######## race_handshake_flat ########
==> race_handshake_flat/congestion_map.png <==
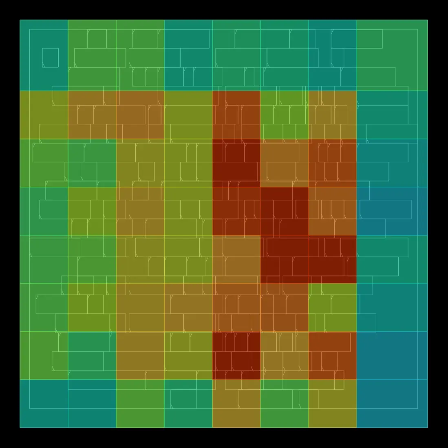

`src/rtl/race_handshake_if.sv`:
```
// Bundles the race request, start/finish handshake and debug outputs of race_handshake.
// The environment side uses master; the block itself uses slave.
interface race_handshake_if;
    logic       ready;
    logic       start;
    logic       done;
    logic       t;
    logic [1:0] official_state;
    logic [1:0] observer_state;
    logic [7:0] race_count;

    modport master (
        output ready,
        input  start, done, t, official_state, observer_state, race_count
    );

    modport slave (
        input  ready,
        output start, done, t, official_state, observer_state, race_count
    );
endinterface

```
`src/rtl/race_handshake.sv`:
```
// Start/finish race handshake: an official raises start, an observer times the race
// and answers with done, and an LFSR pulse generator paces the environment's requests.

module race_official (
    input  logic       clk,
    input  logic       rst,
    input  logic       ready,
    input  logic       done,
    output logic       start,
    output logic [1:0] state
);
    localparam logic [1:0] IDLE  = 2'd0;
    localparam logic [1:0] GO    = 2'd1;
    localparam logic [1:0] CLEAR = 2'd2;

    logic [1:0] state_r;
    logic [1:0] state_nxt_s;
    logic       start_r;
    logic       start_nxt_s;

    // State register; start is registered alongside so it is a clean Moore flag
    always_ff @(posedge clk) begin
        if (rst) begin
            state_r <= IDLE;
            start_r <= 1'b0;
        end else begin
            state_r <= state_nxt_s;
            start_r <= start_nxt_s;
        end
    end

    // Next-state logic; ready only matters in IDLE, code 3 falls back to IDLE
    always_comb begin
        state_nxt_s = IDLE;
        case (state_r)
            IDLE: begin
                if (ready) begin
                    state_nxt_s = GO;
                end else begin
                    state_nxt_s = IDLE;
                end
            end
            GO: begin
                if (done) begin
                    state_nxt_s = CLEAR;
                end else begin
                    state_nxt_s = GO;
                end
            end
            CLEAR: begin
                if (!done) begin
                    state_nxt_s = IDLE;
                end else begin
                    state_nxt_s = CLEAR;
                end
            end
            default: begin
                state_nxt_s = IDLE;
            end
        endcase
    end

    // Output decode from the state being entered
    always_comb begin
        start_nxt_s = (state_nxt_s == GO);
    end

    assign start = start_r;
    assign state = state_r;
endmodule

module race_observer #(
    parameter int RACE_CYCLES = 4
) (
    input  logic       clk,
    input  logic       rst,
    input  logic       start,
    output logic       done,
    output logic [1:0] state,
    output logic [7:0] race_count
);
    localparam logic [1:0] IDLE   = 2'd0;
    localparam logic [1:0] TIMING = 2'd1;
    localparam logic [1:0] DONE   = 2'd2;
    localparam logic [7:0] LAST   = 8'(RACE_CYCLES - 1);

    logic [1:0] state_r;
    logic [1:0] state_nxt_s;
    logic [7:0] cnt_r;
    logic [7:0] cnt_nxt_s;
    logic       finish_s;
    logic       done_r;
    logic       done_nxt_s;
    logic [7:0] race_count_r;
    logic [7:0] race_count_nxt_s;

    // State, cycle counter and registered outputs
    always_ff @(posedge clk) begin
        if (rst) begin
            state_r      <= IDLE;
            cnt_r        <= 8'd0;
            done_r       <= 1'b0;
            race_count_r <= 8'd0;
        end else begin
            state_r      <= state_nxt_s;
            cnt_r        <= cnt_nxt_s;
            done_r       <= done_nxt_s;
            race_count_r <= race_count_nxt_s;
        end
    end

    // Next-state logic; a dropped start aborts timing before the finish test
    always_comb begin
        state_nxt_s = IDLE;
        cnt_nxt_s   = cnt_r;
        finish_s    = 1'b0;
        case (state_r)
            IDLE: begin
                if (start) begin
                    state_nxt_s = TIMING;
                    cnt_nxt_s   = 8'd0;
                end else begin
                    state_nxt_s = IDLE;
                end
            end
            TIMING: begin
                if (!start) begin
                    state_nxt_s = IDLE;
                end else if (cnt_r == LAST) begin
                    state_nxt_s = DONE;
                    finish_s    = 1'b1;
                end else begin
                    state_nxt_s = TIMING;
                    cnt_nxt_s   = cnt_r + 8'd1;
                end
            end
            DONE: begin
                if (!start) begin
                    state_nxt_s = IDLE;
                end else begin
                    state_nxt_s = DONE;
                end
            end
            default: begin
                state_nxt_s = IDLE;
            end
        endcase
    end

    // Output decode; the race counter wraps naturally at 8 bits
    always_comb begin
        done_nxt_s = (state_nxt_s == DONE);
        if (finish_s) begin
            race_count_nxt_s = race_count_r + 8'd1;
        end else begin
            race_count_nxt_s = race_count_r;
        end
    end

    assign done       = done_r;
    assign state      = state_r;
    assign race_count = race_count_r;
endmodule

module random_timer #(
    parameter logic [15:0] LFSR_SEED = 16'hACE1
) (
    input  logic clk,
    input  logic rst,
    output logic t
);
    logic [15:0] lfsr_r;

    function automatic logic lfsr_feedback(input logic [15:0] l);
        return l[15] ^ l[13] ^ l[12] ^ l[10];
    endfunction

    // Maximal-length Fibonacci LFSR; a nonzero seed keeps it out of the all-zero lockup
    always_ff @(posedge clk) begin
        if (rst) begin
            lfsr_r <= LFSR_SEED;
        end else begin
            lfsr_r <= {lfsr_r[14:0], lfsr_feedback(lfsr_r)};
        end
    end

    assign t = (lfsr_r[3:0] == 4'b0000);
endmodule

module race_handshake #(
    parameter int          RACE_CYCLES = 4,
    parameter logic [15:0] LFSR_SEED   = 16'hACE1
) (
    input  logic             clk,
    input  logic             rst,
    race_handshake_if.slave  bus
);
    logic       start_s;
    logic       done_s;
    logic       t_s;
    logic [1:0] official_state_s;
    logic [1:0] observer_state_s;
    logic [7:0] race_count_s;

    // Each FSM sees only the other's registered flag, so there is no combinational loop
    race_official u_official (
        .clk   (clk),
        .rst   (rst),
        .ready (bus.ready),
        .done  (done_s),
        .start (start_s),
        .state (official_state_s)
    );

    race_observer #(.RACE_CYCLES(RACE_CYCLES)) u_observer (
        .clk        (clk),
        .rst        (rst),
        .start      (start_s),
        .done       (done_s),
        .state      (observer_state_s),
        .race_count (race_count_s)
    );

    random_timer #(.LFSR_SEED(LFSR_SEED)) u_timer (
        .clk (clk),
        .rst (rst),
        .t   (t_s)
    );

    assign bus.start          = start_s;
    assign bus.done           = done_s;
    assign bus.t              = t_s;
    assign bus.official_state = official_state_s;
    assign bus.observer_state = observer_state_s;
    assign bus.race_count     = race_count_s;
endmodule

```
`src/flat_wrapper.sv`:
```
// flat-port wrapper written by rule: the top's interface ports become plain ports
module race_handshake_flat 
#(
    parameter int          RACE_CYCLES = 4,
    parameter logic [15:0] LFSR_SEED   = 16'hACE1
)
  (clk, rst, bus_ready, bus_start, bus_done, bus_t, bus_official_state, bus_observer_state, bus_race_count);
  race_handshake_if bus_i ();
  input  logic clk;
  input  logic rst;
  input wire logic [$bits(bus_i.ready)-1:0] bus_ready;
  output wire logic [$bits(bus_i.start)-1:0] bus_start;
  output wire logic [$bits(bus_i.done)-1:0] bus_done;
  output wire logic [$bits(bus_i.t)-1:0] bus_t;
  output wire logic [$bits(bus_i.official_state)-1:0] bus_official_state;
  output wire logic [$bits(bus_i.observer_state)-1:0] bus_observer_state;
  output wire logic [$bits(bus_i.race_count)-1:0] bus_race_count;
  assign bus_i.ready = bus_ready;
  assign bus_start = bus_i.start;
  assign bus_done = bus_i.done;
  assign bus_t = bus_i.t;
  assign bus_official_state = bus_i.official_state;
  assign bus_observer_state = bus_i.observer_state;
  assign bus_race_count = bus_i.race_count;
  race_handshake #(.RACE_CYCLES(RACE_CYCLES), .LFSR_SEED(LFSR_SEED)) u_core (.clk(clk), .rst(rst), .bus(bus_i));
endmodule
```
`config.mk`:
```
export PLATFORM = sky130hd
export DESIGN_NAME = race_handshake_flat
export DESIGN_NICKNAME = d
export VERILOG_FILES = /design/src/rtl/race_handshake_if.sv /design/src/rtl/race_handshake.sv /design/src/flat_wrapper.sv
export SDC_FILE = /design/constraint.sdc
export NUM_CORES = 1
export LEC_CHECK = 0
export CORE_UTILIZATION = 48
export CTS_CLUSTER_SIZE = 20
export DETAILED_ROUTE_END_ITERATION = 8
export PLACE_DENSITY = 0.82
export SLEW_MARGIN = 15
export SYNTH_ARGS = -nofsm -noshare
export SYNTH_HDL_FRONTEND = slang
export SYNTH_SLANG_ARGS = --single-unit
export TNS_END_PERCENT = 50
```
`constraint.sdc`:
```
create_clock -name clk -period 1.8 [get_ports clk]
set_clock_uncertainty 0.15 [all_clocks]
set_input_delay 0.27 -clock clk [delete_from_list [all_inputs] [get_ports clk]]
set_output_delay 0.27 -clock clk [all_outputs]
set_load 0.1 [all_outputs]
```
######## muldiv_sequencer ########
$ cat config.mk
export PLATFORM = sky130hd
export DESIGN_NAME = muldiv_sequencer
export DESIGN_NICKNAME = d
export VERILOG_FILES = /design/src/rtl/muldiv_pkg.sv /design/src/rtl/muldiv_step.sv /design/src/rtl/muldiv_sequencer.sv
export SDC_FILE = /design/constraint.sdc
export NUM_CORES = 1
export LEC_CHECK = 0
export ABC_CLOCK_PERIOD_IN_PS = 6600
export CAP_MARGIN = 10
export CORE_ASPECT_RATIO = 0.7
export CORE_MARGIN = 10
export CORE_UTILIZATION = 60
export DETAILED_ROUTE_END_ITERATION = 7
export PLACE_DENSITY = 0.83
export SYNTH_ARGS = -nofsm -noshare
export SYNTH_HDL_FRONTEND = slang
export SYNTH_SLANG_ARGS = --single-unit
$ cat constraint.sdc
create_clock -name clk -period 6.6 [get_ports clk]
set_clock_uncertainty 0.15 [all_clocks]
set_input_delay 1.65 -clock clk [delete_from_list [all_inputs] [get_ports clk]]
set_output_delay 1.65 -clock clk [all_outputs]
set_load 0.005 [all_outputs]
$ cat src/rtl/muldiv_pkg.sv
// Shared definitions for the iterative multiply/divide sequencer and its control unit.
package muldiv_pkg;

    typedef enum logic [1:0] {
        S_IDLE = 2'd0,
        S_RUN  = 2'd1,
        S_FIX  = 2'd2,
        S_DONE = 2'd3
    } state_e;

    localparam logic OP_MULT = 1'b0;
    localparam logic OP_DIV  = 1'b1;

endpackage

$ cat src/rtl/muldiv_step.sv
// One radix-2 iteration on unsigned magnitudes: shift-add for MULT, restoring trial
// subtract for DIV. For DIV the new quotient bit lands in q_o[0].
module muldiv_step
    import muldiv_pkg::*;
#(
    parameter int WIDTH = 32
) (
    input  logic             op_i,
    input  logic [WIDTH:0]   acc_i,
    input  logic [WIDTH-1:0] q_i,
    input  logic [WIDTH-1:0] m_i,
    output logic [WIDTH:0]   acc_o,
    output logic [WIDTH-1:0] q_o
);

    logic [WIDTH:0] sum;
    logic [WIDTH:0] addend;
    logic [WIDTH:0] shl;
    logic [WIDTH:0] trial;

    always_comb begin
        sum    = acc_i + {1'b0, m_i};
        addend = q_i[0] ? sum : acc_i;
        shl    = {acc_i[WIDTH-1:0], q_i[WIDTH-1]};
        trial  = shl - {1'b0, m_i};
        acc_o  = '0;
        q_o    = '0;
        if (op_i == OP_DIV) begin
            // shl and m both stay below 2**WIDTH, so trial[WIDTH] is the borrow.
            if (!trial[WIDTH]) begin
                acc_o = trial;
            end else begin
                acc_o = shl;
            end
            q_o = {q_i[WIDTH-2:0], ~trial[WIDTH]};
        end else begin
            acc_o = {1'b0, addend[WIDTH:1]};
            q_o   = {addend[0], q_i[WIDTH-1:1]};
        end
    end

endmodule

$ cat src/rtl/muldiv_sequencer.sv
// Iterative signed MULT/DIV engine: latches magnitudes, runs WIDTH radix-2 steps,
// applies signs and presents the MIPS Hi/Lo result with a done/load handshake.
module muldiv_sequencer
    import muldiv_pkg::*;
#(
    parameter int WIDTH = 32,
    parameter int CNT_W = 6
) (
    input  logic             clk,
    input  logic             reset,
    input  logic             start,
    input  logic             op,
    input  logic [WIDTH-1:0] a,
    input  logic [WIDTH-1:0] b,
    output logic             busy,
    output logic             done,
    output logic             load_hi,
    output logic             load_lo,
    output logic [WIDTH-1:0] hi,
    output logic [WIDTH-1:0] lo,
    output logic             div_zero,
    output logic [1:0]       dbg_state_o
);

    state_e             state_q;
    logic [CNT_W-1:0]   count_q;
    logic               op_q;
    logic               neg_res_q;
    logic               neg_rem_q;
    logic [WIDTH:0]     acc_q;
    logic [WIDTH:0]     acc_d;
    logic [WIDTH-1:0]   q_q;
    logic [WIDTH-1:0]   q_d;
    logic [WIDTH-1:0]   m_q;
    logic               busy_q;
    logic               done_q;
    logic               load_q;
    logic               dz_q;
    logic [WIDTH-1:0]   hi_q;
    logic [WIDTH-1:0]   lo_q;
    logic [WIDTH-1:0]   hi_d;
    logic [WIDTH-1:0]   lo_d;
    logic [WIDTH-1:0]   a_mag;
    logic [WIDTH-1:0]   b_mag;
    logic [2*WIDTH-1:0] prod;
    logic [2*WIDTH-1:0] prod_fix;

    muldiv_step #(.WIDTH(WIDTH)) u_step (
        .op_i  (op_q),
        .acc_i (acc_q),
        .q_i   (q_q),
        .m_i   (m_q),
        .acc_o (acc_d),
        .q_o   (q_d)
    );

    // The most negative value negates to itself, which is its correct unsigned magnitude.
    always_comb begin
        a_mag = a[WIDTH-1] ? -a : a;
        b_mag = b[WIDTH-1] ? -b : b;
    end

    always_comb begin
        prod     = {acc_q[WIDTH-1:0], q_q};
        prod_fix = neg_res_q ? -prod : prod;
        hi_d     = '0;
        lo_d     = '0;
        if (op_q == OP_MULT) begin
            hi_d = prod_fix[2*WIDTH-1:WIDTH];
            lo_d = prod_fix[WIDTH-1:0];
        end else begin
            lo_d = neg_res_q ? -q_q : q_q;
            hi_d = neg_rem_q ? -acc_q[WIDTH-1:0] : acc_q[WIDTH-1:0];
        end
    end

    always_ff @(posedge clk or negedge reset) begin
        if (!reset) begin
            state_q   <= S_IDLE;
            count_q   <= '0;
            op_q      <= OP_MULT;
            neg_res_q <= 1'b0;
            neg_rem_q <= 1'b0;
            acc_q     <= '0;
            q_q       <= '0;
            m_q       <= '0;
            busy_q    <= 1'b0;
            done_q    <= 1'b0;
            load_q    <= 1'b0;
            dz_q      <= 1'b0;
            hi_q      <= '0;
            lo_q      <= '0;
        end else begin
            case (state_q)
                S_IDLE: begin
                    if (start) begin
                        op_q      <= op;
                        q_q       <= a_mag;
                        m_q       <= b_mag;
                        acc_q     <= '0;
                        count_q   <= '0;
                        neg_res_q <= a[WIDTH-1] ^ b[WIDTH-1];
                        neg_rem_q <= a[WIDTH-1];
                        busy_q    <= 1'b1;
                        if (op == OP_DIV && b == '0) begin
                            state_q <= S_DONE;
                            done_q  <= 1'b1;
                            dz_q    <= 1'b1;
                        end else begin
                            state_q <= S_RUN;
                        end
                    end
                end
                S_RUN: begin
                    acc_q <= acc_d;
                    q_q   <= q_d;
                    if (count_q == CNT_W'(WIDTH - 1)) begin
                        state_q <= S_FIX;
                    end else begin
                        count_q <= count_q + CNT_W'(1);
                    end
                end
                S_FIX: begin
                    hi_q    <= hi_d;
                    lo_q    <= lo_d;
                    done_q  <= 1'b1;
                    load_q  <= 1'b1;
                    state_q <= S_DONE;
                end
                S_DONE: begin
                    done_q  <= 1'b0;
                    load_q  <= 1'b0;
                    dz_q    <= 1'b0;
                    busy_q  <= 1'b0;
                    state_q <= S_IDLE;
                end
                default: state_q <= S_IDLE;
            endcase
        end
    end

    assign busy        = busy_q;
    assign done        = done_q;
    assign load_hi     = load_q;
    assign load_lo     = load_q;
    assign div_zero    = dz_q;
    assign hi          = hi_q;
    assign lo          = lo_q;
    assign dbg_state_o = state_q;

endmodule

######## serial_word_rx_flat ########
===== src/rtl/serial_word_rx_if.sv =====
// Parallel-side and serial-side signals of the serial word receiver.
// The slave modport is the receiver; master is the driver/consumer side.
interface serial_word_rx_if #(
  parameter int unsigned W = 4
);
  logic         frame_start;
  logic         rl;
  logic         bit_in;
  logic         bit_valid;
  logic [W-1:0] data_out;
  logic         data_valid;
  logic         data_ready;
  logic         busy;
  logic         overrun;
  logic         abort;

  modport slave (
    input  frame_start, rl, bit_in, bit_valid, data_ready,
    output data_out, data_valid, busy, overrun, abort
  );

  modport master (
    output frame_start, rl, bit_in, bit_valid, data_ready,
    input  data_out, data_valid, busy, overrun, abort
  );
endinterface


===== src/rtl/serial_word_rx.sv =====
// Serial-to-parallel receiver: assembles W-bit frames (LSB- or MSB-first)
// into a one-word valid/ready output buffer.
module serial_word_rx #(
  parameter int unsigned W = 4
) (
  input  logic            clk,
  input  logic            reset,
  serial_word_rx_if.slave bus
);

  localparam int unsigned CW = $clog2(W + 1);

  typedef enum logic {StIdle, StShift} state_e;

  state_e         state_q, state_d;
  logic [W-1:0]   shreg_q, shreg_d;
  logic [CW-1:0]  cnt_q, cnt_d;
  logic           dir_q, dir_d;
  logic [W-1:0]   data_q, data_d;
  logic           valid_q, valid_d;
  logic           overrun_q, overrun_d;
  logic           abort_q, abort_d;
  logic           complete;
  logic [W-1:0]   word;

  function automatic logic [W-1:0] shift_in(input logic [W-1:0] s, input logic lsb_first,
                                            input logic b);
    if (lsb_first) return {b, s[W-1:1]};
    else           return {s[W-2:0], b};
  endfunction

  always_comb begin
    state_d   = state_q;
    shreg_d   = shreg_q;
    cnt_d     = cnt_q;
    dir_d     = dir_q;
    data_d    = data_q;
    valid_d   = valid_q;
    overrun_d = 1'b0;
    abort_d   = 1'b0;
    complete  = 1'b0;
    word      = shift_in(shreg_q, dir_q, bus.bit_in);

    if (bus.frame_start) begin
      // Restart from an empty register; a same-cycle bit becomes bit 0 of the new frame.
      abort_d = (state_q == StShift) && (cnt_q != '0);
      dir_d   = bus.rl;
      state_d = StShift;
      if (bus.bit_valid) begin
        shreg_d = shift_in('0, bus.rl, bus.bit_in);
        cnt_d   = CW'(1);
      end else begin
        shreg_d = '0;
        cnt_d   = '0;
      end
    end else if (state_q == StShift && bus.bit_valid) begin
      shreg_d = word;
      if (cnt_q == CW'(W - 1)) begin
        complete = 1'b1;
        state_d  = StIdle;
        cnt_d    = '0;
      end else begin
        cnt_d = cnt_q + CW'(1);
      end
    end

    if (complete) begin
      if (!valid_q || bus.data_ready) begin
        data_d  = word;
        valid_d = 1'b1;
      end else begin
        overrun_d = 1'b1;
      end
    end else if (valid_q && bus.data_ready) begin
      valid_d = 1'b0;
    end
  end

  always_ff @(posedge clk or negedge reset) begin
    if (!reset) begin
      state_q   <= StIdle;
      shreg_q   <= '0;
      cnt_q     <= '0;
      dir_q     <= 1'b0;
      data_q    <= '0;
      valid_q   <= 1'b0;
      overrun_q <= 1'b0;
      abort_q   <= 1'b0;
    end else begin
      state_q   <= state_d;
      shreg_q   <= shreg_d;
      cnt_q     <= cnt_d;
      dir_q     <= dir_d;
      data_q    <= data_d;
      valid_q   <= valid_d;
      overrun_q <= overrun_d;
      abort_q   <= abort_d;
    end
  end

  assign bus.data_out   = data_q;
  assign bus.data_valid = valid_q;
  assign bus.busy       = (state_q == StShift);
  assign bus.overrun    = overrun_q;
  assign bus.abort      = abort_q;

endmodule


===== src/flat_wrapper.sv =====
// flat-port wrapper written by rule: the top's interface ports become plain ports
module serial_word_rx_flat 
#(
  parameter int unsigned W = 4
)
  (clk, reset, bus_frame_start, bus_rl, bus_bit_in, bus_bit_valid, bus_data_ready, bus_data_out, bus_data_valid, bus_busy, bus_overrun, bus_abort);
  serial_word_rx_if #(.W(W)) bus_i ();
  input  logic clk;
  input  logic reset;
  input wire logic [$bits(bus_i.frame_start)-1:0] bus_frame_start;
  input wire logic [$bits(bus_i.rl)-1:0] bus_rl;
  input wire logic [$bits(bus_i.bit_in)-1:0] bus_bit_in;
  input wire logic [$bits(bus_i.bit_valid)-1:0] bus_bit_valid;
  input wire logic [$bits(bus_i.data_ready)-1:0] bus_data_ready;
  output wire logic [$bits(bus_i.data_out)-1:0] bus_data_out;
  output wire logic [$bits(bus_i.data_valid)-1:0] bus_data_valid;
  output wire logic [$bits(bus_i.busy)-1:0] bus_busy;
  output wire logic [$bits(bus_i.overrun)-1:0] bus_overrun;
  output wire logic [$bits(bus_i.abort)-1:0] bus_abort;
  assign bus_i.frame_start = bus_frame_start;
  assign bus_i.rl = bus_rl;
  assign bus_i.bit_in = bus_bit_in;
  assign bus_i.bit_valid = bus_bit_valid;
  assign bus_i.data_ready = bus_data_ready;
  assign bus_data_out = bus_i.data_out;
  assign bus_data_valid = bus_i.data_valid;
  assign bus_busy = bus_i.busy;
  assign bus_overrun = bus_i.overrun;
  assign bus_abort = bus_i.abort;
  serial_word_rx #(.W(W)) u_core (.clk(clk), .reset(reset), .bus(bus_i));
endmodule

===== config.mk =====
export PLATFORM = sky130hd
export DESIGN_NAME = serial_word_rx_flat
export DESIGN_NICKNAME = d
export VERILOG_FILES = /design/src/rtl/serial_word_rx_if.sv /design/src/rtl/serial_word_rx.sv /design/src/flat_wrapper.sv
export SDC_FILE = /design/constraint.sdc
export NUM_CORES = 1
export LEC_CHECK = 0
export CAP_MARGIN = 15
export CORE_AREA = 2 2 44 46
export DETAILED_ROUTE_END_ITERATION = 10
export DIE_AREA = 0 0 46 48
export HOLD_SLACK_MARGIN = 0.05
export MAX_ROUTING_LAYER = met4
export PLACE_DENSITY = 0.69
export SLEW_MARGIN = 40
export SYNTH_ARGS = -nofsm -noshare
export SYNTH_HDL_FRONTEND = slang
export SYNTH_SLANG_ARGS = --single-unit

===== constraint.sdc =====
create_clock -name clk -period 3.3 [get_ports clk]
set_clock_uncertainty 0.15 [all_clocks]
set_input_delay 0.66 -clock clk [delete_from_list [all_inputs] [get_ports clk]]
set_output_delay 0.66 -clock clk [all_outputs]
set_load 0.05 [all_outputs]

==> serial_word_rx_flat/congestion_map.png <==
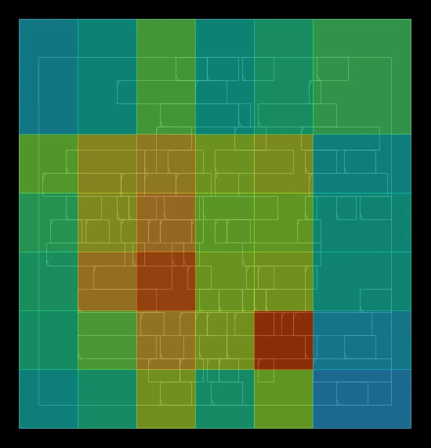
global routing met2 resource utilization: 0.222
most heavily used metal layer in global routing: met2

==> flow_summary.rst, serial_word_rx_flat <==
Implementation results
======================

.. list-table::
   :header-rows: 1

   * - Metric
     - Value
   * - Result of the run
     - completed
   * - Final period util
     - 0.715
   * - Max-cap violations
     - 0
   * - Largest net degree at the start of global routing
     - 17
   * - Initial DRC Count
     - 12
   * - Total number of H-tree levels
     - 1
   * - HPWL after detailed placement
     - 972 µm
   * - Post-Synthesis Net Count
     - 74
   * - WL met1
     - 636 µm
   * - Clock latency on the worst-skew pair
     - 280 ps
   * - Well-tap cell count
     - 17
   * - Non-clock buffer count
     - 15
   * - Antenna diode count
     - 0
   * - Leakage power total
     - 0.414 nW
   * - MUX area fraction
     - 0.131
   * - Worst-path cell with the longest stage delay
     - sky130_fd_sc_hd__clkdlybuf4s50_1
   * - Dominant delay contributor by cell family on the critical path
     - buffers and inverters
   * - Clock tree from TritonCTS
     - yes
   * - Post-synthesis instance area
     - 738 µm²
   * - Filler Cells Inserted
     - 156
   * - RD Place Congestion
     - 0.766
   * - Die span in y
     - 48 µm
   * - Worst min-delay path category
     - reg -> reg
   * - Worst ir drop on vdd
     - 301 µV
   * - Met3 usage in global routing
     - 0.0453
   * - Area share of fa/ha/maj cells after synthesis
     - 0.0339
   * - Amount of wire on met3 after detailed routing
     - 41 µm
## serial_word_rx_flat: final timing paths
kind	endpoint	slack, ps	startpoint	cells after the start
max	bus_busy	940	u_core.bus.busy	1
min	u_core.bus.data_out[0]	360	u_core.bus.data_out[0]	1
max reg2reg	u_core.bus.data_out[0]	1500	u_core.cnt_q[1]	4
min reg2reg	u_core.bus.data_out[0]	360	u_core.bus.data_out[0]	1
max in group asynchronous	u_core.dir_q	1900	reset	1
min in group asynchronous	u_core.bus.overrun	640	reset	1
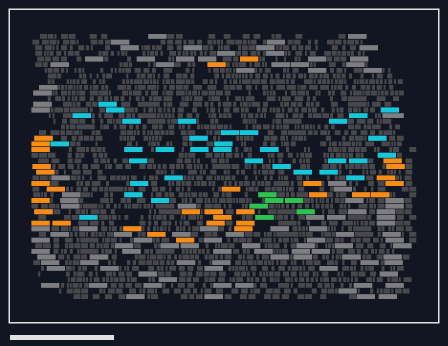
(muldiv_sequencer/ff_map.png)
The bar under the picture is 50 µm long. Other sequential cells in the stronger gray, the rest of the logic in the fainter gray.
- hi: orange (flops 32)
- acc_q: cyan (flops 33)
- count_q: green (flops 6)
fraction of area in registers: 0.265
Seq. pwr: 2.29 mW
Final Core Density: 0.701
storage element area: 4410 µm²

==> muldiv_sequencer/congestion_map.png <==
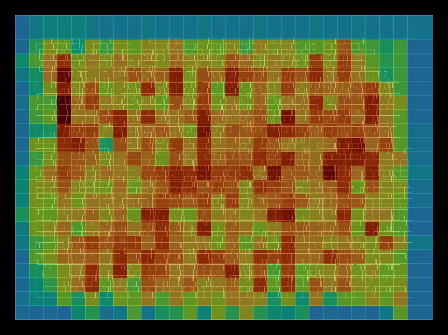
average detailed-routed wire length per instance: 20.7 µm
met1 capacity usage during global routing: 0.413
global routing met2 resource utilization: 0.434
overall fraction of global-route tracks in use: 0.291
most heavily used metal layer in global routing: met2

==> flow_summary.rst, muldiv_sequencer <==
Implementation results
======================

.. list-table::
   :header-rows: 1

   * - Metric
     - Value
   * - Result of the run
     - completed
   * - Number of sinks on the clock net
     - 176
   * - Dominant delay contributor by cell family on the critical path
     - AND-OR/OR-AND gates
   * - Logic share of the area
     - 0.567
   * - Combinational gate area
     - 9430 µm²
   * - Crit path buf inv count
     - 2
   * - Post-CTS Resized
     - 0
   * - Antenna diode count
     - 0
   * - Prevailing post-synth register cell
     - sky130_fd_sc_hd__dfrtp_1
   * - Non-clock buffer count
     - 157
   * - Clock Root Buffer
     - sky130_fd_sc_hd__clkbuf_16
   * - Area of the core
     - 23,700 µm²
   * - Combinational gate count
     - 1,447
   * - Signed area change from the synthesized netlist to the final layout
     - 14.6%
   * - Basic Gates by Area
     - 0.184
   * - Clock distribution area overhead in the final layout
     - 0.0363
## muldiv_sequencer: how the worst max path moves through the flow
stage	from	endpoint
2_1_floorplan	b[6]	m_q[27]
3_3_place_gp	b[2]	div_zero
3_5_place_dp	b[2]	done
4_1_cts	q_q[31]	acc_q[14]
5_1_grt	q_q[31]	acc_q[29]
6_report	q_q[31]	acc_q[14]
## muldiv_sequencer: per-layer routing
metal  vias to the layer above  wire length [µm]
met4                         0              1010
met5                         -                 0
met3                        84              4420
met1                      6790             20200
li1                       6633                 -
met2                       683             19900
==> race_handshake_flat/m1.png <==
The bar under the picture is 20 µm long. Supply wires on this layer in gray. Cells faint in the background.
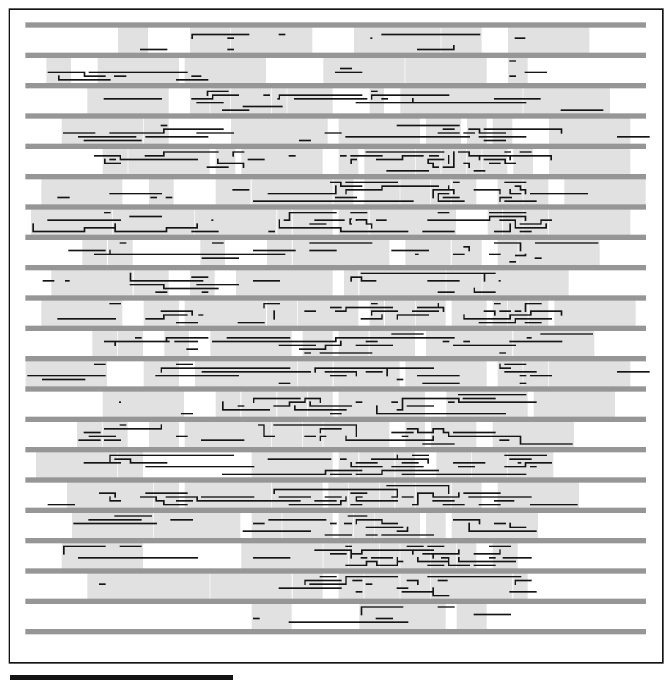
- longest straight run: 17.0 µm
- main direction: horizontal
- wire length on this layer: 1,260 µm
- nets with wire on the layer: 167
met1 capacity usage during global routing: 0.233
Total Routed Length: 3.16 mm
routed vias: 1,223

Notes on race_handshake_flat/congestion_map.png above:
met3 usage in global routing: 0.0747
global routing met2 resource utilization: 0.337
overall fraction of global-route tracks in use: 0.208

==> flow_summary.rst, race_handshake_flat <==
Implementation results
======================

.. list-table::
   :header-rows: 1

   * - Metric
     - Value
   * - Result of the run
     - complete, but fails checks
   * - Violations in the final reports
     - negative setup slack
   * - Number of warnings reported in the yosys synthesis log
     - 0
   * - Post-route setup TNS
     - -13.9 ps
   * - Critical R2R Capture
     - u_core.u_observer.state[0]
   * - Clock distribution area overhead in the final layout
     - 0.0490
   * - Crit-path max FO
     - 6
   * - Worst endpoint data arrival time
     - 1930 ps
   * - Endpoint type of the worst setup path
     - flop
   * - Portion of synthesized cell area occupied by the leading cell type
     - 0.497
   * - Number of antenna violations at the first check in global routing
     - 0
   * - Setup repair after global routing missed its margin
     - true
   * - Timing endpoint of the critical path
     - u_core.u_observer.state[0]
   * - Number of cell instances on the worst register-to-register path
     - 6
   * - Setup slack of the critical path after layout
     - -13.9 ps
   * - Slew at the pin with the worst max-slew slack
     - 323 ps
   * - Final setup viols
     - 1
## race_handshake_flat: cell families after synthesis
| kind of cell | Yosys count | synth area share |
|---|---|---|
| simple gates | 64 | 0.284 |
| flops | 38 | 0.497 |
| compound gates | 28 | 0.125 |
| xor+xnor | 7 | 0.0401 |
| buf+inv | 7 | 0.0245 |
| mux | 2 | 0.0131 |
| fa+ha+maj | 2 | 0.0164 |

######## adc_spi_req_arbiter ########
==> adc_spi_req_arbiter/m1.png <==
The bar under the picture is 50 µm long. Supply wires on this layer in gray. Cells faint in the background.
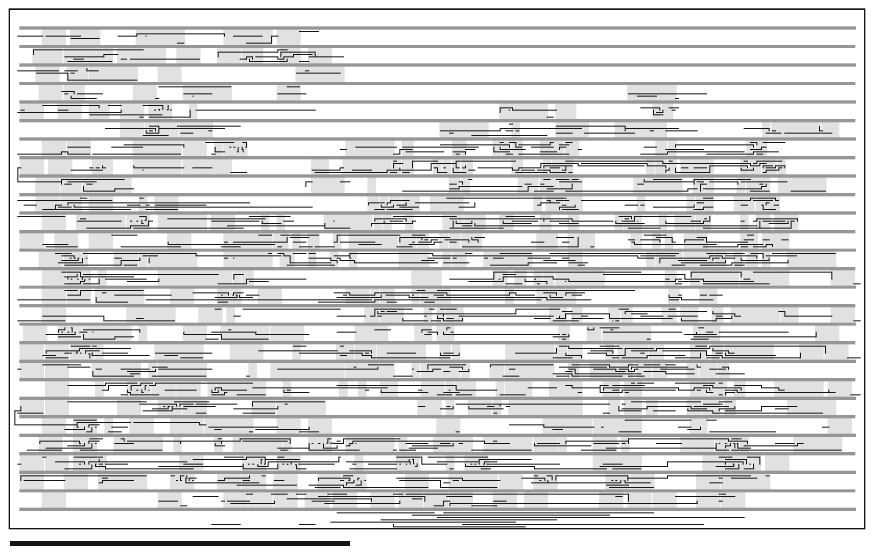

File: config.mk
export PLATFORM = sky130hd
export DESIGN_NAME = adc_spi_req_arbiter
export DESIGN_NICKNAME = d
export VERILOG_FILES = /design/src/rtl/adc_spi_req_arbiter.sv
export SDC_FILE = /design/constraint.sdc
export NUM_CORES = 1
export LEC_CHECK = 0
export ABC_CLOCK_PERIOD_IN_PS = 3180
export CORE_ASPECT_RATIO = 0.6
export CORE_UTILIZATION = 30
export CTS_BUF_LIST = sky130_fd_sc_hd__clkbuf_8
export CTS_CLUSTER_DIAMETER = 40
export DETAILED_ROUTE_END_ITERATION = 7
export GPL_TIMING_DRIVEN = 0
export PLACE_DENSITY = 0.58
export SETUP_SLACK_MARGIN = 0.05
export SLEW_MARGIN = 30
export SYNTH_ARGS = -nofsm -noshare
export SYNTH_HDL_FRONTEND = slang
export SYNTH_SLANG_ARGS = --single-unit
export TNS_END_PERCENT = 30
File: constraint.sdc
create_clock -name CLK -period 3.18 [get_ports CLK]
set_input_delay 0.636 -clock CLK [delete_from_list [all_inputs] [get_ports CLK]]
set_output_delay 0.636 -clock CLK [all_outputs]
set_load 0.02 [all_outputs]
File: src/rtl/adc_spi_req_arbiter.sv
// adc_spi_req_arbiter: shares one AD9680 3-wire SPI transaction engine among NUM_REQ requesters.
// Round-robin by default; define ADC_SPI_ARB_PRIORITY_EN for fixed priority (lowest index wins).
module adc_spi_req_arbiter #(
    parameter int NUM_REQ        = 2,
    parameter int ADDR_WIDTH     = 15,
    parameter int DATA_WIDTH     = 8,
    parameter int TIMEOUT_CYCLES = 4096
) (
    input  logic                          CLK,
    input  logic                          RESET,
    input  logic [NUM_REQ-1:0]            REQ_VALID,
    output logic [NUM_REQ-1:0]            REQ_READY,
    input  logic [NUM_REQ-1:0]            REQ_RNW,
    input  logic [NUM_REQ*ADDR_WIDTH-1:0] REQ_ADDR,
    input  logic [NUM_REQ*DATA_WIDTH-1:0] REQ_WDATA,
    output logic [NUM_REQ-1:0]            RSP_VALID,
    output logic [DATA_WIDTH-1:0]         RSP_RDATA,
    output logic                          RSP_ERR,
    output logic                          SPI_START,
    output logic                          SPI_RNW,
    output logic [ADDR_WIDTH-1:0]         SPI_ADDR,
    output logic [DATA_WIDTH-1:0]         SPI_WDATA,
    input  logic                          SPI_DONE,
    input  logic [DATA_WIDTH-1:0]         SPI_RDATA,
    output logic [$clog2(NUM_REQ)-1:0]    GRANT_ID,
    output logic                          BUSY,
    output logic [7:0]                    TIMEOUT_CNT
);

    localparam int GW = $clog2(NUM_REQ);
    localparam int TW = $clog2(TIMEOUT_CYCLES + 1);

    typedef enum logic [1:0] {
        ST_IDLE  = 2'd0,
        ST_ISSUE = 2'd1,
        ST_WAIT  = 2'd2,
        ST_RESP  = 2'd3
    } state_t;

    state_t                  state_q;
    logic [GW-1:0]           grant_q;
    logic                    spi_start_q;
    logic                    spi_rnw_q;
    logic [ADDR_WIDTH-1:0]   spi_addr_q;
    logic [DATA_WIDTH-1:0]   spi_wdata_q;
    logic [NUM_REQ-1:0]      rsp_valid_q;
    logic [DATA_WIDTH-1:0]   rsp_rdata_q;
    logic                    rsp_err_q;
    logic [7:0]              timeout_cnt_q;
    logic [TW-1:0]           timer_q;
    logic [TW-1:0]           timer_d;
    logic                    timeout_hit;
    logic [GW-1:0]           winner;
    logic                    any_req;
`ifndef ADC_SPI_ARB_PRIORITY_EN
    logic [GW-1:0]           last_grant_q;
`endif

    assign any_req = |REQ_VALID;

    always_comb begin
        winner = '0;
`ifdef ADC_SPI_ARB_PRIORITY_EN
        for (int i = NUM_REQ - 1; i >= 0; i--) begin
            if (REQ_VALID[i]) winner = GW'(i);
        end
`else
        // Scan farthest-first so the nearest valid requester after last_grant overwrites the rest.
        for (int k = NUM_REQ; k >= 1; k--) begin
            if (REQ_VALID[(int'(last_grant_q) + k) % NUM_REQ])
                winner = GW'((int'(last_grant_q) + k) % NUM_REQ);
        end
`endif
    end

    // Handshake: a request transfers on a cycle where REQ_VALID[i] and REQ_READY[i] are both high;
    // READY is only offered in IDLE, one-hot on the winner, and never depends on anything but VALID.
    always_comb begin
        REQ_READY = '0;
        if (state_q == ST_IDLE && any_req) REQ_READY[winner] = 1'b1;
    end

    assign timer_d     = timer_q + 1'b1;
    assign timeout_hit = (timer_d == TW'(TIMEOUT_CYCLES));

    always_ff @(posedge CLK) begin
        if (RESET) begin
            state_q       <= ST_IDLE;
            grant_q       <= '0;
            spi_start_q   <= 1'b0;
            spi_rnw_q     <= 1'b0;
            spi_addr_q    <= '0;
            spi_wdata_q   <= '0;
            rsp_valid_q   <= '0;
            rsp_rdata_q   <= '0;
            rsp_err_q     <= 1'b0;
            timeout_cnt_q <= '0;
            timer_q       <= '0;
`ifndef ADC_SPI_ARB_PRIORITY_EN
            last_grant_q  <= GW'(NUM_REQ - 1);
`endif
        end else begin
            spi_start_q <= 1'b0;
            rsp_valid_q <= '0;
            case (state_q)
                ST_IDLE: begin
                    if (any_req) begin
                        spi_rnw_q    <= REQ_RNW[winner];
                        spi_addr_q   <= REQ_ADDR[winner*ADDR_WIDTH +: ADDR_WIDTH];
                        spi_wdata_q  <= REQ_WDATA[winner*DATA_WIDTH +: DATA_WIDTH];
                        grant_q      <= winner;
`ifndef ADC_SPI_ARB_PRIORITY_EN
                        last_grant_q <= winner;
`endif
                        spi_start_q  <= 1'b1;
                        state_q      <= ST_ISSUE;
                    end
                end
                ST_ISSUE: begin
                    timer_q <= '0;
                    state_q <= ST_WAIT;
                end
                ST_WAIT: begin
                    timer_q <= timer_d;
                    // A completion on the timeout cycle still counts as a success.
                    if (SPI_DONE) begin
                        rsp_rdata_q          <= spi_rnw_q ? SPI_RDATA : '0;
                        rsp_err_q            <= 1'b0;
                        rsp_valid_q[grant_q] <= 1'b1;
                        state_q              <= ST_RESP;
                    end else if (timeout_hit) begin
                        rsp_rdata_q          <= '0;
                        rsp_err_q            <= 1'b1;
                        rsp_valid_q[grant_q] <= 1'b1;
                        if (timeout_cnt_q != 8'hFF) timeout_cnt_q <= timeout_cnt_q + 8'd1;
                        state_q              <= ST_RESP;
                    end
                end
                ST_RESP: begin
                    state_q <= ST_IDLE;
                end
                default: begin
                    state_q <= ST_IDLE;
                end
            endcase
        end
    end

    assign SPI_START   = spi_start_q;
    assign SPI_RNW     = spi_rnw_q;
    assign SPI_ADDR    = spi_addr_q;
    assign SPI_WDATA   = spi_wdata_q;
    assign RSP_VALID   = rsp_valid_q;
    assign RSP_RDATA   = rsp_rdata_q;
    assign RSP_ERR     = rsp_err_q;
    assign GRANT_ID    = grant_q;
    assign BUSY        = (state_q != ST_IDLE);
    assign TIMEOUT_CNT = timeout_cnt_q;

endmodule

######## addr_seq_reg ########
File: src/rtl/addr_seq_pkg.sv
// Shared types and default widths for the address sequencer.
package addr_seq_pkg;

    typedef enum logic {IDLE = 1'b0, RUN = 1'b1} state_t;

    localparam int WIDTH_DEF = 8;
    localparam int LEN_W_DEF = 8;

endpackage

File: src/rtl/addr_seq_cnt.sv
// Loadable down-counter tracking the beats left in the current burst pass.
module addr_seq_cnt
    import addr_seq_pkg::*;
#(
    parameter int W = LEN_W_DEF
) (
    input  logic         clk,
    input  logic         rst,
    input  logic         load,
    input  logic         dec,
    input  logic [W-1:0] load_val,
    output logic [W-1:0] count,
    output logic         is_one
);

    localparam logic [W-1:0] ONE = {{(W-1){1'b0}}, 1'b1};

    always_ff @(posedge clk) begin
        if (!rst)
            count <= '0;
        else if (load)
            count <= load_val;
        else if (dec)
            count <= count - ONE;
    end

    assign is_one = (count == ONE);

endmodule

File: src/rtl/addr_seq_reg.sv
// Address register with legacy load/hold plus linear/circular burst sequencing
// over a valid/ready handshake. All outputs come straight from flops.
module addr_seq_reg
    import addr_seq_pkg::*;
#(
    parameter int WIDTH = WIDTH_DEF,
    parameter int LEN_W = LEN_W_DEF
) (
    input  logic             clk,
    input  logic             rst,
    input  logic             ld,
    input  logic [WIDTH-1:0] in_addr,
    input  logic             start,
    input  logic [WIDTH-1:0] base,
    input  logic [LEN_W-1:0] len,
    input  logic             circ,
    input  logic             abort,
    input  logic             out_ready,
    output logic [WIDTH-1:0] out_addr,
    output logic             out_valid,
    output logic             busy,
    output logic             done,
    output logic             wrap
);

    localparam logic [WIDTH-1:0] ADDR_ONE = {{(WIDTH-1){1'b0}}, 1'b1};

    state_t           state;
    logic [WIDTH-1:0] base_q;
    logic [LEN_W-1:0] len_q;
    logic             circ_q;

    logic             go;
    logic             beat;
    logic             last;
    logic             cnt_load;
    logic             cnt_dec;
    logic [LEN_W-1:0] cnt_val;
    logic [LEN_W-1:0] remaining;
    logic             rem_one;

    // go: a burst is accepted from IDLE; beat: a non-aborted handshake in RUN
    assign go   = (state == IDLE) && start && (len != '0);
    assign beat = (state == RUN) && !abort && out_valid && out_ready;
    assign last = beat && rem_one;

    // A circular pass reloads the full length; a linear last beat just counts down to 0
    assign cnt_load = go || (last && circ_q);
    assign cnt_dec  = beat && !(rem_one && circ_q);
    assign cnt_val  = (state == IDLE) ? len : len_q;

    addr_seq_cnt #(.W(LEN_W)) u_cnt (
        .clk      (clk),
        .rst      (rst),
        .load     (cnt_load),
        .dec      (cnt_dec),
        .load_val (cnt_val),
        .count    (remaining),
        .is_one   (rem_one)
    );

    always_ff @(posedge clk) begin
        if (!rst) begin
            state     <= IDLE;
            out_addr  <= '0;
            out_valid <= 1'b0;
            busy      <= 1'b0;
            done      <= 1'b0;
            wrap      <= 1'b0;
            base_q    <= '0;
            len_q     <= '0;
            circ_q    <= 1'b0;
        end else begin
            done <= 1'b0;
            wrap <= 1'b0;
            case (state)
                IDLE: begin
                    if (start) begin
                        if (len != '0) begin
                            base_q    <= base;
                            len_q     <= len;
                            circ_q    <= circ;
                            out_addr  <= base;
                            out_valid <= 1'b1;
                            busy      <= 1'b1;
                            state     <= RUN;
                        end else begin
                            done <= 1'b1;
                        end
                    end else if (ld) begin
                        out_addr <= in_addr;
                    end
                end
                RUN: begin
                    if (abort) begin
                        out_valid <= 1'b0;
                        busy      <= 1'b0;
                        state     <= IDLE;
                    end else if (beat) begin
                        if (!rem_one) begin
                            out_addr <= out_addr + ADDR_ONE;
                        end else if (circ_q) begin
                            out_addr <= base_q;
                            wrap     <= 1'b1;
                        end else begin
                            out_valid <= 1'b0;
                            busy      <= 1'b0;
                            done      <= 1'b1;
                            state     <= IDLE;
                        end
                    end
                end
                default: state <= IDLE;
            endcase
        end
    end

    // remaining is only consumed through rem_one
    logic unused_rem;
    assign unused_rem = ^remaining;

endmodule

File: config.mk
export PLATFORM = sky130hd
export DESIGN_NAME = addr_seq_reg
export DESIGN_NICKNAME = d
export VERILOG_FILES = /design/src/rtl/addr_seq_pkg.sv /design/src/rtl/addr_seq_cnt.sv /design/src/rtl/addr_seq_reg.sv
export SDC_FILE = /design/constraint.sdc
export NUM_CORES = 1
export LEC_CHECK = 0
export ABC_AREA = 1
export CAP_MARGIN = 20
export CELL_PAD_IN_SITES_DETAIL_PLACEMENT = 1
export CELL_PAD_IN_SITES_GLOBAL_PLACEMENT = 2
export CORE_MARGIN = 2
export CORE_UTILIZATION = 30
export CTS_CLUSTER_SIZE = 28
export DETAILED_ROUTE_END_ITERATION = 8
export DONT_BUFFER_PORTS = 1
export PLACE_DENSITY_LB_ADDON = 0.1
export SETUP_SLACK_MARGIN = 0.1
export SYNTH_ARGS = -nofsm -noshare
export SYNTH_HDL_FRONTEND = slang
export SYNTH_SLANG_ARGS = --single-unit
File: constraint.sdc
create_clock -name clk -period 1.52 [get_ports clk]
set_clock_uncertainty 0.15 [all_clocks]
set_input_delay 0.38 -clock clk [delete_from_list [all_inputs] [get_ports clk]]
set_output_delay 0.38 -clock clk [all_outputs]
set_load 0.01 [all_outputs]
######## dff_bank_arbiter_flat ########
$ cat config.mk
export PLATFORM = sky130hd
export DESIGN_NAME = dff_bank_arbiter_flat
export DESIGN_NICKNAME = d
export VERILOG_FILES = /design/src/rtl/dff_bank_arbiter_if.sv /design/src/rtl/dff_bank_arbiter.sv /design/src/flat_wrapper.sv
export SDC_FILE = /design/constraint.sdc
export NUM_CORES = 1
export LEC_CHECK = 0
export CAP_MARGIN = 20
export CORE_AREA = 4 4 73 75
export DETAILED_ROUTE_END_ITERATION = 12
export DIE_AREA = 0 0 77 79
export SETUP_SLACK_MARGIN = 0.1
export SLEW_MARGIN = 10
export SYNTH_ARGS = -nofsm -noshare
export SYNTH_HDL_FRONTEND = slang
export SYNTH_SLANG_ARGS = --single-unit
export TNS_END_PERCENT = 20
$ cat constraint.sdc
create_clock -name Clock -period 1.66 [get_ports Clock]
set_clock_uncertainty 0.1 [all_clocks]
set_input_delay 0.415 -clock Clock [delete_from_list [all_inputs] [get_ports Clock]]
set_output_delay 0.415 -clock Clock [all_outputs]
set_load 0.02 [all_outputs]
$ cat src/rtl/dff_bank_arbiter_if.sv
// Requester <-> arbiter bus for the shared DFF register bank.
// Lock exists only when DFF_ARB_LOCK_EN is defined.
interface dff_bank_arbiter_if #(
    parameter int NREQ  = 4,
    parameter int WIDTH = 8
);
    logic [NREQ-1:0]       Req;
    logic [NREQ*WIDTH-1:0] WrData;
    logic [NREQ-1:0]       Grant;
    logic [NREQ-1:0]       Ack;
    logic [WIDTH-1:0]      Q;
    logic [WIDTH-1:0]      Qbar;
    logic                  Busy;
`ifdef DFF_ARB_LOCK_EN
    logic [NREQ-1:0]       Lock;

    modport master (output Req, WrData, Lock, input Grant, Ack, Q, Qbar, Busy);
    modport slave  (input Req, WrData, Lock, output Grant, Ack, Q, Qbar, Busy);
`else
    modport master (output Req, WrData, input Grant, Ack, Q, Qbar, Busy);
    modport slave  (input Req, WrData, output Grant, Ack, Q, Qbar, Busy);
`endif
endinterface

$ cat src/rtl/dff_bank_arbiter.sv
// Round-robin write arbiter owning a WIDTH-bit Q/Qbar register bank.
// Define DFF_ARB_LOCK_EN to add the Lock port (back-to-back writes by one requester).
module dff_bank_arbiter #(
    parameter int NREQ  = 4,
    parameter int WIDTH = 8
) (
    input  logic               Clock,
    input  logic               Clear,
    dff_bank_arbiter_if.slave  bus
);
    localparam int PW = (NREQ > 1) ? $clog2(NREQ) : 1;

    typedef enum logic [1:0] {IDLE, GRANT, DONE} state_t;

    state_t           state, state_n;
    logic [PW-1:0]    ptr, ptr_n;
    logic [PW-1:0]    sel, sel_n;
    logic [WIDTH-1:0] q, q_n, qbar;
    logic [NREQ-1:0]  grant, grant_n;
    logic [NREQ-1:0]  ack, ack_n;
    logic             busy;
    logic             found;
    logic [PW-1:0]    pick;
    logic [PW-1:0]    sel_inc;

    // First active request at or after ptr, wrapping modulo NREQ.
    always_comb begin
        found = 1'b0;
        pick  = ptr;
        for (int k = 0; k < NREQ; k++) begin
            int idx;
            idx = int'(ptr) + k;
            if (idx >= NREQ) idx = idx - NREQ;
            if (!found && bus.Req[idx]) begin
                found = 1'b1;
                pick  = PW'(idx);
            end
        end
    end

    assign sel_inc = (sel == PW'(NREQ - 1)) ? '0 : sel + PW'(1);

    always_comb begin
        state_n = state;
        ptr_n   = ptr;
        sel_n   = sel;
        q_n     = q;
        grant_n = grant;
        ack_n   = '0;
        case (state)
            IDLE: begin
                grant_n = '0;
                if (found) begin
                    sel_n   = pick;
                    grant_n = NREQ'(1) << pick;
                    state_n = GRANT;
                end
            end
            GRANT: begin
                grant_n = '0;
                if (bus.Req[sel]) begin
                    q_n     = bus.WrData[int'(sel)*WIDTH +: WIDTH];
                    ack_n   = NREQ'(1) << sel;
                    ptr_n   = sel_inc;
                    state_n = DONE;
                end else begin
                    state_n = IDLE;
                end
            end
            DONE: begin
                grant_n = '0;
                state_n = IDLE;
`ifdef DFF_ARB_LOCK_EN
                // Locked requester keeps the bank; ptr already moved past it.
                if (bus.Req[sel] && bus.Lock[sel]) begin
                    grant_n = NREQ'(1) << sel;
                    state_n = GRANT;
                end
`endif
            end
            default: begin
                grant_n = '0;
                state_n = IDLE;
            end
        endcase
    end

    always_ff @(posedge Clock) begin
        if (!Clear) begin
            state <= IDLE;
            ptr   <= '0;
            sel   <= '0;
            q     <= '0;
            qbar  <= '1;
            grant <= '0;
            ack   <= '0;
            busy  <= 1'b0;
        end else begin
            state <= state_n;
            ptr   <= ptr_n;
            sel   <= sel_n;
            q     <= q_n;
            qbar  <= ~q_n;
            grant <= grant_n;
            ack   <= ack_n;
            busy  <= (state_n != IDLE);
        end
    end

    assign bus.Grant = grant;
    assign bus.Ack   = ack;
    assign bus.Q     = q;
    assign bus.Qbar  = qbar;
    assign bus.Busy  = busy;
endmodule

$ cat src/flat_wrapper.sv
// flat-port wrapper written by rule: the top's interface ports become plain ports
module dff_bank_arbiter_flat 
#(
    parameter int NREQ  = 4,
    parameter int WIDTH = 8
)
  (Clock, Clear, bus_Req, bus_WrData, bus_Grant, bus_Ack, bus_Q, bus_Qbar, bus_Busy);
  dff_bank_arbiter_if #(.NREQ(NREQ), .WIDTH(WIDTH)) bus_i ();
  input  logic Clock;
  input  logic Clear;
  input wire logic [$bits(bus_i.Req)-1:0] bus_Req;
  input wire logic [$bits(bus_i.WrData)-1:0] bus_WrData;
  output wire logic [$bits(bus_i.Grant)-1:0] bus_Grant;
  output wire logic [$bits(bus_i.Ack)-1:0] bus_Ack;
  output wire logic [$bits(bus_i.Q)-1:0] bus_Q;
  output wire logic [$bits(bus_i.Qbar)-1:0] bus_Qbar;
  output wire logic [$bits(bus_i.Busy)-1:0] bus_Busy;
  assign bus_i.Req = bus_Req;
  assign bus_i.WrData = bus_WrData;
  assign bus_Grant = bus_i.Grant;
  assign bus_Ack = bus_i.Ack;
  assign bus_Q = bus_i.Q;
  assign bus_Qbar = bus_i.Qbar;
  assign bus_Busy = bus_i.Busy;
  dff_bank_arbiter #(.NREQ(NREQ), .WIDTH(WIDTH)) u_core (.Clock(Clock), .Clear(Clear), .bus(bus_i));
endmodule

==> screenshots <==
Track usage over the die.
shot_01.png
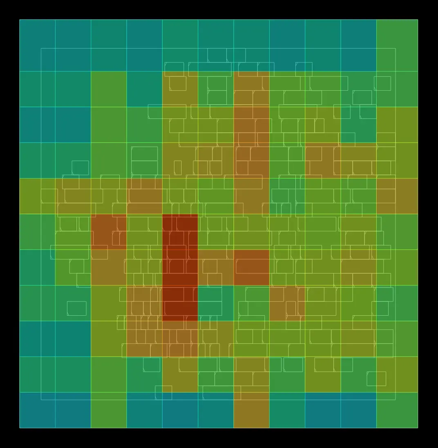
shot_02.png
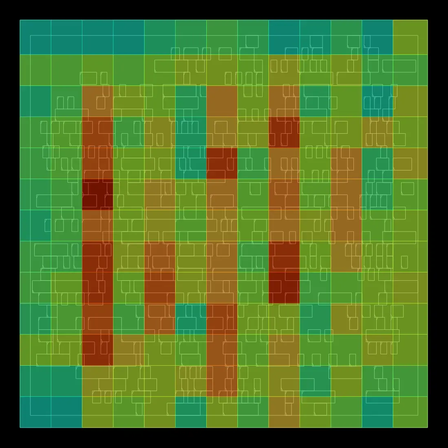
shot_03.png
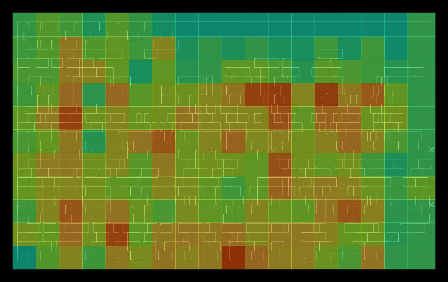
- lowest track usage: shot_01.png
addr_seq_reg is shot_02.png.
adc_spi_req_arbiter is shot_03.png.
dff_bank_arbiter_flat is shot_01.png.

==> addr_seq_reg/layers.png <==
Two of the layers only.
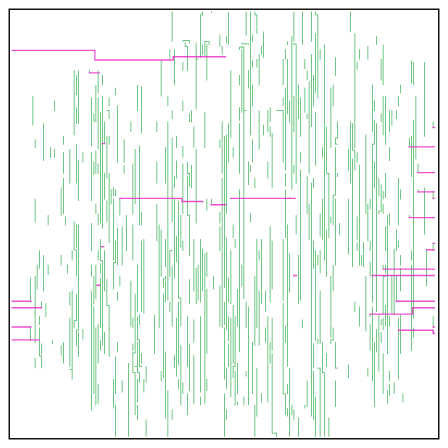
- M2: green (wire length 3,740 µm)
- M3: magenta (wire length 181 µm)
routed vias: 2,332
Total Routed Length: 7.30 mm

==> flow_summary.rst, addr_seq_reg <==
Implementation results
======================

.. list-table::
   :header-rows: 1

   * - Metric
     - Value
   * - Average via count per standard cell
     - 4.73
   * - Vias in the first global route
     - 2,477
   * - Starting density of the core
     - 0.309
   * - Final setup viols
     - 14
   * - Crit path depth
     - 9
   * - Post-route setup TNS
     - -283 ps
   * - Violations in the final reports
     - negative setup slack
   * - Cell area reported after detailed placement
     - 2610 µm²
   * - Relative slew slack
     - 0.787
   * - Highest-count cells in the layout ignoring fill and taps
     - sky130_fd_sc_hd__nand2_1, sky130_fd_sc_hd__inv_1, sky130_fd_sc_hd__buf_4
   * - Net Sw Power
     - 946 µW
   * - Number of antenna violations at the first check in global routing
     - 0
   * - Setup slack of the critical path after layout
     - -56.5 ps
   * - Result of the run
     - complete, but fails checks
   * - Clock latency on the worst-skew pair
     - 290 ps
   * - Int Pwr
     - 1.85 mW
   * - Timing endpoint of the critical path
     - u_cnt.count[1]
==> addr_seq_reg: timing repair <==
action / CTS / global route
cloned: 2 / 1
gates resized: 34 / 74
pin swaps: 15 / 25
endpoints found under the setup margin: 28 / 35
buffers inserted: 7 / 4
==> addr_seq_reg: cell type report <==
type / instances / area, µm²
Fill cell: 934 / 4100
Multi-Input combinational cell: 253 / 1560
Sequential cell: 37 / 751
Timing Repair Buffer: 50 / 448
Inverter: 47 / 184
Tap cell: 99 / 124
Clock buffer: 7 / 86.3
==> dff_bank_arbiter_flat/m1.png <==
The bar under the picture is 20 µm long. Supply wires on this layer in gray. Cells faint in the background.
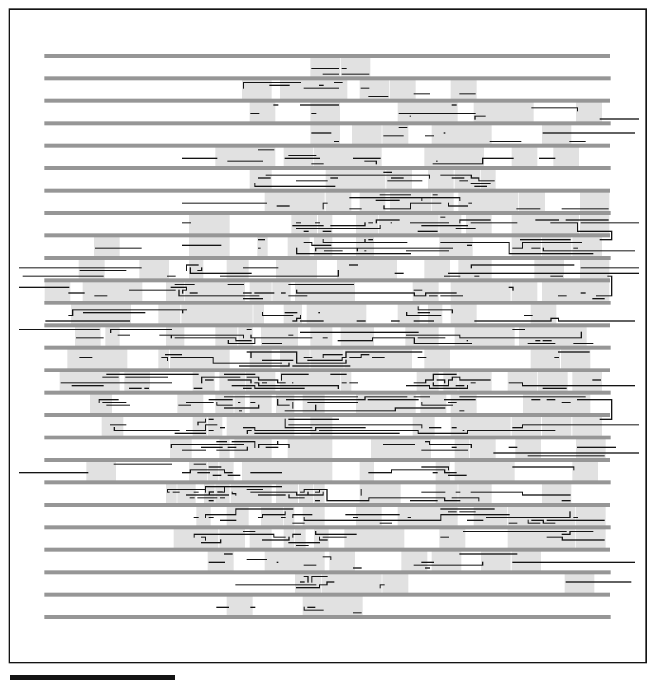
- share of all routed wire: 43%
- wire length on this layer: 1,720 µm
met1 capacity usage during global routing: 0.160
Total Routed Length: 4.04 mm

==> dff_bank_arbiter_flat/port_trees.png <==
The bar under the picture is 20 µm long.
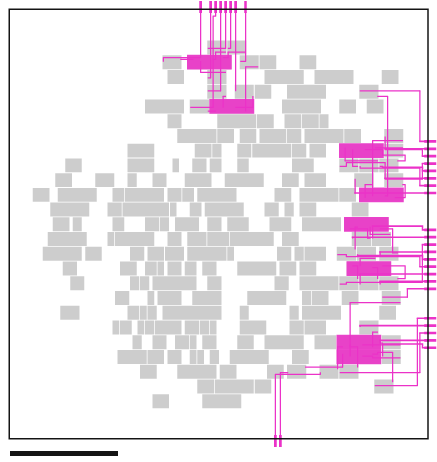
- bus_WrData: magenta (direction input; edge 22 right, 8 top, 2 bottom; end cells 8; buffers 32; wire 671 µm)
input/output buffers: 62
number of top-level pins: 63

==> flow_summary.rst, dff_bank_arbiter_flat <==
Implementation results
======================

.. list-table::
   :header-rows: 1

   * - Metric
     - Value
   * - Seq. pwr
     - 829 µW
   * - Int Pwr
     - 1.57 mW
   * - Cell with the most instances after synthesis
     - sky130_fd_sc_hd__dfxtp_1
   * - Pre-antenna DRT Iters
     - 4
   * - WL met1
     - 1.72 mm
   * - Post-synthesis cell type count
     - 31
   * - Crit path depth
     - 4
   * - Worst setup startpoint
     - u_core.sel[0]
   * - Synth async-reset ratio
     - 0
   * - Total die area
     - 6080 µm²
   * - Count of warning messages emitted by the tools
     - 29
   * - Synthesized netlist cell count
     - 127
   * - Result of the run
     - completed
   * - Slew at the pin with the worst max-slew slack
     - 304 ps
   * - Worst min-delay path category
     - reg -> reg
   * - Post-CTS Hold Fix Bufs
     - 0
   * - Final #Nets
     - 243
   * - Total count of max-transition violations in the final report
     - 0
   * - Area of the core
     - 4660 µm²
   * - Prevailing post-synth register cell
     - sky130_fd_sc_hd__dfxtp_1
   * - Routed vias
     - 1,263
   * - Number of warnings reported in the yosys synthesis log
     - 0
   * - Mean cell area of the mapped netlist
     - 10.8 µm²
## dff_bank_arbiter_flat: flip-flops by register name (all words and copies together), names as in the netlist
register and count:
u_core.bus.Q 8, u_core.bus.Qbar 8, u_core.bus.Ack 4, u_core.bus.Grant 4, u_core.ptr 2, u_core.sel 2
u_core.state 2, u_core.bus.Busy 1
## dff_bank_arbiter_flat: area by class of cell
type	count	area, µm²
flip-flops and latches	31	624
multi-input cells	85	776
clock inverters	2	35.0
clock buffers	6	82.6
repair buffers	76	698
well taps	54	67.6
inverters	5	18.8
fillers	447	2360
==> adc_spi_req_arbiter/ff_map.png <==
The bar under the picture is 50 µm long. Other sequential cells in the stronger gray, the rest of the logic in the fainter gray.
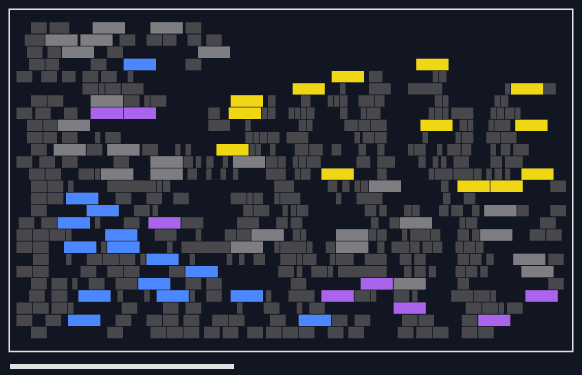
- SPI_WDATA: purple (flops 8)
- timer_q: yellow (flops 13)
- SPI_ADDR: blue (flops 15)
- not colored: 25
Seq. pwr: 933 µW
fraction of area in registers: 0.288

==> adc_spi_req_arbiter/layers.png <==
Two of the layers only.
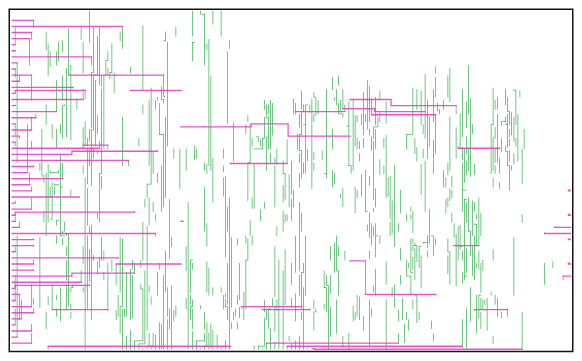
- M3: magenta (wire length 875 µm)
- M2: green (wire length 3,310 µm)
average detailed-routed wire length per instance: 16.7 µm
Total Routed Length: 9.04 mm

About adc_spi_req_arbiter/m1.png:
- longest straight run: 45.1 µm
- nets with wire on the layer: 430
- main direction: horizontal
met1 capacity usage during global routing: 0.282
routed vias: 2,846

==> flow_summary.rst, adc_spi_req_arbiter <==
Implementation results
======================

.. list-table::
   :header-rows: 1

   * - Metric
     - Value
   * - Reg2reg setup slack
     - 290 ps
   * - Result of the run
     - complete, but fails checks
   * - Leakage power total
     - 1.56 nW
   * - DRC errors left
     - 4
   * - Worst endpoint data arrival time
     - 3130 ps
   * - Basic Gates by Area
     - 0.219
   * - Flip-flops
     - 61
   * - Final Core Density
     - 0.489
   * - Total count of hold-check failures in the final report
     - 0
   * - Endpoint type of the worst setup path
     - flop
   * - Post-CTS Resized
     - 7
   * - Maximum buffer depth of the clock tree
     - 2
   * - Worst min-delay path category
     - reg -> reg
   * - Final #Nets
     - 489
   * - Post-route setup TNS
     - 0 ps
   * - Number of nets with antenna violations after routing
     - 0
   * - Total CTS buffers
     - 9
   * - Violations in the final reports
     - design-rule violations
   * - Final hold slack
     - 471 ps
   * - Met3 usage in global routing
     - 0.0920
   * - Overall fraction of global-route tracks in use
     - 0.200
   * - PnR Total Power
     - 2.85 mW
[adc_spi_req_arbiter: how the worst max path moves through the flow]
stage | start | endpoint | slack, ps
floorplan | timer_q[6] | TIMEOUT_CNT[5] | 610
global route | timer_q[1] | TIMEOUT_CNT[5] | 140
finish | timer_q[1] | TIMEOUT_CNT[5] | 290
global placement | REQ_VALID[1] | REQ_READY[1] | -450
detailed placement | REQ_VALID[1] | REQ_READY[1] | -500
CTS | REQ_VALID[0] | REQ_READY[0] | -10

######## sprite_line_fetch ########
==> sprite_line_fetch/congestion_map.png <==
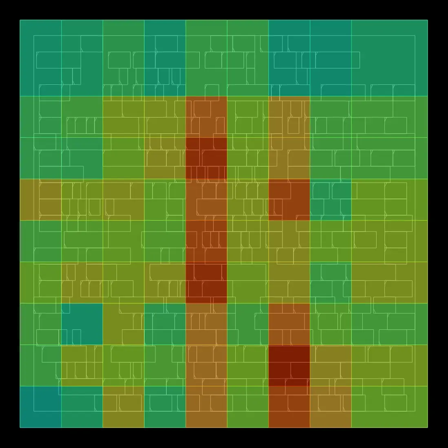

### src/rtl/vga_pkg.sv
// Shared VGA sprite types: fetch FSM states, sprite data width, and the
// default sprite RAM base address.
package vga_pkg;

   typedef enum logic [1:0] {
      IDLE,
      SETTLE,
      ISSUE,
      WAIT
   } fetch_state_t;

   localparam int SPR_DATA_W = 16;

   localparam logic [8:0] SPRITE_MEM_LOC = 9'h0a0;

endpackage

### src/rtl/sprite_next_sel.sv
// Priority encoder: lowest set bit of a pending mask.
// Ports: i_pend (mask in), o_found (any bit set), o_next_idx (lowest index).
module sprite_next_sel #(
   parameter int N  = 4,
   parameter int IW = 2
) (
   input  logic [N-1:0]  i_pend,
   output logic          o_found,
   output logic [IW-1:0] o_next_idx
);

   // Scan from the top down so the lowest set bit is written last.
   always_comb begin
      o_found    = 1'b0;
      o_next_idx = '0;
      for (int i = N - 1; i >= 0; i--) begin
         if (i_pend[i]) begin
            o_found    = 1'b1;
            o_next_idx = IW'(i);
         end
      end
   end

endmodule

### src/rtl/sprite_line_fetch.sv
// Per-scanline sprite row fetcher: on linebegin it walks enabled sprites in
// index order, reads each row from sprite RAM and strobes it out on line_en.
// Ports: px_clk/rst clock+sync reset; linebegin start pulse; spr_addr/spr_en
// per-sprite row address and enable; ram_addr/ram_rd/ram_rdata RAM port;
// line_data/line_en row delivery; busy walk active; overrun/overrun_clr
// sticky restart flag and its clear.
module sprite_line_fetch
   import vga_pkg::*;
#(
   parameter int NSPR   = 4,
   parameter int RD_LAT = 1,
   parameter int AW     = 9
) (
   input  logic                  px_clk,
   input  logic                  rst,
   input  logic                  linebegin,
   input  logic [NSPR*AW-1:0]    spr_addr,
   input  logic [NSPR-1:0]       spr_en,
   output logic [AW-1:0]         ram_addr,
   output logic                  ram_rd,
   input  logic [SPR_DATA_W-1:0] ram_rdata,
   output logic [SPR_DATA_W-1:0] line_data,
   output logic [NSPR-1:0]       line_en,
   output logic                  busy,
   output logic                  overrun,
   input  logic                  overrun_clr
);

   localparam int IW = (NSPR > 1) ? $clog2(NSPR) : 1;
   localparam int CW = $clog2(RD_LAT + 1);

   fetch_state_t          r_state;
   fetch_state_t          w_state_nx;
   logic [IW-1:0]         r_idx;
   logic [IW-1:0]         w_idx_nx;
   logic [NSPR-1:0]       r_pend;
   logic [NSPR-1:0]       w_pend_nx;
   logic [CW-1:0]         r_cnt;
   logic [CW-1:0]         w_cnt_nx;
   logic [SPR_DATA_W-1:0] r_line_data;
   logic [NSPR-1:0]       r_line_en;
   logic                  r_overrun;

   logic [NSPR-1:0]       w_idx_oh;
   logic [NSPR-1:0]       w_sel_in;
   logic                  w_found;
   logic [IW-1:0]         w_next_idx;
   logic                  w_last;
   logic                  w_cap;
   logic                  w_abort;

   assign w_idx_oh = NSPR'(1) << r_idx;
   assign w_last   = (r_cnt == CW'(1));

   // SETTLE picks the first sprite straight from spr_en (pend is being
   // loaded that same cycle); WAIT picks the next one after dropping idx.
   assign w_sel_in = (r_state == SETTLE) ? spr_en
                                         : (r_pend & ~w_idx_oh);

   sprite_next_sel #(
      .N  (NSPR),
      .IW (IW)
   ) u_next_sel (
      .i_pend     (w_sel_in),
      .o_found    (w_found),
      .o_next_idx (w_next_idx)
   );

   always_comb begin
      w_state_nx = r_state;
      w_idx_nx   = r_idx;
      w_pend_nx  = r_pend;
      w_cnt_nx   = r_cnt;
      w_cap      = 1'b0;
      w_abort    = 1'b0;
      if (linebegin) begin
         // A new line always restarts; mid-walk it also drops any capture.
         w_abort    = (r_state != IDLE);
         w_state_nx = SETTLE;
      end else begin
         unique case (r_state)
            IDLE: begin
               w_state_nx = IDLE;
            end
            SETTLE: begin
               w_pend_nx = spr_en;
               if (w_found) begin
                  w_idx_nx   = w_next_idx;
                  w_state_nx = ISSUE;
               end else begin
                  w_state_nx = IDLE;
               end
            end
            ISSUE: begin
               w_cnt_nx   = CW'(RD_LAT);
               w_state_nx = WAIT;
            end
            WAIT: begin
               w_cnt_nx = r_cnt - CW'(1);
               if (w_last) begin
                  w_cap     = 1'b1;
                  w_pend_nx = r_pend & ~w_idx_oh;
                  if (w_found) begin
                     w_idx_nx   = w_next_idx;
                     w_state_nx = ISSUE;
                  end else begin
                     w_state_nx = IDLE;
                  end
               end
            end
            default: begin
               w_state_nx = IDLE;
            end
         endcase
      end
   end

   always_ff @(posedge px_clk) begin
      if (rst) begin
         r_state     <= IDLE;
         r_idx       <= '0;
         r_pend      <= '0;
         r_cnt       <= '0;
         r_line_data <= '0;
         r_line_en   <= '0;
         r_overrun   <= 1'b0;
      end else begin
         r_state   <= w_state_nx;
         r_idx     <= w_idx_nx;
         r_pend    <= w_pend_nx;
         r_cnt     <= w_cnt_nx;
         r_line_en <= w_cap ? w_idx_oh : '0;
         if (w_cap) begin
            r_line_data <= ram_rdata;
         end
         // Set has priority over clear.
         if (w_abort) begin
            r_overrun <= 1'b1;
         end else if (overrun_clr) begin
            r_overrun <= 1'b0;
         end
      end
   end

   assign ram_addr  = spr_addr[int'(r_idx)*AW +: AW];
   assign ram_rd    = (r_state == ISSUE);
   assign busy      = (r_state != IDLE);
   assign line_data = r_line_data;
   assign line_en   = r_line_en;
   assign overrun   = r_overrun;

endmodule

### config.mk
export PLATFORM = sky130hd
export DESIGN_NAME = sprite_line_fetch
export DESIGN_NICKNAME = d
export VERILOG_FILES = /design/src/rtl/vga_pkg.sv /design/src/rtl/sprite_next_sel.sv /design/src/rtl/sprite_line_fetch.sv
export SDC_FILE = /design/constraint.sdc
export NUM_CORES = 1
export LEC_CHECK = 0
export CAP_MARGIN = 20
export CORE_MARGIN = 2
export CORE_UTILIZATION = 36
export CTS_CLUSTER_DIAMETER = 120
export DETAILED_ROUTE_END_ITERATION = 10
export PLACE_DENSITY_LB_ADDON = 0.05
export SLEW_MARGIN = 20
export SYNTH_ARGS = -nofsm -noshare
export SYNTH_HDL_FRONTEND = slang
export SYNTH_SLANG_ARGS = --single-unit
### constraint.sdc
create_clock -name px_clk -period 2 [get_ports px_clk]
set_clock_uncertainty 0.05 [all_clocks]
set_input_delay 0.2 -clock px_clk [delete_from_list [all_inputs] [get_ports px_clk]]
set_output_delay 0.2 -clock px_clk [all_outputs]
set_load 0.005 [all_outputs]
######## arty_z7_led_driver ########
[src/rtl/arty_z7_led_pkg.sv]
// Shared types and helpers for the Arty Z7 LED driver.
// The gamma map is used only when LED_DRIVER_GAMMA_EN is defined.
package arty_z7_led_pkg;

  typedef enum logic [1:0] {
    LED_OFF_E   = 2'd0,
    LED_ON_E    = 2'd1,
    LED_PWM_E   = 2'd2,
    LED_BLINK_E = 2'd3
  } led_mode_t;

  typedef enum logic {
    CMT_IDLE_E    = 1'b0,
    CMT_PENDING_E = 1'b1
  } commit_state_t;

  // Square-law dimming curve; full scale maps to itself so full-on stays gap-free.
  function automatic logic [31:0] gamma_map(input logic [31:0] duty, input int unsigned width);
    logic [63:0] sq;
    logic [31:0] full;
    full = (32'd1 << width) - 32'd1;
    sq   = {32'd0, duty} * {32'd0, duty};
    if (duty == full) begin
      return duty;
    end
    return 32'(sq >> width);
  endfunction

endpackage

[src/rtl/arty_z7_led_driver_pwm_channel.sv]
// One LED channel: active mode/duty registers loaded by a commit strobe,
// the raw-output compare and the registered pin drive. Honours LED_DRIVER_GAMMA_EN.
module led_pwm_channel
  import arty_z7_led_pkg::*;
#(
  parameter int PWM_WIDTH_P = 8
) (
  input  logic                   clk,
  input  logic                   rst,
  input  logic                   commit,
  input  logic [1:0]             commit_mode,
  input  logic [PWM_WIDTH_P-1:0] commit_duty,
  input  logic [PWM_WIDTH_P-1:0] pwm_cnt,
  input  logic                   blink_phase,
  output logic                   led
);

  led_mode_t              mode_reg;
  logic [PWM_WIDTH_P-1:0] eff_duty_reg;
  logic [PWM_WIDTH_P-1:0] eff_duty_next;
  logic                   led_reg;
  logic                   led_next;
  logic                   below_duty;

`ifdef LED_DRIVER_GAMMA_EN
  always_comb eff_duty_next = PWM_WIDTH_P'(gamma_map(32'(commit_duty), PWM_WIDTH_P));
`else
  always_comb eff_duty_next = commit_duty;
`endif

  // The counter never reaches full scale, so a full-scale duty is on every cycle.
  assign below_duty = (pwm_cnt < eff_duty_reg);

  always_comb begin
    led_next = 1'b0;
    case (mode_reg)
      LED_OFF_E:   led_next = 1'b0;
      LED_ON_E:    led_next = 1'b1;
      LED_PWM_E:   led_next = below_duty;
      LED_BLINK_E: led_next = blink_phase & below_duty;
      default:     led_next = 1'b0;
    endcase
  end

  always_ff @(posedge clk) begin
    if (rst) begin
      mode_reg     <= LED_OFF_E;
      eff_duty_reg <= '0;
      led_reg      <= 1'b0;
    end else begin
      if (commit) begin
        mode_reg     <= led_mode_t'(commit_mode);
        eff_duty_reg <= eff_duty_next;
      end
      led_reg <= led_next;
    end
  end

  assign led = led_reg;

endmodule

[src/rtl/arty_z7_led_driver.sv]
// LED driver top: shared PWM counter and blink prescaler, command handshake,
// single pending slot and the boundary-aligned commit FSM. Optional LED_DRIVER_GAMMA_EN.
module arty_z7_led_driver
  import arty_z7_led_pkg::*;
#(
  parameter int NR_OF_LEDS_P  = 4,
  parameter int PWM_WIDTH_P   = 8,
  parameter int BLINK_DIV_P   = 62500000,
  localparam int LED_IDX_W    = (NR_OF_LEDS_P > 1) ? $clog2(NR_OF_LEDS_P) : 1
) (
  input  logic                    clk,
  input  logic                    rst,
  input  logic                    cmd_valid,
  output logic                    cmd_ready,
  input  logic [LED_IDX_W-1:0]    cmd_led,
  input  logic [1:0]              cmd_mode,
  input  logic [PWM_WIDTH_P-1:0]  cmd_duty,
  output logic [NR_OF_LEDS_P-1:0] led
);

  localparam int PERIOD  = (1 << PWM_WIDTH_P) - 1;
  localparam int PRESC_W = $clog2(BLINK_DIV_P);
  localparam logic [PWM_WIDTH_P-1:0] PWM_LAST   = PWM_WIDTH_P'(PERIOD - 1);
  localparam logic [PRESC_W-1:0]     PRESC_LAST = PRESC_W'(BLINK_DIV_P - 1);

  logic [PWM_WIDTH_P-1:0] pwm_cnt_reg;
  logic [PRESC_W-1:0]     presc_reg;
  logic                   blink_phase_reg;
  logic                   pwm_last;
  logic                   presc_last;

  commit_state_t          state_reg;
  commit_state_t          state_next;
  logic                   commit_en;
  logic                   transfer;
  logic                   idx_ok;

  logic [LED_IDX_W-1:0]   pend_led_reg;
  logic [1:0]             pend_mode_reg;
  logic [PWM_WIDTH_P-1:0] pend_duty_reg;

  assign pwm_last   = (pwm_cnt_reg == PWM_LAST);
  assign presc_last = (presc_reg == PRESC_LAST);

  always_ff @(posedge clk) begin
    if (rst) begin
      pwm_cnt_reg     <= '0;
      presc_reg       <= '0;
      blink_phase_reg <= 1'b0;
    end else begin
      pwm_cnt_reg <= pwm_last ? '0 : pwm_cnt_reg + 1'b1;
      presc_reg   <= presc_last ? '0 : presc_reg + 1'b1;
      if (presc_last) begin
        blink_phase_reg <= ~blink_phase_reg;
      end
    end
  end

  assign cmd_ready = (state_reg == CMT_IDLE_E) & ~rst;
  assign transfer  = cmd_valid & cmd_ready;
  // Out-of-range targets complete the handshake but never occupy the slot.
  assign idx_ok    = (int'(cmd_led) < NR_OF_LEDS_P);

  always_ff @(posedge clk) begin
    if (rst) begin
      state_reg <= CMT_IDLE_E;
    end else begin
      state_reg <= state_next;
    end
  end

  always_comb begin
    state_next = state_reg;
    commit_en  = 1'b0;
    case (state_reg)
      CMT_IDLE_E: begin
        if (transfer && idx_ok) begin
          state_next = CMT_PENDING_E;
        end
      end
      CMT_PENDING_E: begin
        if (pwm_last) begin
          commit_en  = 1'b1;
          state_next = CMT_IDLE_E;
        end
      end
      default: state_next = CMT_IDLE_E;
    endcase
  end

  always_ff @(posedge clk) begin
    if (rst) begin
      pend_led_reg  <= '0;
      pend_mode_reg <= '0;
      pend_duty_reg <= '0;
    end else if (transfer && idx_ok) begin
      pend_led_reg  <= cmd_led;
      pend_mode_reg <= cmd_mode;
      pend_duty_reg <= cmd_duty;
    end
  end

  generate
    for (genvar gi = 0; gi < NR_OF_LEDS_P; gi++) begin : g_channel
      logic commit_hit;
      assign commit_hit = commit_en && (pend_led_reg == LED_IDX_W'(gi));

      led_pwm_channel #(
        .PWM_WIDTH_P (PWM_WIDTH_P)
      ) u_channel (
        .clk         (clk),
        .rst         (rst),
        .commit      (commit_hit),
        .commit_mode (pend_mode_reg),
        .commit_duty (pend_duty_reg),
        .pwm_cnt     (pwm_cnt_reg),
        .blink_phase (blink_phase_reg),
        .led         (led[gi])
      );
    end
  endgenerate

endmodule

[config.mk]
export PLATFORM = sky130hd
export DESIGN_NAME = arty_z7_led_driver
export DESIGN_NICKNAME = d
export VERILOG_FILES = /design/src/rtl/arty_z7_led_pkg.sv /design/src/rtl/arty_z7_led_driver_pwm_channel.sv /design/src/rtl/arty_z7_led_driver.sv
export SDC_FILE = /design/constraint.sdc
export NUM_CORES = 1
export LEC_CHECK = 0
export ABC_CLOCK_PERIOD_IN_PS = 2310
export CAP_MARGIN = 10
export CELL_PAD_IN_SITES_DETAIL_PLACEMENT = 2
export CELL_PAD_IN_SITES_GLOBAL_PLACEMENT = 2
export CORE_MARGIN = 1
export CORE_UTILIZATION = 40
export CTS_CLUSTER_SIZE = 24
export DETAILED_ROUTE_END_ITERATION = 8
export DONT_BUFFER_PORTS = 1
export PLACE_DENSITY_LB_ADDON = 0.1
export SLEW_MARGIN = 15
export SYNTH_ARGS = -nofsm -noshare
export SYNTH_HDL_FRONTEND = slang
export SYNTH_SLANG_ARGS = --single-unit
[constraint.sdc]
create_clock -name clk -period 2.31 [get_ports clk]
set_input_delay 0.5775 -clock clk [delete_from_list [all_inputs] [get_ports clk]]
set_output_delay 0.5775 -clock clk [all_outputs]
set_load 0.01 [all_outputs]
######## std_out_uart_tx_flat ########
### config.mk
export PLATFORM = sky130hd
export DESIGN_NAME = std_out_uart_tx_flat
export DESIGN_NICKNAME = d
export VERILOG_FILES = /design/src/rtl/std_out_pkg.sv /design/src/rtl/std_out_uart_tx_if.sv /design/src/rtl/std_out_fifo.sv /design/src/rtl/std_out_uart_tx.sv /design/src/flat_wrapper.sv
export SDC_FILE = /design/constraint.sdc
export NUM_CORES = 1
export LEC_CHECK = 0
export CAP_MARGIN = 25
export CORE_MARGIN = 3
export CORE_UTILIZATION = 49
export DETAILED_ROUTE_END_ITERATION = 16
export GPL_ROUTABILITY_DRIVEN = 0
export HOLD_SLACK_MARGIN = 0.05
export PLACE_DENSITY = 0.75
export SLEW_MARGIN = 10
export SYNTH_ARGS = -nofsm -noshare
export SYNTH_HDL_FRONTEND = slang
export SYNTH_HIERARCHICAL = 1
export SYNTH_SLANG_ARGS = --single-unit
### constraint.sdc
create_clock -name clockInput -period 2.6 [get_ports clockInput]
set_input_delay 0.26 -clock clockInput [delete_from_list [all_inputs] [get_ports clockInput]]
set_output_delay 0.26 -clock clockInput [all_outputs]
set_load 0.005 [all_outputs]
### src/rtl/std_out_pkg.sv
// Shared serializer state encoding and 8N1 frame constants for the stdout UART.
package std_out_pkg;

    localparam int unsigned WORD_W    = 32;
    localparam int unsigned DATA_BITS = 8;
    localparam int unsigned STOP_BITS = 1;

    typedef enum logic [1:0] {
        ST_IDLE  = 2'd0,
        ST_START = 2'd1,
        ST_DATA  = 2'd2,
        ST_STOP  = 2'd3
    } tx_state_e;

endpackage

### src/rtl/std_out_uart_tx_if.sv
// Stdout word handshake: upstream raises ready with a word, the UART pulses ack on capture.
interface std_out_uart_tx_if;
    import std_out_pkg::*;

    logic              stdOutReadyInput;
    logic [WORD_W-1:0] stdOutDataInput;
    logic              stdOutAckOutput;

    modport master (output stdOutReadyInput, output stdOutDataInput, input stdOutAckOutput);
    modport slave  (input stdOutReadyInput, input stdOutDataInput, output stdOutAckOutput);
endinterface

### src/rtl/std_out_fifo.sv
// Power-of-two FIFO with extra-MSB pointers; push while full is legal only alongside a pop.
module std_out_fifo #(
    parameter int unsigned WIDTH = 8,
    parameter int unsigned DEPTH = 4
) (
    input  logic                     clk,
    input  logic                     rst,
    input  logic                     push,
    input  logic                     pop,
    input  logic [WIDTH-1:0]         wdata,
    output logic [WIDTH-1:0]         rdata,
    output logic                     full,
    output logic                     empty,
    output logic [$clog2(DEPTH):0]   count
);
    localparam int unsigned AW = $clog2(DEPTH);
    localparam int unsigned PW = AW + 1;

    logic [WIDTH-1:0] mem [DEPTH];
    logic [PW-1:0]    wr_ptr;
    logic [PW-1:0]    rd_ptr;

    assign empty = (wr_ptr == rd_ptr);
    assign full  = (wr_ptr[AW] != rd_ptr[AW]) && (wr_ptr[AW-1:0] == rd_ptr[AW-1:0]);
    assign count = wr_ptr - rd_ptr;
    assign rdata = mem[rd_ptr[AW-1:0]];

    always_ff @(posedge clk) begin
        if (rst) begin
            wr_ptr <= '0;
            rd_ptr <= '0;
        end else begin
            if (push) wr_ptr <= wr_ptr + PW'(1);
            if (pop)  rd_ptr <= rd_ptr + PW'(1);
        end
    end

    // Storage is not reset; the pointers alone define validity.
    always_ff @(posedge clk) begin
        if (push) mem[wr_ptr[AW-1:0]] <= wdata;
    end
endmodule

### src/rtl/std_out_uart_tx.sv
// Stdout word capture into a FIFO and 8N1 UART serializer.
// Define STD_OUT_UART_TX_FULL_WORD_EN to send all four bytes of each word, [7:0] first.
module std_out_uart_tx
    import std_out_pkg::*;
#(
    parameter int unsigned CLOCKS_PER_BIT = 868,
    parameter int unsigned FIFO_DEPTH     = 4
) (
    input  logic              clockInput,
    input  logic              resetInput,
    std_out_uart_tx_if.slave  stdOut,
    output logic              txOutput,
    output logic              busyOutput
);
    localparam int unsigned CNT_W = (CLOCKS_PER_BIT > 1) ? $clog2(CLOCKS_PER_BIT) : 1;
    localparam int unsigned PTR_W = $clog2(FIFO_DEPTH) + 1;
`ifdef STD_OUT_UART_TX_FULL_WORD_EN
    localparam int unsigned FIFO_W = WORD_W;
`else
    localparam int unsigned FIFO_W = DATA_BITS;
`endif

    tx_state_e        state, state_d;
    logic [CNT_W-1:0] baud_cnt, baud_cnt_d;
    logic [2:0]       bit_cnt, bit_cnt_d;
    logic [FIFO_W-1:0] head, frame_word;
    logic [PTR_W-1:0] fifo_count;
    logic             fifo_full, fifo_empty;
    logic             push, pop, ack, bit_done, more_bytes;
    logic [7:0]       cur_byte;
    logic             tx_d, busy_d;

    // Ready is ignored during the ack cycle; a full FIFO still accepts when popping.
    assign push     = stdOut.stdOutReadyInput && !ack && (!fifo_full || pop);
    assign bit_done = (baud_cnt == CNT_W'(CLOCKS_PER_BIT - 1));
    assign stdOut.stdOutAckOutput = ack;

    std_out_fifo #(.WIDTH(FIFO_W), .DEPTH(FIFO_DEPTH)) u_fifo (
        .clk   (clockInput),
        .rst   (resetInput),
        .push  (push),
        .pop   (pop),
        .wdata (stdOut.stdOutDataInput[FIFO_W-1:0]),
        .rdata (head),
        .full  (fifo_full),
        .empty (fifo_empty),
        .count (fifo_count)
    );

`ifdef STD_OUT_UART_TX_FULL_WORD_EN
    logic [1:0] byte_idx;

    assign more_bytes = (byte_idx != 2'd3);
    assign cur_byte   = frame_word[{byte_idx, 3'b000} +: 8];

    always_ff @(posedge clockInput) begin
        if (resetInput)                                    byte_idx <= '0;
        else if (pop)                                      byte_idx <= '0;
        else if (state == ST_STOP && bit_done && more_bytes) byte_idx <= byte_idx + 2'd1;
    end
`else
    logic [WORD_W-DATA_BITS-1:0] unused_data;

    assign unused_data = stdOut.stdOutDataInput[WORD_W-1:DATA_BITS];
    assign more_bytes  = 1'b0;
    assign cur_byte    = frame_word;
`endif

    always_ff @(posedge clockInput) begin
        if (resetInput) state <= ST_IDLE;
        else            state <= state_d;
    end

    always_comb begin
        state_d    = state;
        pop        = 1'b0;
        bit_cnt_d  = bit_cnt;
        baud_cnt_d = '0;
        if (state != ST_IDLE) baud_cnt_d = bit_done ? '0 : baud_cnt + CNT_W'(1);
        case (state)
            ST_IDLE: begin
                if (!fifo_empty) begin
                    state_d = ST_START;
                    pop     = 1'b1;
                end
            end
            ST_START: begin
                if (bit_done) begin
                    state_d   = ST_DATA;
                    bit_cnt_d = '0;
                end
            end
            ST_DATA: begin
                if (bit_done) begin
                    bit_cnt_d = bit_cnt + 3'd1;
                    if (bit_cnt == 3'(DATA_BITS - 1)) state_d = ST_STOP;
                end
            end
            ST_STOP: begin
                if (bit_done) begin
                    if (more_bytes) begin
                        state_d = ST_START;
                    end else if (!fifo_empty) begin
                        state_d = ST_START;
                        pop     = 1'b1;
                    end else begin
                        state_d = ST_IDLE;
                    end
                end
            end
            default: state_d = ST_IDLE;
        endcase
    end

    // Line level and busy are derived from the next state so the registered pins align with it.
    always_comb begin
        tx_d = 1'b1;
        case (state_d)
            ST_START: tx_d = 1'b0;
            ST_DATA:  tx_d = cur_byte[bit_cnt_d];
            default:  tx_d = 1'b1;
        endcase
        busy_d = (state_d != ST_IDLE) || push || (fifo_count > PTR_W'(pop));
    end

    always_ff @(posedge clockInput) begin
        if (resetInput) begin
            baud_cnt   <= '0;
            bit_cnt    <= '0;
            frame_word <= '0;
        end else begin
            baud_cnt <= baud_cnt_d;
            bit_cnt  <= bit_cnt_d;
            if (pop) frame_word <= head;
        end
    end

    always_ff @(posedge clockInput) begin
        if (resetInput) begin
            txOutput   <= 1'b1;
            busyOutput <= 1'b0;
            ack        <= 1'b0;
        end else begin
            txOutput   <= tx_d;
            busyOutput <= busy_d;
            ack        <= push;
        end
    end
endmodule
### src/flat_wrapper.sv
// flat-port wrapper written by rule: the top's interface ports become plain ports
module std_out_uart_tx_flat import std_out_pkg::*;
#(
    parameter int unsigned CLOCKS_PER_BIT = 868,
    parameter int unsigned FIFO_DEPTH     = 4
)
  (clockInput, resetInput, txOutput, busyOutput, stdOut_stdOutReadyInput, stdOut_stdOutDataInput, stdOut_stdOutAckOutput);
  std_out_uart_tx_if stdOut_i ();
  input  logic clockInput;
  input  logic resetInput;
  output logic txOutput;
  output logic busyOutput;
  input wire logic [$bits(stdOut_i.stdOutReadyInput)-1:0] stdOut_stdOutReadyInput;
  input wire logic [$bits(stdOut_i.stdOutDataInput)-1:0] stdOut_stdOutDataInput;
  output wire logic [$bits(stdOut_i.stdOutAckOutput)-1:0] stdOut_stdOutAckOutput;
  assign stdOut_i.stdOutReadyInput = stdOut_stdOutReadyInput;
  assign stdOut_i.stdOutDataInput = stdOut_stdOutDataInput;
  assign stdOut_stdOutAckOutput = stdOut_i.stdOutAckOutput;
  std_out_uart_tx #(.CLOCKS_PER_BIT(CLOCKS_PER_BIT), .FIFO_DEPTH(FIFO_DEPTH)) u_core (.clockInput(clockInput), .resetInput(resetInput), .stdOut(stdOut_i), .txOutput(txOutput), .busyOutput(busyOutput));
endmodule
######## ov7670_config_seq_flat ########
<file path="config.mk">
export PLATFORM = sky130hd
export DESIGN_NAME = ov7670_config_seq_flat
export DESIGN_NICKNAME = d
export VERILOG_FILES = /design/src/rtl/ov7670_config_seq_if.sv /design/src/rtl/ov7670_config_seq.sv /design/src/flat_wrapper.sv
export SDC_FILE = /design/constraint.sdc
export NUM_CORES = 1
export LEC_CHECK = 0
export ABC_AREA = 1
export CAP_MARGIN = 20
export CORE_ASPECT_RATIO = 2
export CORE_MARGIN = 2
export CORE_UTILIZATION = 40
export CTS_BUF_LIST = sky130_fd_sc_hd__clkbuf_16
export CTS_CLUSTER_SIZE = 28
export DETAILED_ROUTE_END_ITERATION = 7
export PLACE_DENSITY = 0.68
export SYNTH_ARGS = -nofsm -noshare
export SYNTH_HDL_FRONTEND = slang
export SYNTH_SLANG_ARGS = --single-unit
</file>
<file path="constraint.sdc">
create_clock -name clk -period 2.15 [get_ports clk]
set_input_delay 0.3225 -clock clk [delete_from_list [all_inputs] [get_ports clk]]
set_output_delay 0.3225 -clock clk [all_outputs]
set_load 0.01 [all_outputs]
</file>
<file path="src/rtl/ov7670_config_seq_if.sv">
// Write-command channel between the config sequencer and the SCCB write engine.
interface ov7670_config_seq_if;
  logic       cmd_valid;
  logic       cmd_ready;
  logic [7:0] cmd_reg;
  logic [7:0] cmd_data;
  logic       sccb_busy;

  modport master (
    output cmd_valid,
    output cmd_reg,
    output cmd_data,
    input  cmd_ready,
    input  sccb_busy
  );

  modport slave (
    input  cmd_valid,
    input  cmd_reg,
    input  cmd_data,
    output cmd_ready,
    output sccb_busy
  );
endinterface

</file>
<file path="src/rtl/ov7670_config_seq.sv">
// OV7670 init sequencer: walks the config ROM from address 0 and issues one SCCB write per
// entry. 16'hFFF0 inserts a settle delay once the SCCB engine is idle, 16'hFFFF ends the table.
module ov7670_config_seq #(
  parameter int unsigned CLK_FREQ_HZ = 25_000_000,
  parameter int unsigned DELAY_MS    = 10
) (
  input  logic                       clk,
  input  logic                       rst_n,
  input  logic                       start_i,
  output logic [7:0]                 rom_addr_o,
  input  logic [15:0]                rom_data_i,
  ov7670_config_seq_if.master        cmd_if,
  output logic                       busy_o,
  output logic                       done_o,
  output logic [7:0]                 wr_count_o
);

  localparam int unsigned DELAY_CYCLES = CLK_FREQ_HZ / 1000 * DELAY_MS;
  localparam int unsigned CntW         = $clog2(DELAY_CYCLES + 1);

  typedef enum logic [2:0] {
    StIdle, StFetch, StWait, StDecode, StIssue, StDrain, StDelay, StDone
  } state_e;

  state_e          state_q, state_d;
  logic [7:0]      rom_addr_q, rom_addr_d;
  logic            cmd_valid_q, cmd_valid_d;
  logic [7:0]      cmd_reg_q, cmd_reg_d;
  logic [7:0]      cmd_data_q, cmd_data_d;
  logic [7:0]      wr_count_q, wr_count_d;
  logic [CntW-1:0] cnt_q, cnt_d;
  // Remembers whether DRAIN was entered for end-of-table (1) or for a settle delay (0).
  logic            is_end_q, is_end_d;

  // State register; reset drops cmd_valid asynchronously and clears all progress.
  always_ff @(posedge clk or negedge rst_n) begin
    if (!rst_n) begin
      state_q     <= StIdle;
      rom_addr_q  <= '0;
      cmd_valid_q <= 1'b0;
      cmd_reg_q   <= '0;
      cmd_data_q  <= '0;
      wr_count_q  <= '0;
      cnt_q       <= '0;
      is_end_q    <= 1'b0;
    end else begin
      state_q     <= state_d;
      rom_addr_q  <= rom_addr_d;
      cmd_valid_q <= cmd_valid_d;
      cmd_reg_q   <= cmd_reg_d;
      cmd_data_q  <= cmd_data_d;
      wr_count_q  <= wr_count_d;
      cnt_q       <= cnt_d;
      is_end_q    <= is_end_d;
    end
  end

  // Next-state logic: fetch, decode markers, handshake writes, drain and delay.
  always_comb begin
    state_d     = state_q;
    rom_addr_d  = rom_addr_q;
    cmd_valid_d = cmd_valid_q;
    cmd_reg_d   = cmd_reg_q;
    cmd_data_d  = cmd_data_q;
    wr_count_d  = wr_count_q;
    cnt_d       = cnt_q;
    is_end_d    = is_end_q;
    case (state_q)
      StIdle, StDone: begin
        if (start_i) begin
          rom_addr_d = '0;
          wr_count_d = '0;
          state_d    = StFetch;
        end
      end
      StFetch:  state_d = StWait;
      StWait:   state_d = StDecode;
      StDecode: begin
        if (rom_data_i == 16'hFFFF) begin
          is_end_d = 1'b1;
          state_d  = StDrain;
        end else if (rom_data_i == 16'hFFF0) begin
          is_end_d = 1'b0;
          state_d  = StDrain;
        end else begin
          cmd_reg_d   = rom_data_i[15:8];
          cmd_data_d  = rom_data_i[7:0];
          cmd_valid_d = 1'b1;
          state_d     = StIssue;
        end
      end
      StIssue: begin
        if (cmd_valid_q && cmd_if.cmd_ready) begin
          cmd_valid_d = 1'b0;
          if (wr_count_q != 8'hFF) wr_count_d = wr_count_q + 8'd1;
          // The table never wraps past the last ROM address.
          if (rom_addr_q == 8'hFF) begin
            is_end_d = 1'b1;
            state_d  = StDrain;
          end else begin
            rom_addr_d = rom_addr_q + 8'd1;
            state_d    = StFetch;
          end
        end
      end
      StDrain: begin
        if (!cmd_if.sccb_busy) begin
          if (is_end_q) begin
            state_d = StDone;
          end else begin
            cnt_d   = CntW'(DELAY_CYCLES - 1);
            state_d = StDelay;
          end
        end
      end
      StDelay: begin
        if (cnt_q == '0) begin
          if (rom_addr_q == 8'hFF) begin
            state_d = StDone;
          end else begin
            rom_addr_d = rom_addr_q + 8'd1;
            state_d    = StFetch;
          end
        end else begin
          cnt_d = cnt_q - 1'b1;
        end
      end
      default: state_d = StIdle;
    endcase
  end

  // Output decode from the registered state.
  always_comb begin
    busy_o           = (state_q != StIdle) && (state_q != StDone);
    done_o           = (state_q == StDone);
    rom_addr_o       = rom_addr_q;
    wr_count_o       = wr_count_q;
    cmd_if.cmd_valid = cmd_valid_q;
    cmd_if.cmd_reg   = cmd_reg_q;
    cmd_if.cmd_data  = cmd_data_q;
  end

endmodule
</file>
<file path="src/flat_wrapper.sv">
// flat-port wrapper written by rule: the top's interface ports become plain ports
module ov7670_config_seq_flat 
#(
  parameter int unsigned CLK_FREQ_HZ = 25_000_000,
  parameter int unsigned DELAY_MS    = 10
)
  (clk, rst_n, start_i, rom_addr_o, rom_data_i, busy_o, done_o, wr_count_o, cmd_if_cmd_valid, cmd_if_cmd_reg, cmd_if_cmd_data, cmd_if_cmd_ready, cmd_if_sccb_busy);
  ov7670_config_seq_if cmd_if_i ();
  input  logic clk;
  input  logic rst_n;
  input  logic start_i;
  output logic [7:0] rom_addr_o;
  input  logic [15:0] rom_data_i;
  output logic busy_o;
  output logic done_o;
  output logic [7:0] wr_count_o;
  output wire logic [$bits(cmd_if_i.cmd_valid)-1:0] cmd_if_cmd_valid;
  output wire logic [$bits(cmd_if_i.cmd_reg)-1:0] cmd_if_cmd_reg;
  output wire logic [$bits(cmd_if_i.cmd_data)-1:0] cmd_if_cmd_data;
  input wire logic [$bits(cmd_if_i.cmd_ready)-1:0] cmd_if_cmd_ready;
  input wire logic [$bits(cmd_if_i.sccb_busy)-1:0] cmd_if_sccb_busy;
  assign cmd_if_cmd_valid = cmd_if_i.cmd_valid;
  assign cmd_if_cmd_reg = cmd_if_i.cmd_reg;
  assign cmd_if_cmd_data = cmd_if_i.cmd_data;
  assign cmd_if_i.cmd_ready = cmd_if_cmd_ready;
  assign cmd_if_i.sccb_busy = cmd_if_sccb_busy;
  ov7670_config_seq #(.CLK_FREQ_HZ(CLK_FREQ_HZ), .DELAY_MS(DELAY_MS)) u_core (.clk(clk), .rst_n(rst_n), .start_i(start_i), .rom_addr_o(rom_addr_o), .rom_data_i(rom_data_i), .cmd_if(cmd_if_i), .busy_o(busy_o), .done_o(done_o), .wr_count_o(wr_count_o));
endmodule
</file>
==> sprite_line_fetch/m1.png <==
The bar under the picture is 20 µm long. Supply wires on this layer in gray. Cells faint in the background.
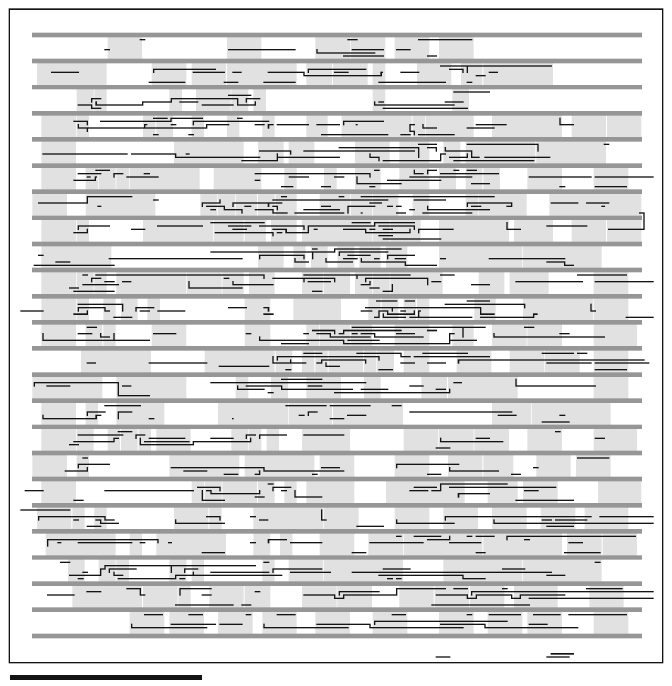
- wire length on this layer: 1,800 µm
- share of all routed wire: 42%
- nets with wire on the layer: 275
- main direction: horizontal
met1 capacity usage during global routing: 0.243
routed vias: 1,550

About sprite_line_fetch/congestion_map.png:
global routing met2 resource utilization: 0.335
average detailed-routed wire length per instance: 13.9 µm

==> flow_summary.rst, sprite_line_fetch <==
Implementation results
======================

.. list-table::
   :header-rows: 1

   * - Metric
     - Value
   * - Crit-path max FO
     - 3
   * - Seq. pwr
     - 611 µW
   * - Largest area contributor in the netlist
     - sky130_fd_sc_hd__dfxtp_1
   * - Cell breakdown of the critical path
     - buf_6, mux4_2, clkdlybuf4s50_1
   * - Data buffer area share
     - 0.397
   * - Worst endpoint data arrival time
     - 1700 ps
   * - Logic share of the area
     - 0.306
   * - Post-CTS Resized
     - 5
   * - Post-route setup TNS
     - 0 ps
   * - Critical Path RT
     - 1750 ps
   * - Part of the power in registers
     - 0.458
   * - Final Core Density
     - 0.648
   * - Overall fraction of global-route tracks in use
     - 0.202
   * - Number of warnings reported in the yosys synthesis log
     - 0
   * - Proportion of synthesized chip area in sequential cells
     - 0.409
   * - Highest-count cells in the layout ignoring fill and taps
     - sky130_fd_sc_hd__clkdlybuf4s50_1, sky130_fd_sc_hd__nand2_1, sky130_fd_sc_hd__dfxtp_1
   * - Number of cell instances on the worst register-to-register path
     - 6
   * - Result of the run
     - completed
   * - Chip area in the Yosys report
     - 1470 µm²
   * - Filler Cells Inserted
     - 365
   * - Area of the core
     - 3970 µm²
   * - Total count of hold-check failures in the final report
     - 0
   * - Worst setup startpoint
     - r_idx[0]
   * - Post-Synthesis Net Count
     - 225
## sprite_line_fetch: registers in the layout (all words and copies together), names as in the netlist, named ones only
register	cells
r_cnt	1
line_en	4
r_pend	4
line_data	16
r_idx	2
overrun	1
r_state	1
## sprite_line_fetch: metrics by stage
step	area, µm²	hold WS, ps
floorplan	1470	271
global placement	2450	393
detailed placement	2450	396
CTS	2550	405
global route	2570	425
finish	2570	402
## sprite_line_fetch: cell families after synthesis
| family | share of synthesized area |
|---|---|
| buffers and inverters | 0.0554 |
| and+or+nand+nor | 0.223 |
| DFF | 0.409 |
| AOI/OAI and AO/OA | 0.165 |
| muxes | 0.147 |
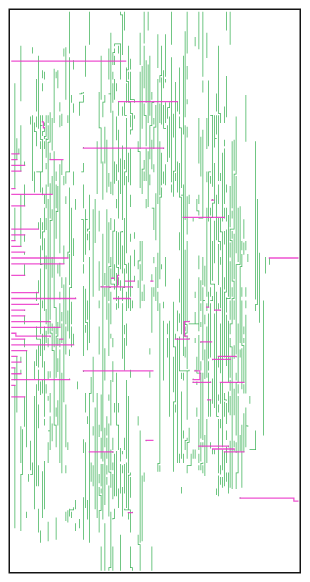
(ov7670_config_seq_flat/layers.png)
Two of the layers only.
- M2: green (wire length 5,020 µm)
- M3: magenta (wire length 361 µm)
Total Routed Length: 8.68 mm
routed vias: 3,201
overall fraction of global-route tracks in use: 0.208
average detailed-routed wire length per instance: 14.0 µm

==> ov7670_config_seq_flat/congestion_map.png <==
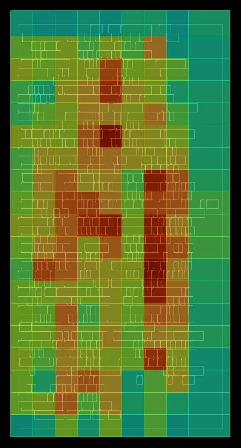
global routing met2 resource utilization: 0.393
met1 capacity usage during global routing: 0.215
met3 usage in global routing: 0.0307

==> flow_summary.rst, ov7670_config_seq_flat <==
Implementation results
======================

.. list-table::
   :header-rows: 1

   * - Metric
     - Value
   * - Logic share of the area
     - 0.416
   * - Vias in the first global route
     - 3,012
   * - Seq. pwr
     - 1.59 mW
   * - Number of warnings reported in the yosys synthesis log
     - 0
   * - Setup slack of the critical path after layout
     - 122 ps
   * - Post-CTS Hold Fix Bufs
     - 1
   * - Number of nets with antenna violations after routing
     - 0
   * - Main area contributors after synthesis
     - sky130_fd_sc_hd__dfrtp_1, sky130_fd_sc_hd__nand2_1, sky130_fd_sc_hd__nand3_1
   * - Clock distribution area overhead in the final layout
     - 0.0325
   * - Final setup viols
     - 0
   * - Synthesized netlist cell count
     - 465
   * - Cell area reported after detailed placement
     - 3940 µm²
   * - Largest net degree at the start of global routing
     - 39
   * - Well-tap cell count
     - 96
   * - Cell count after placement
     - 613
   * - Worst-path cell with the longest stage delay
     - sky130_fd_sc_hd__clkdlybuf4s50_1
   * - Portion of synthesized cell area occupied by the leading cell type
     - 0.420
   * - Filler Cells Inserted
     - 802
   * - Count of cells along the worst hold path
     - 2
   * - Maximum buffer depth of the clock tree
     - 2
   * - Timing endpoint of the critical path
     - busy_o
   * - Post-CTS Resized
     - 0
   * - Crit path depth
     - 5
   * - Yosys stat cell total
     - 465
   * - Net Sw Power
     - 1.84 mW
   * - Max-cap violations
     - 0
   * - Proportion of layout cells with a drive suffix above 1
     - 0.0763
   * - Result of the run
     - completed
   * - Startpoint of the worst register-to-register path
     - u_core.cnt_q[0]
   * - Worst endpoint data arrival time
     - 1710 ps
-- ov7670_config_seq_flat: per-layer routing --
| layer | vias up | global-route usage |
|---|---|---|
| li1 | 1595 | - |
| met1 | 1507 | 0.215 |
| met2 | 85 | 0.393 |
| met3 | 14 | 0.0307 |
| met4 | 0 | 0.0778 |
| met5 | - | 0 |
-- ov7670_config_seq_flat: cells by family after synthesis --
kind of cell / synth area share
xor gates and xnor gates: 0.0347
adders and majority gates: 0.0114
DFF: 0.420
buffers and inverters: 0.0618
AOI/OAI and AO/OA: 0.0282
and+or+nand+nor: 0.444
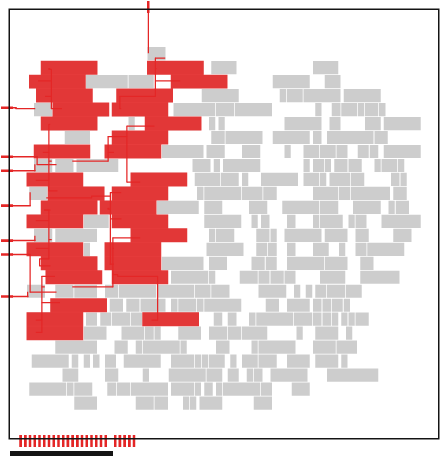
(std_out_uart_tx_flat/port_trees.png)
The bar under the picture is 20 µm long.
- stdOut_stdOutDataInput: red (direction input; edge 24 bottom, 7 left, 1 top; end cells 32; buffers 8; wire 267 µm)
number of top-level pins: 38
input/output buffers: 13

==> flow_summary.rst, std_out_uart_tx_flat <==
Implementation results
======================

.. list-table::
   :header-rows: 1

   * - Metric
     - Value
   * - Clock network power
     - 703 µW
   * - Yosys aoi share
     - 0.0487
   * - Highest Clock Rate
     - 405 MHz
   * - Timing endpoint of the critical path
     - u_core/txOutput
   * - Worst min-delay path category
     - reg -> reg
   * - Number of sinks on the clock net
     - 66
   * - Flip-flops
     - 66
   * - Overall fraction of global-route tracks in use
     - 0.157
   * - Total Routed Length
     - 4.79 mm
   * - Setup slack of the critical path after layout
     - 129 ps
   * - PnR Total Power
     - 2.81 mW
   * - Chip area in the Yosys report
     - 2930 µm²
   * - Seq. pwr
     - 1.32 mW
   * - Net Sw Frac
     - 0.298
   * - Fraction of area in registers
     - 0.476
   * - Total CTS buffers
     - 9
   * - Result of the run
     - completed
   * - Storage element area
     - 1640 µm²
   * - Clock latency on the worst-skew pair
     - 330 ps
-- std_out_uart_tx_flat: layer usage --
| metal | GRT usage | up-vias | routed length [µm] |
|---|---|---|---|
| li1 | - | 891 | - |
| met2 | 0.265 | 20 | 2510 |
| met3 | 0.0625 | 5 | 158 |
| met4 | 0.0535 | 0 | 36 |
| met5 | 0 | - | 0 |
| met1 | 0.179 | 843 | 2090 |
-- std_out_uart_tx_flat: repair_timing --
item | 4_1_cts | 5_1_grt
pin swaps | 3 | 4
setup endpoints to repair | 1 | 1
gates resized | 1 | 5
setup buffers | 1 | 1
hold buffers | 0 | 0
==> arty_z7_led_driver/ff_map.png <==
The bar under the picture is 20 µm long. Other sequential cells in the stronger gray, the rest of the logic in the fainter gray.
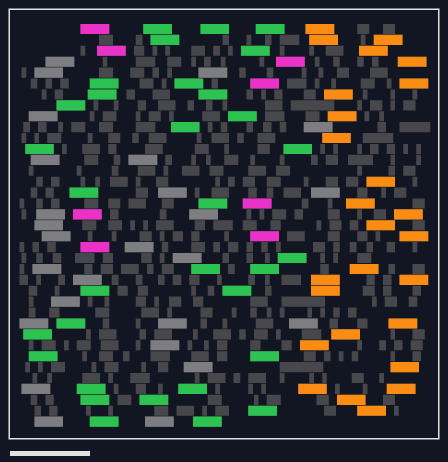
- g_channel.u_channel.eff_duty_reg: green (flops 32)
- presc_reg: orange (flops 26)
- g_channel.u_channel.mode_reg: magenta (flops 8)
- not colored: 26
fraction of area in registers: 0.387
Final Core Density: 0.454
storage element area: 1840 µm²

==> arty_z7_led_driver/layers.png <==
Two of the layers only.
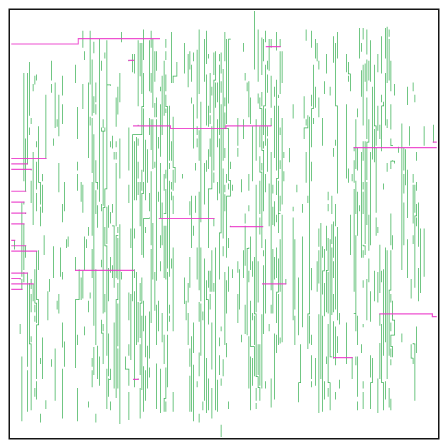
- M2: green (wire length 5,940 µm)
- M3: magenta (wire length 216 µm)
overall fraction of global-route tracks in use: 0.211
average detailed-routed wire length per instance: 17.6 µm

==> flow_summary.rst, arty_z7_led_driver <==
Implementation results
======================

.. list-table::
   :header-rows: 1

   * - Metric
     - Value
   * - Proportion of synthesized chip area in sequential cells
     - 0.420
   * - Result of the run
     - completed
   * - Most frequent cells after synthesis
     - sky130_fd_sc_hd__dfxtp_1, sky130_fd_sc_hd__nor2_1, sky130_fd_sc_hd__nand2_1
   * - Floorplan row count
     - 37
   * - CTS clock-pin slew for the worst setup and hold paths
     - 90 ps
   * - Worst-path cell with the longest stage delay
     - sky130_fd_sc_hd__nor4_4
   * - Slew at the pin with the worst max-slew slack
     - 684 ps
   * - Highest-count logic cell in the final layout
     - sky130_fd_sc_hd__dfxtp_1
   * - Critical R2R Capture
     - presc_reg[18]
   * - Input/output buffers
     - 0
   * - Clock tree from TritonCTS
     - yes
   * - HPWL after detailed placement
     - 7.94 mm
   * - Highest-count cells in the layout ignoring fill and taps
     - sky130_fd_sc_hd__dfxtp_1, sky130_fd_sc_hd__nor2_1, sky130_fd_sc_hd__nand2_1
   * - Amount of wire on met3 after detailed routing
     - 216 µm
   * - Worst endpoint data arrival time
     - 2300 ps
   * - First-pass GRT wire length
     - 18.1 mm
   * - Portion of synthesized cell area occupied by the leading cell type
     - 0.420
   * - Setup slack of the critical path after layout
     - 283 ps
   * - Clock latency on the worst-skew pair
     - 380 ps
   * - Cell count after placement
     - 615
   * - PnR Total Power
     - 3.13 mW
==> arty_z7_led_driver: kinds of logic after synthesis <==
| kind of cell | count (synthesis) | synth area share |
|---|---|---|
| compound gates | 52 | 0.0699 |
| xor+xnor | 31 | 0.0619 |
| fa+ha+maj | 31 | 0.0884 |
| buf+inv | 55 | 0.0570 |
| flops | 92 | 0.420 |
| mux | 30 | 0.0684 |
| simple gates | 201 | 0.235 |
==> arty_z7_led_driver: cell type report <==
class	count	share of cell area
timing repair buffer	10	0.0158
inverter	32	0.0253
tap	136	0.0358
sequential	92	0.387
multi-input combinational	345	0.483
clock buffer	12	0.0326
clock inverter	4	0.0200


==> gallery <==
Metal 1.
picture 1
The bar under the picture is 20 µm long. Supply wires on this layer in gray. Cells faint in the background.
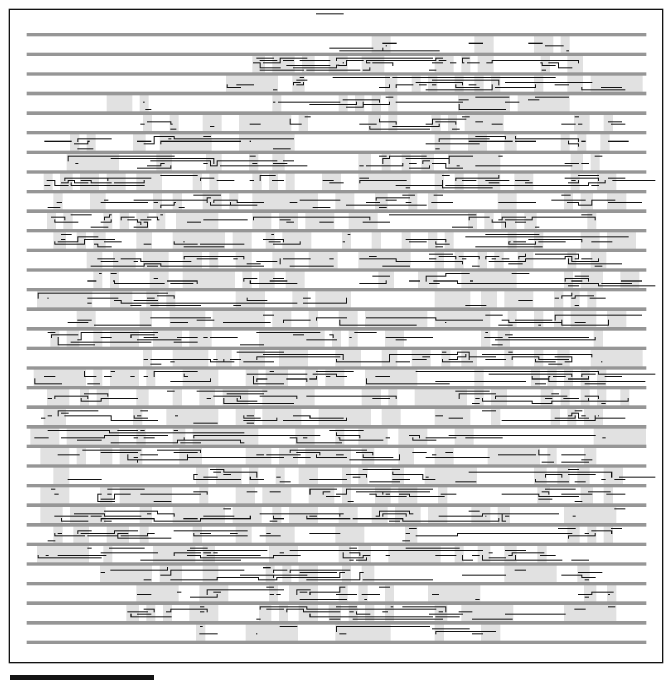
picture 2
The bar under the picture is 20 µm long. Supply wires on this layer in gray. Cells faint in the background.
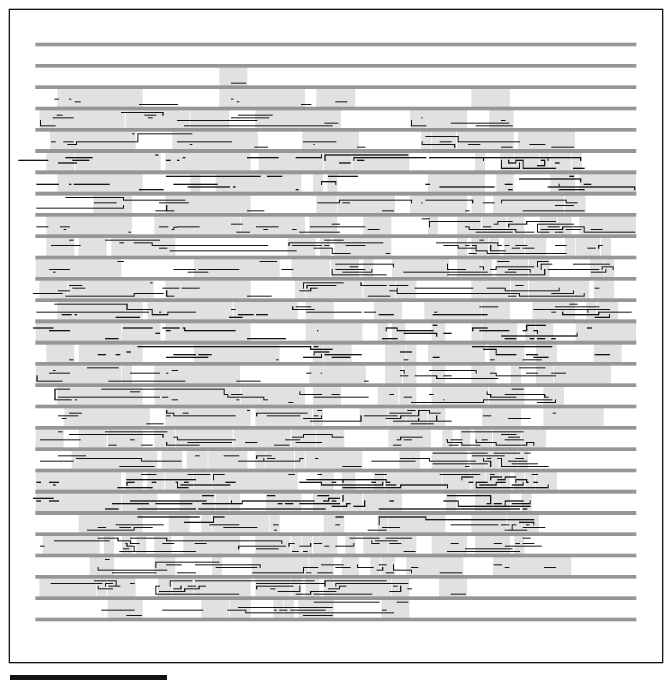
picture 3
The bar under the picture is 10 µm long. Supply wires on this layer in gray. Cells faint in the background.
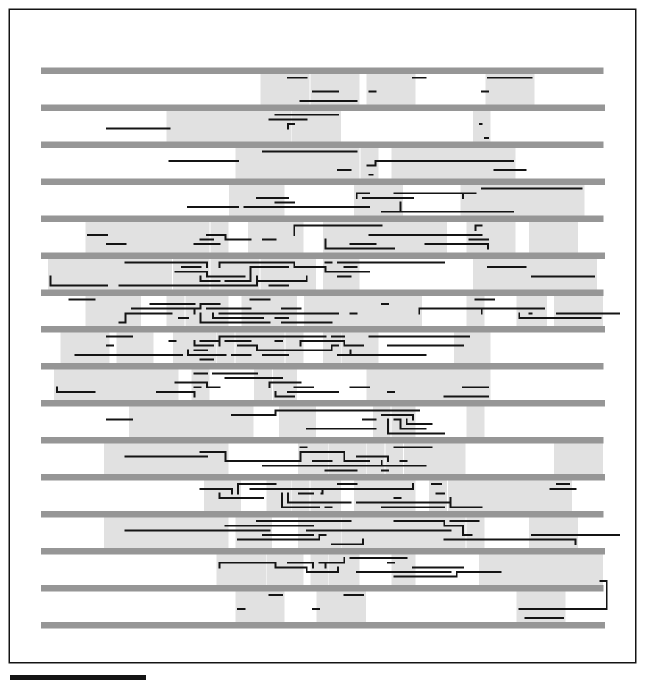
picture 4
The bar under the picture is 50 µm long. Supply wires on this layer in gray. Cells faint in the background.
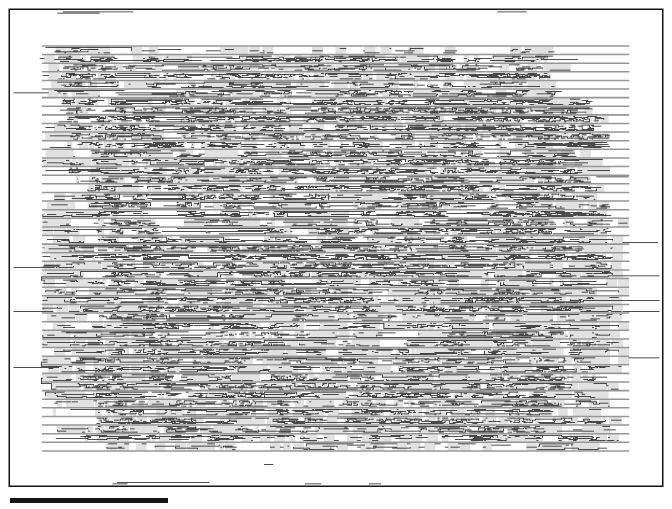
picture 5
The bar under the picture is 20 µm long. Supply wires on this layer in gray. Cells faint in the background.
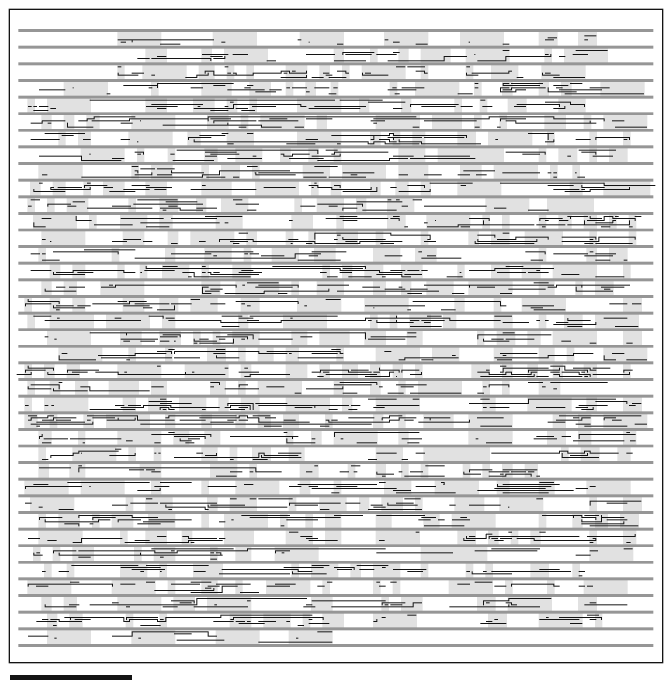
picture 6
The bar under the picture is 20 µm long. Supply wires on this layer in gray. Cells faint in the background.
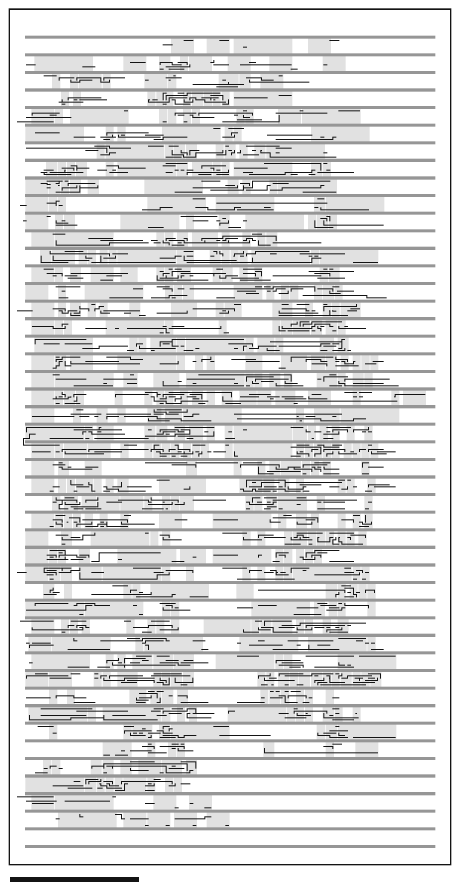
The one with the smallest die is picture 3.
The one with the largest die is picture 4.
std_out_uart_tx_flat: picture 2
serial_word_rx_flat: picture 3
ov7670_config_seq_flat: picture 6
muldiv_sequencer: picture 4
addr_seq_reg: picture 1
arty_z7_led_driver: picture 5

Key to picture 2:
- share of all routed wire: 44%
- main direction: horizontal
- longest straight run: 22.1 µm
- nets with wire on the layer: 270


## Gallery

Sequential cells colored by netlist name.
panel A
The bar under the picture is 20 µm long. Other sequential cells in the stronger gray, the rest of the logic in the fainter gray.
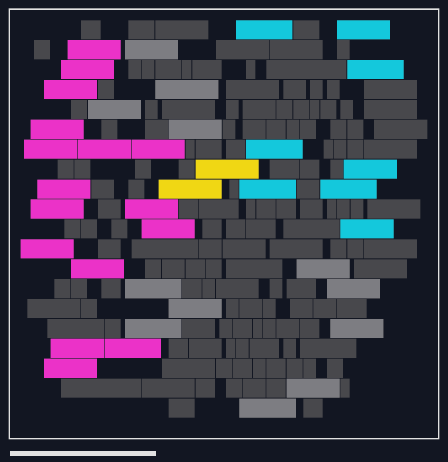
panel B
The bar under the picture is 20 µm long. Other sequential cells in the stronger gray, the rest of the logic in the fainter gray.
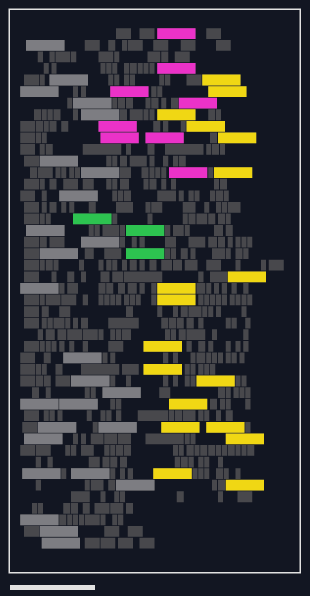
panel C
The bar under the picture is 20 µm long. Other sequential cells in the stronger gray, the rest of the logic in the fainter gray.
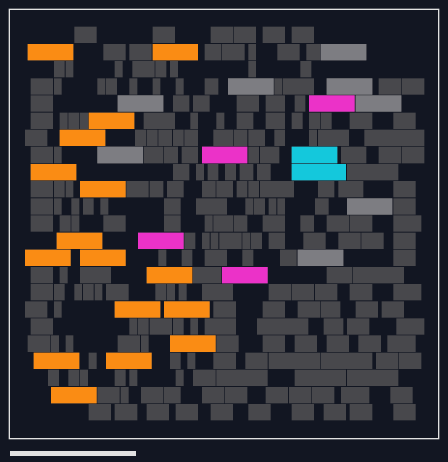
panel D
The bar under the picture is 20 µm long. Other sequential cells in the stronger gray, the rest of the logic in the fainter gray.
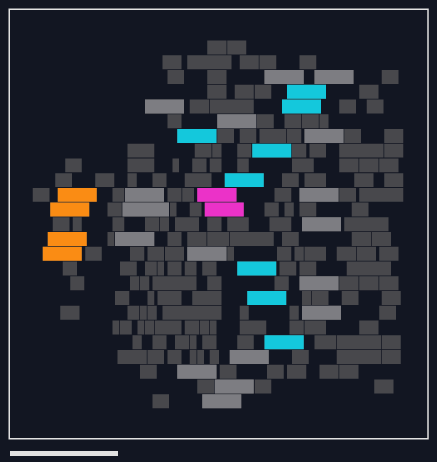
panel E
The bar under the picture is 10 µm long. Other sequential cells in the stronger gray, the rest of the logic in the fainter gray.
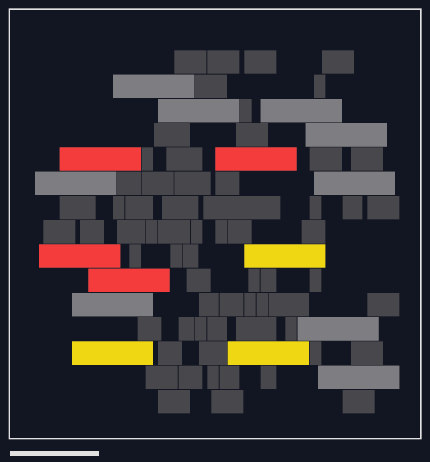
panel F
The bar under the picture is 20 µm long. Other sequential cells in the stronger gray, the rest of the logic in the fainter gray.
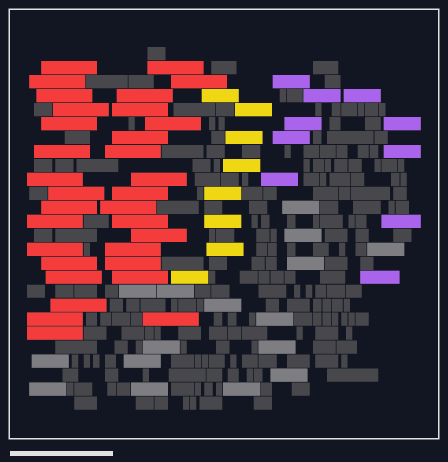
Of these, most cells: panel B
Of these, fewest sequential cells: panel E
ov7670_config_seq_flat is panel B.
dff_bank_arbiter_flat is panel D.
serial_word_rx_flat is panel E.
sprite_line_fetch is panel C.
std_out_uart_tx_flat is panel F.
race_handshake_flat is panel A.

Key to panel C:
- r_pend: magenta (flops 4; where center)
- r_idx: cyan (flops 2)
- line_data: orange (flops 16)

Power is estimated from default activity; no workload was simulated.
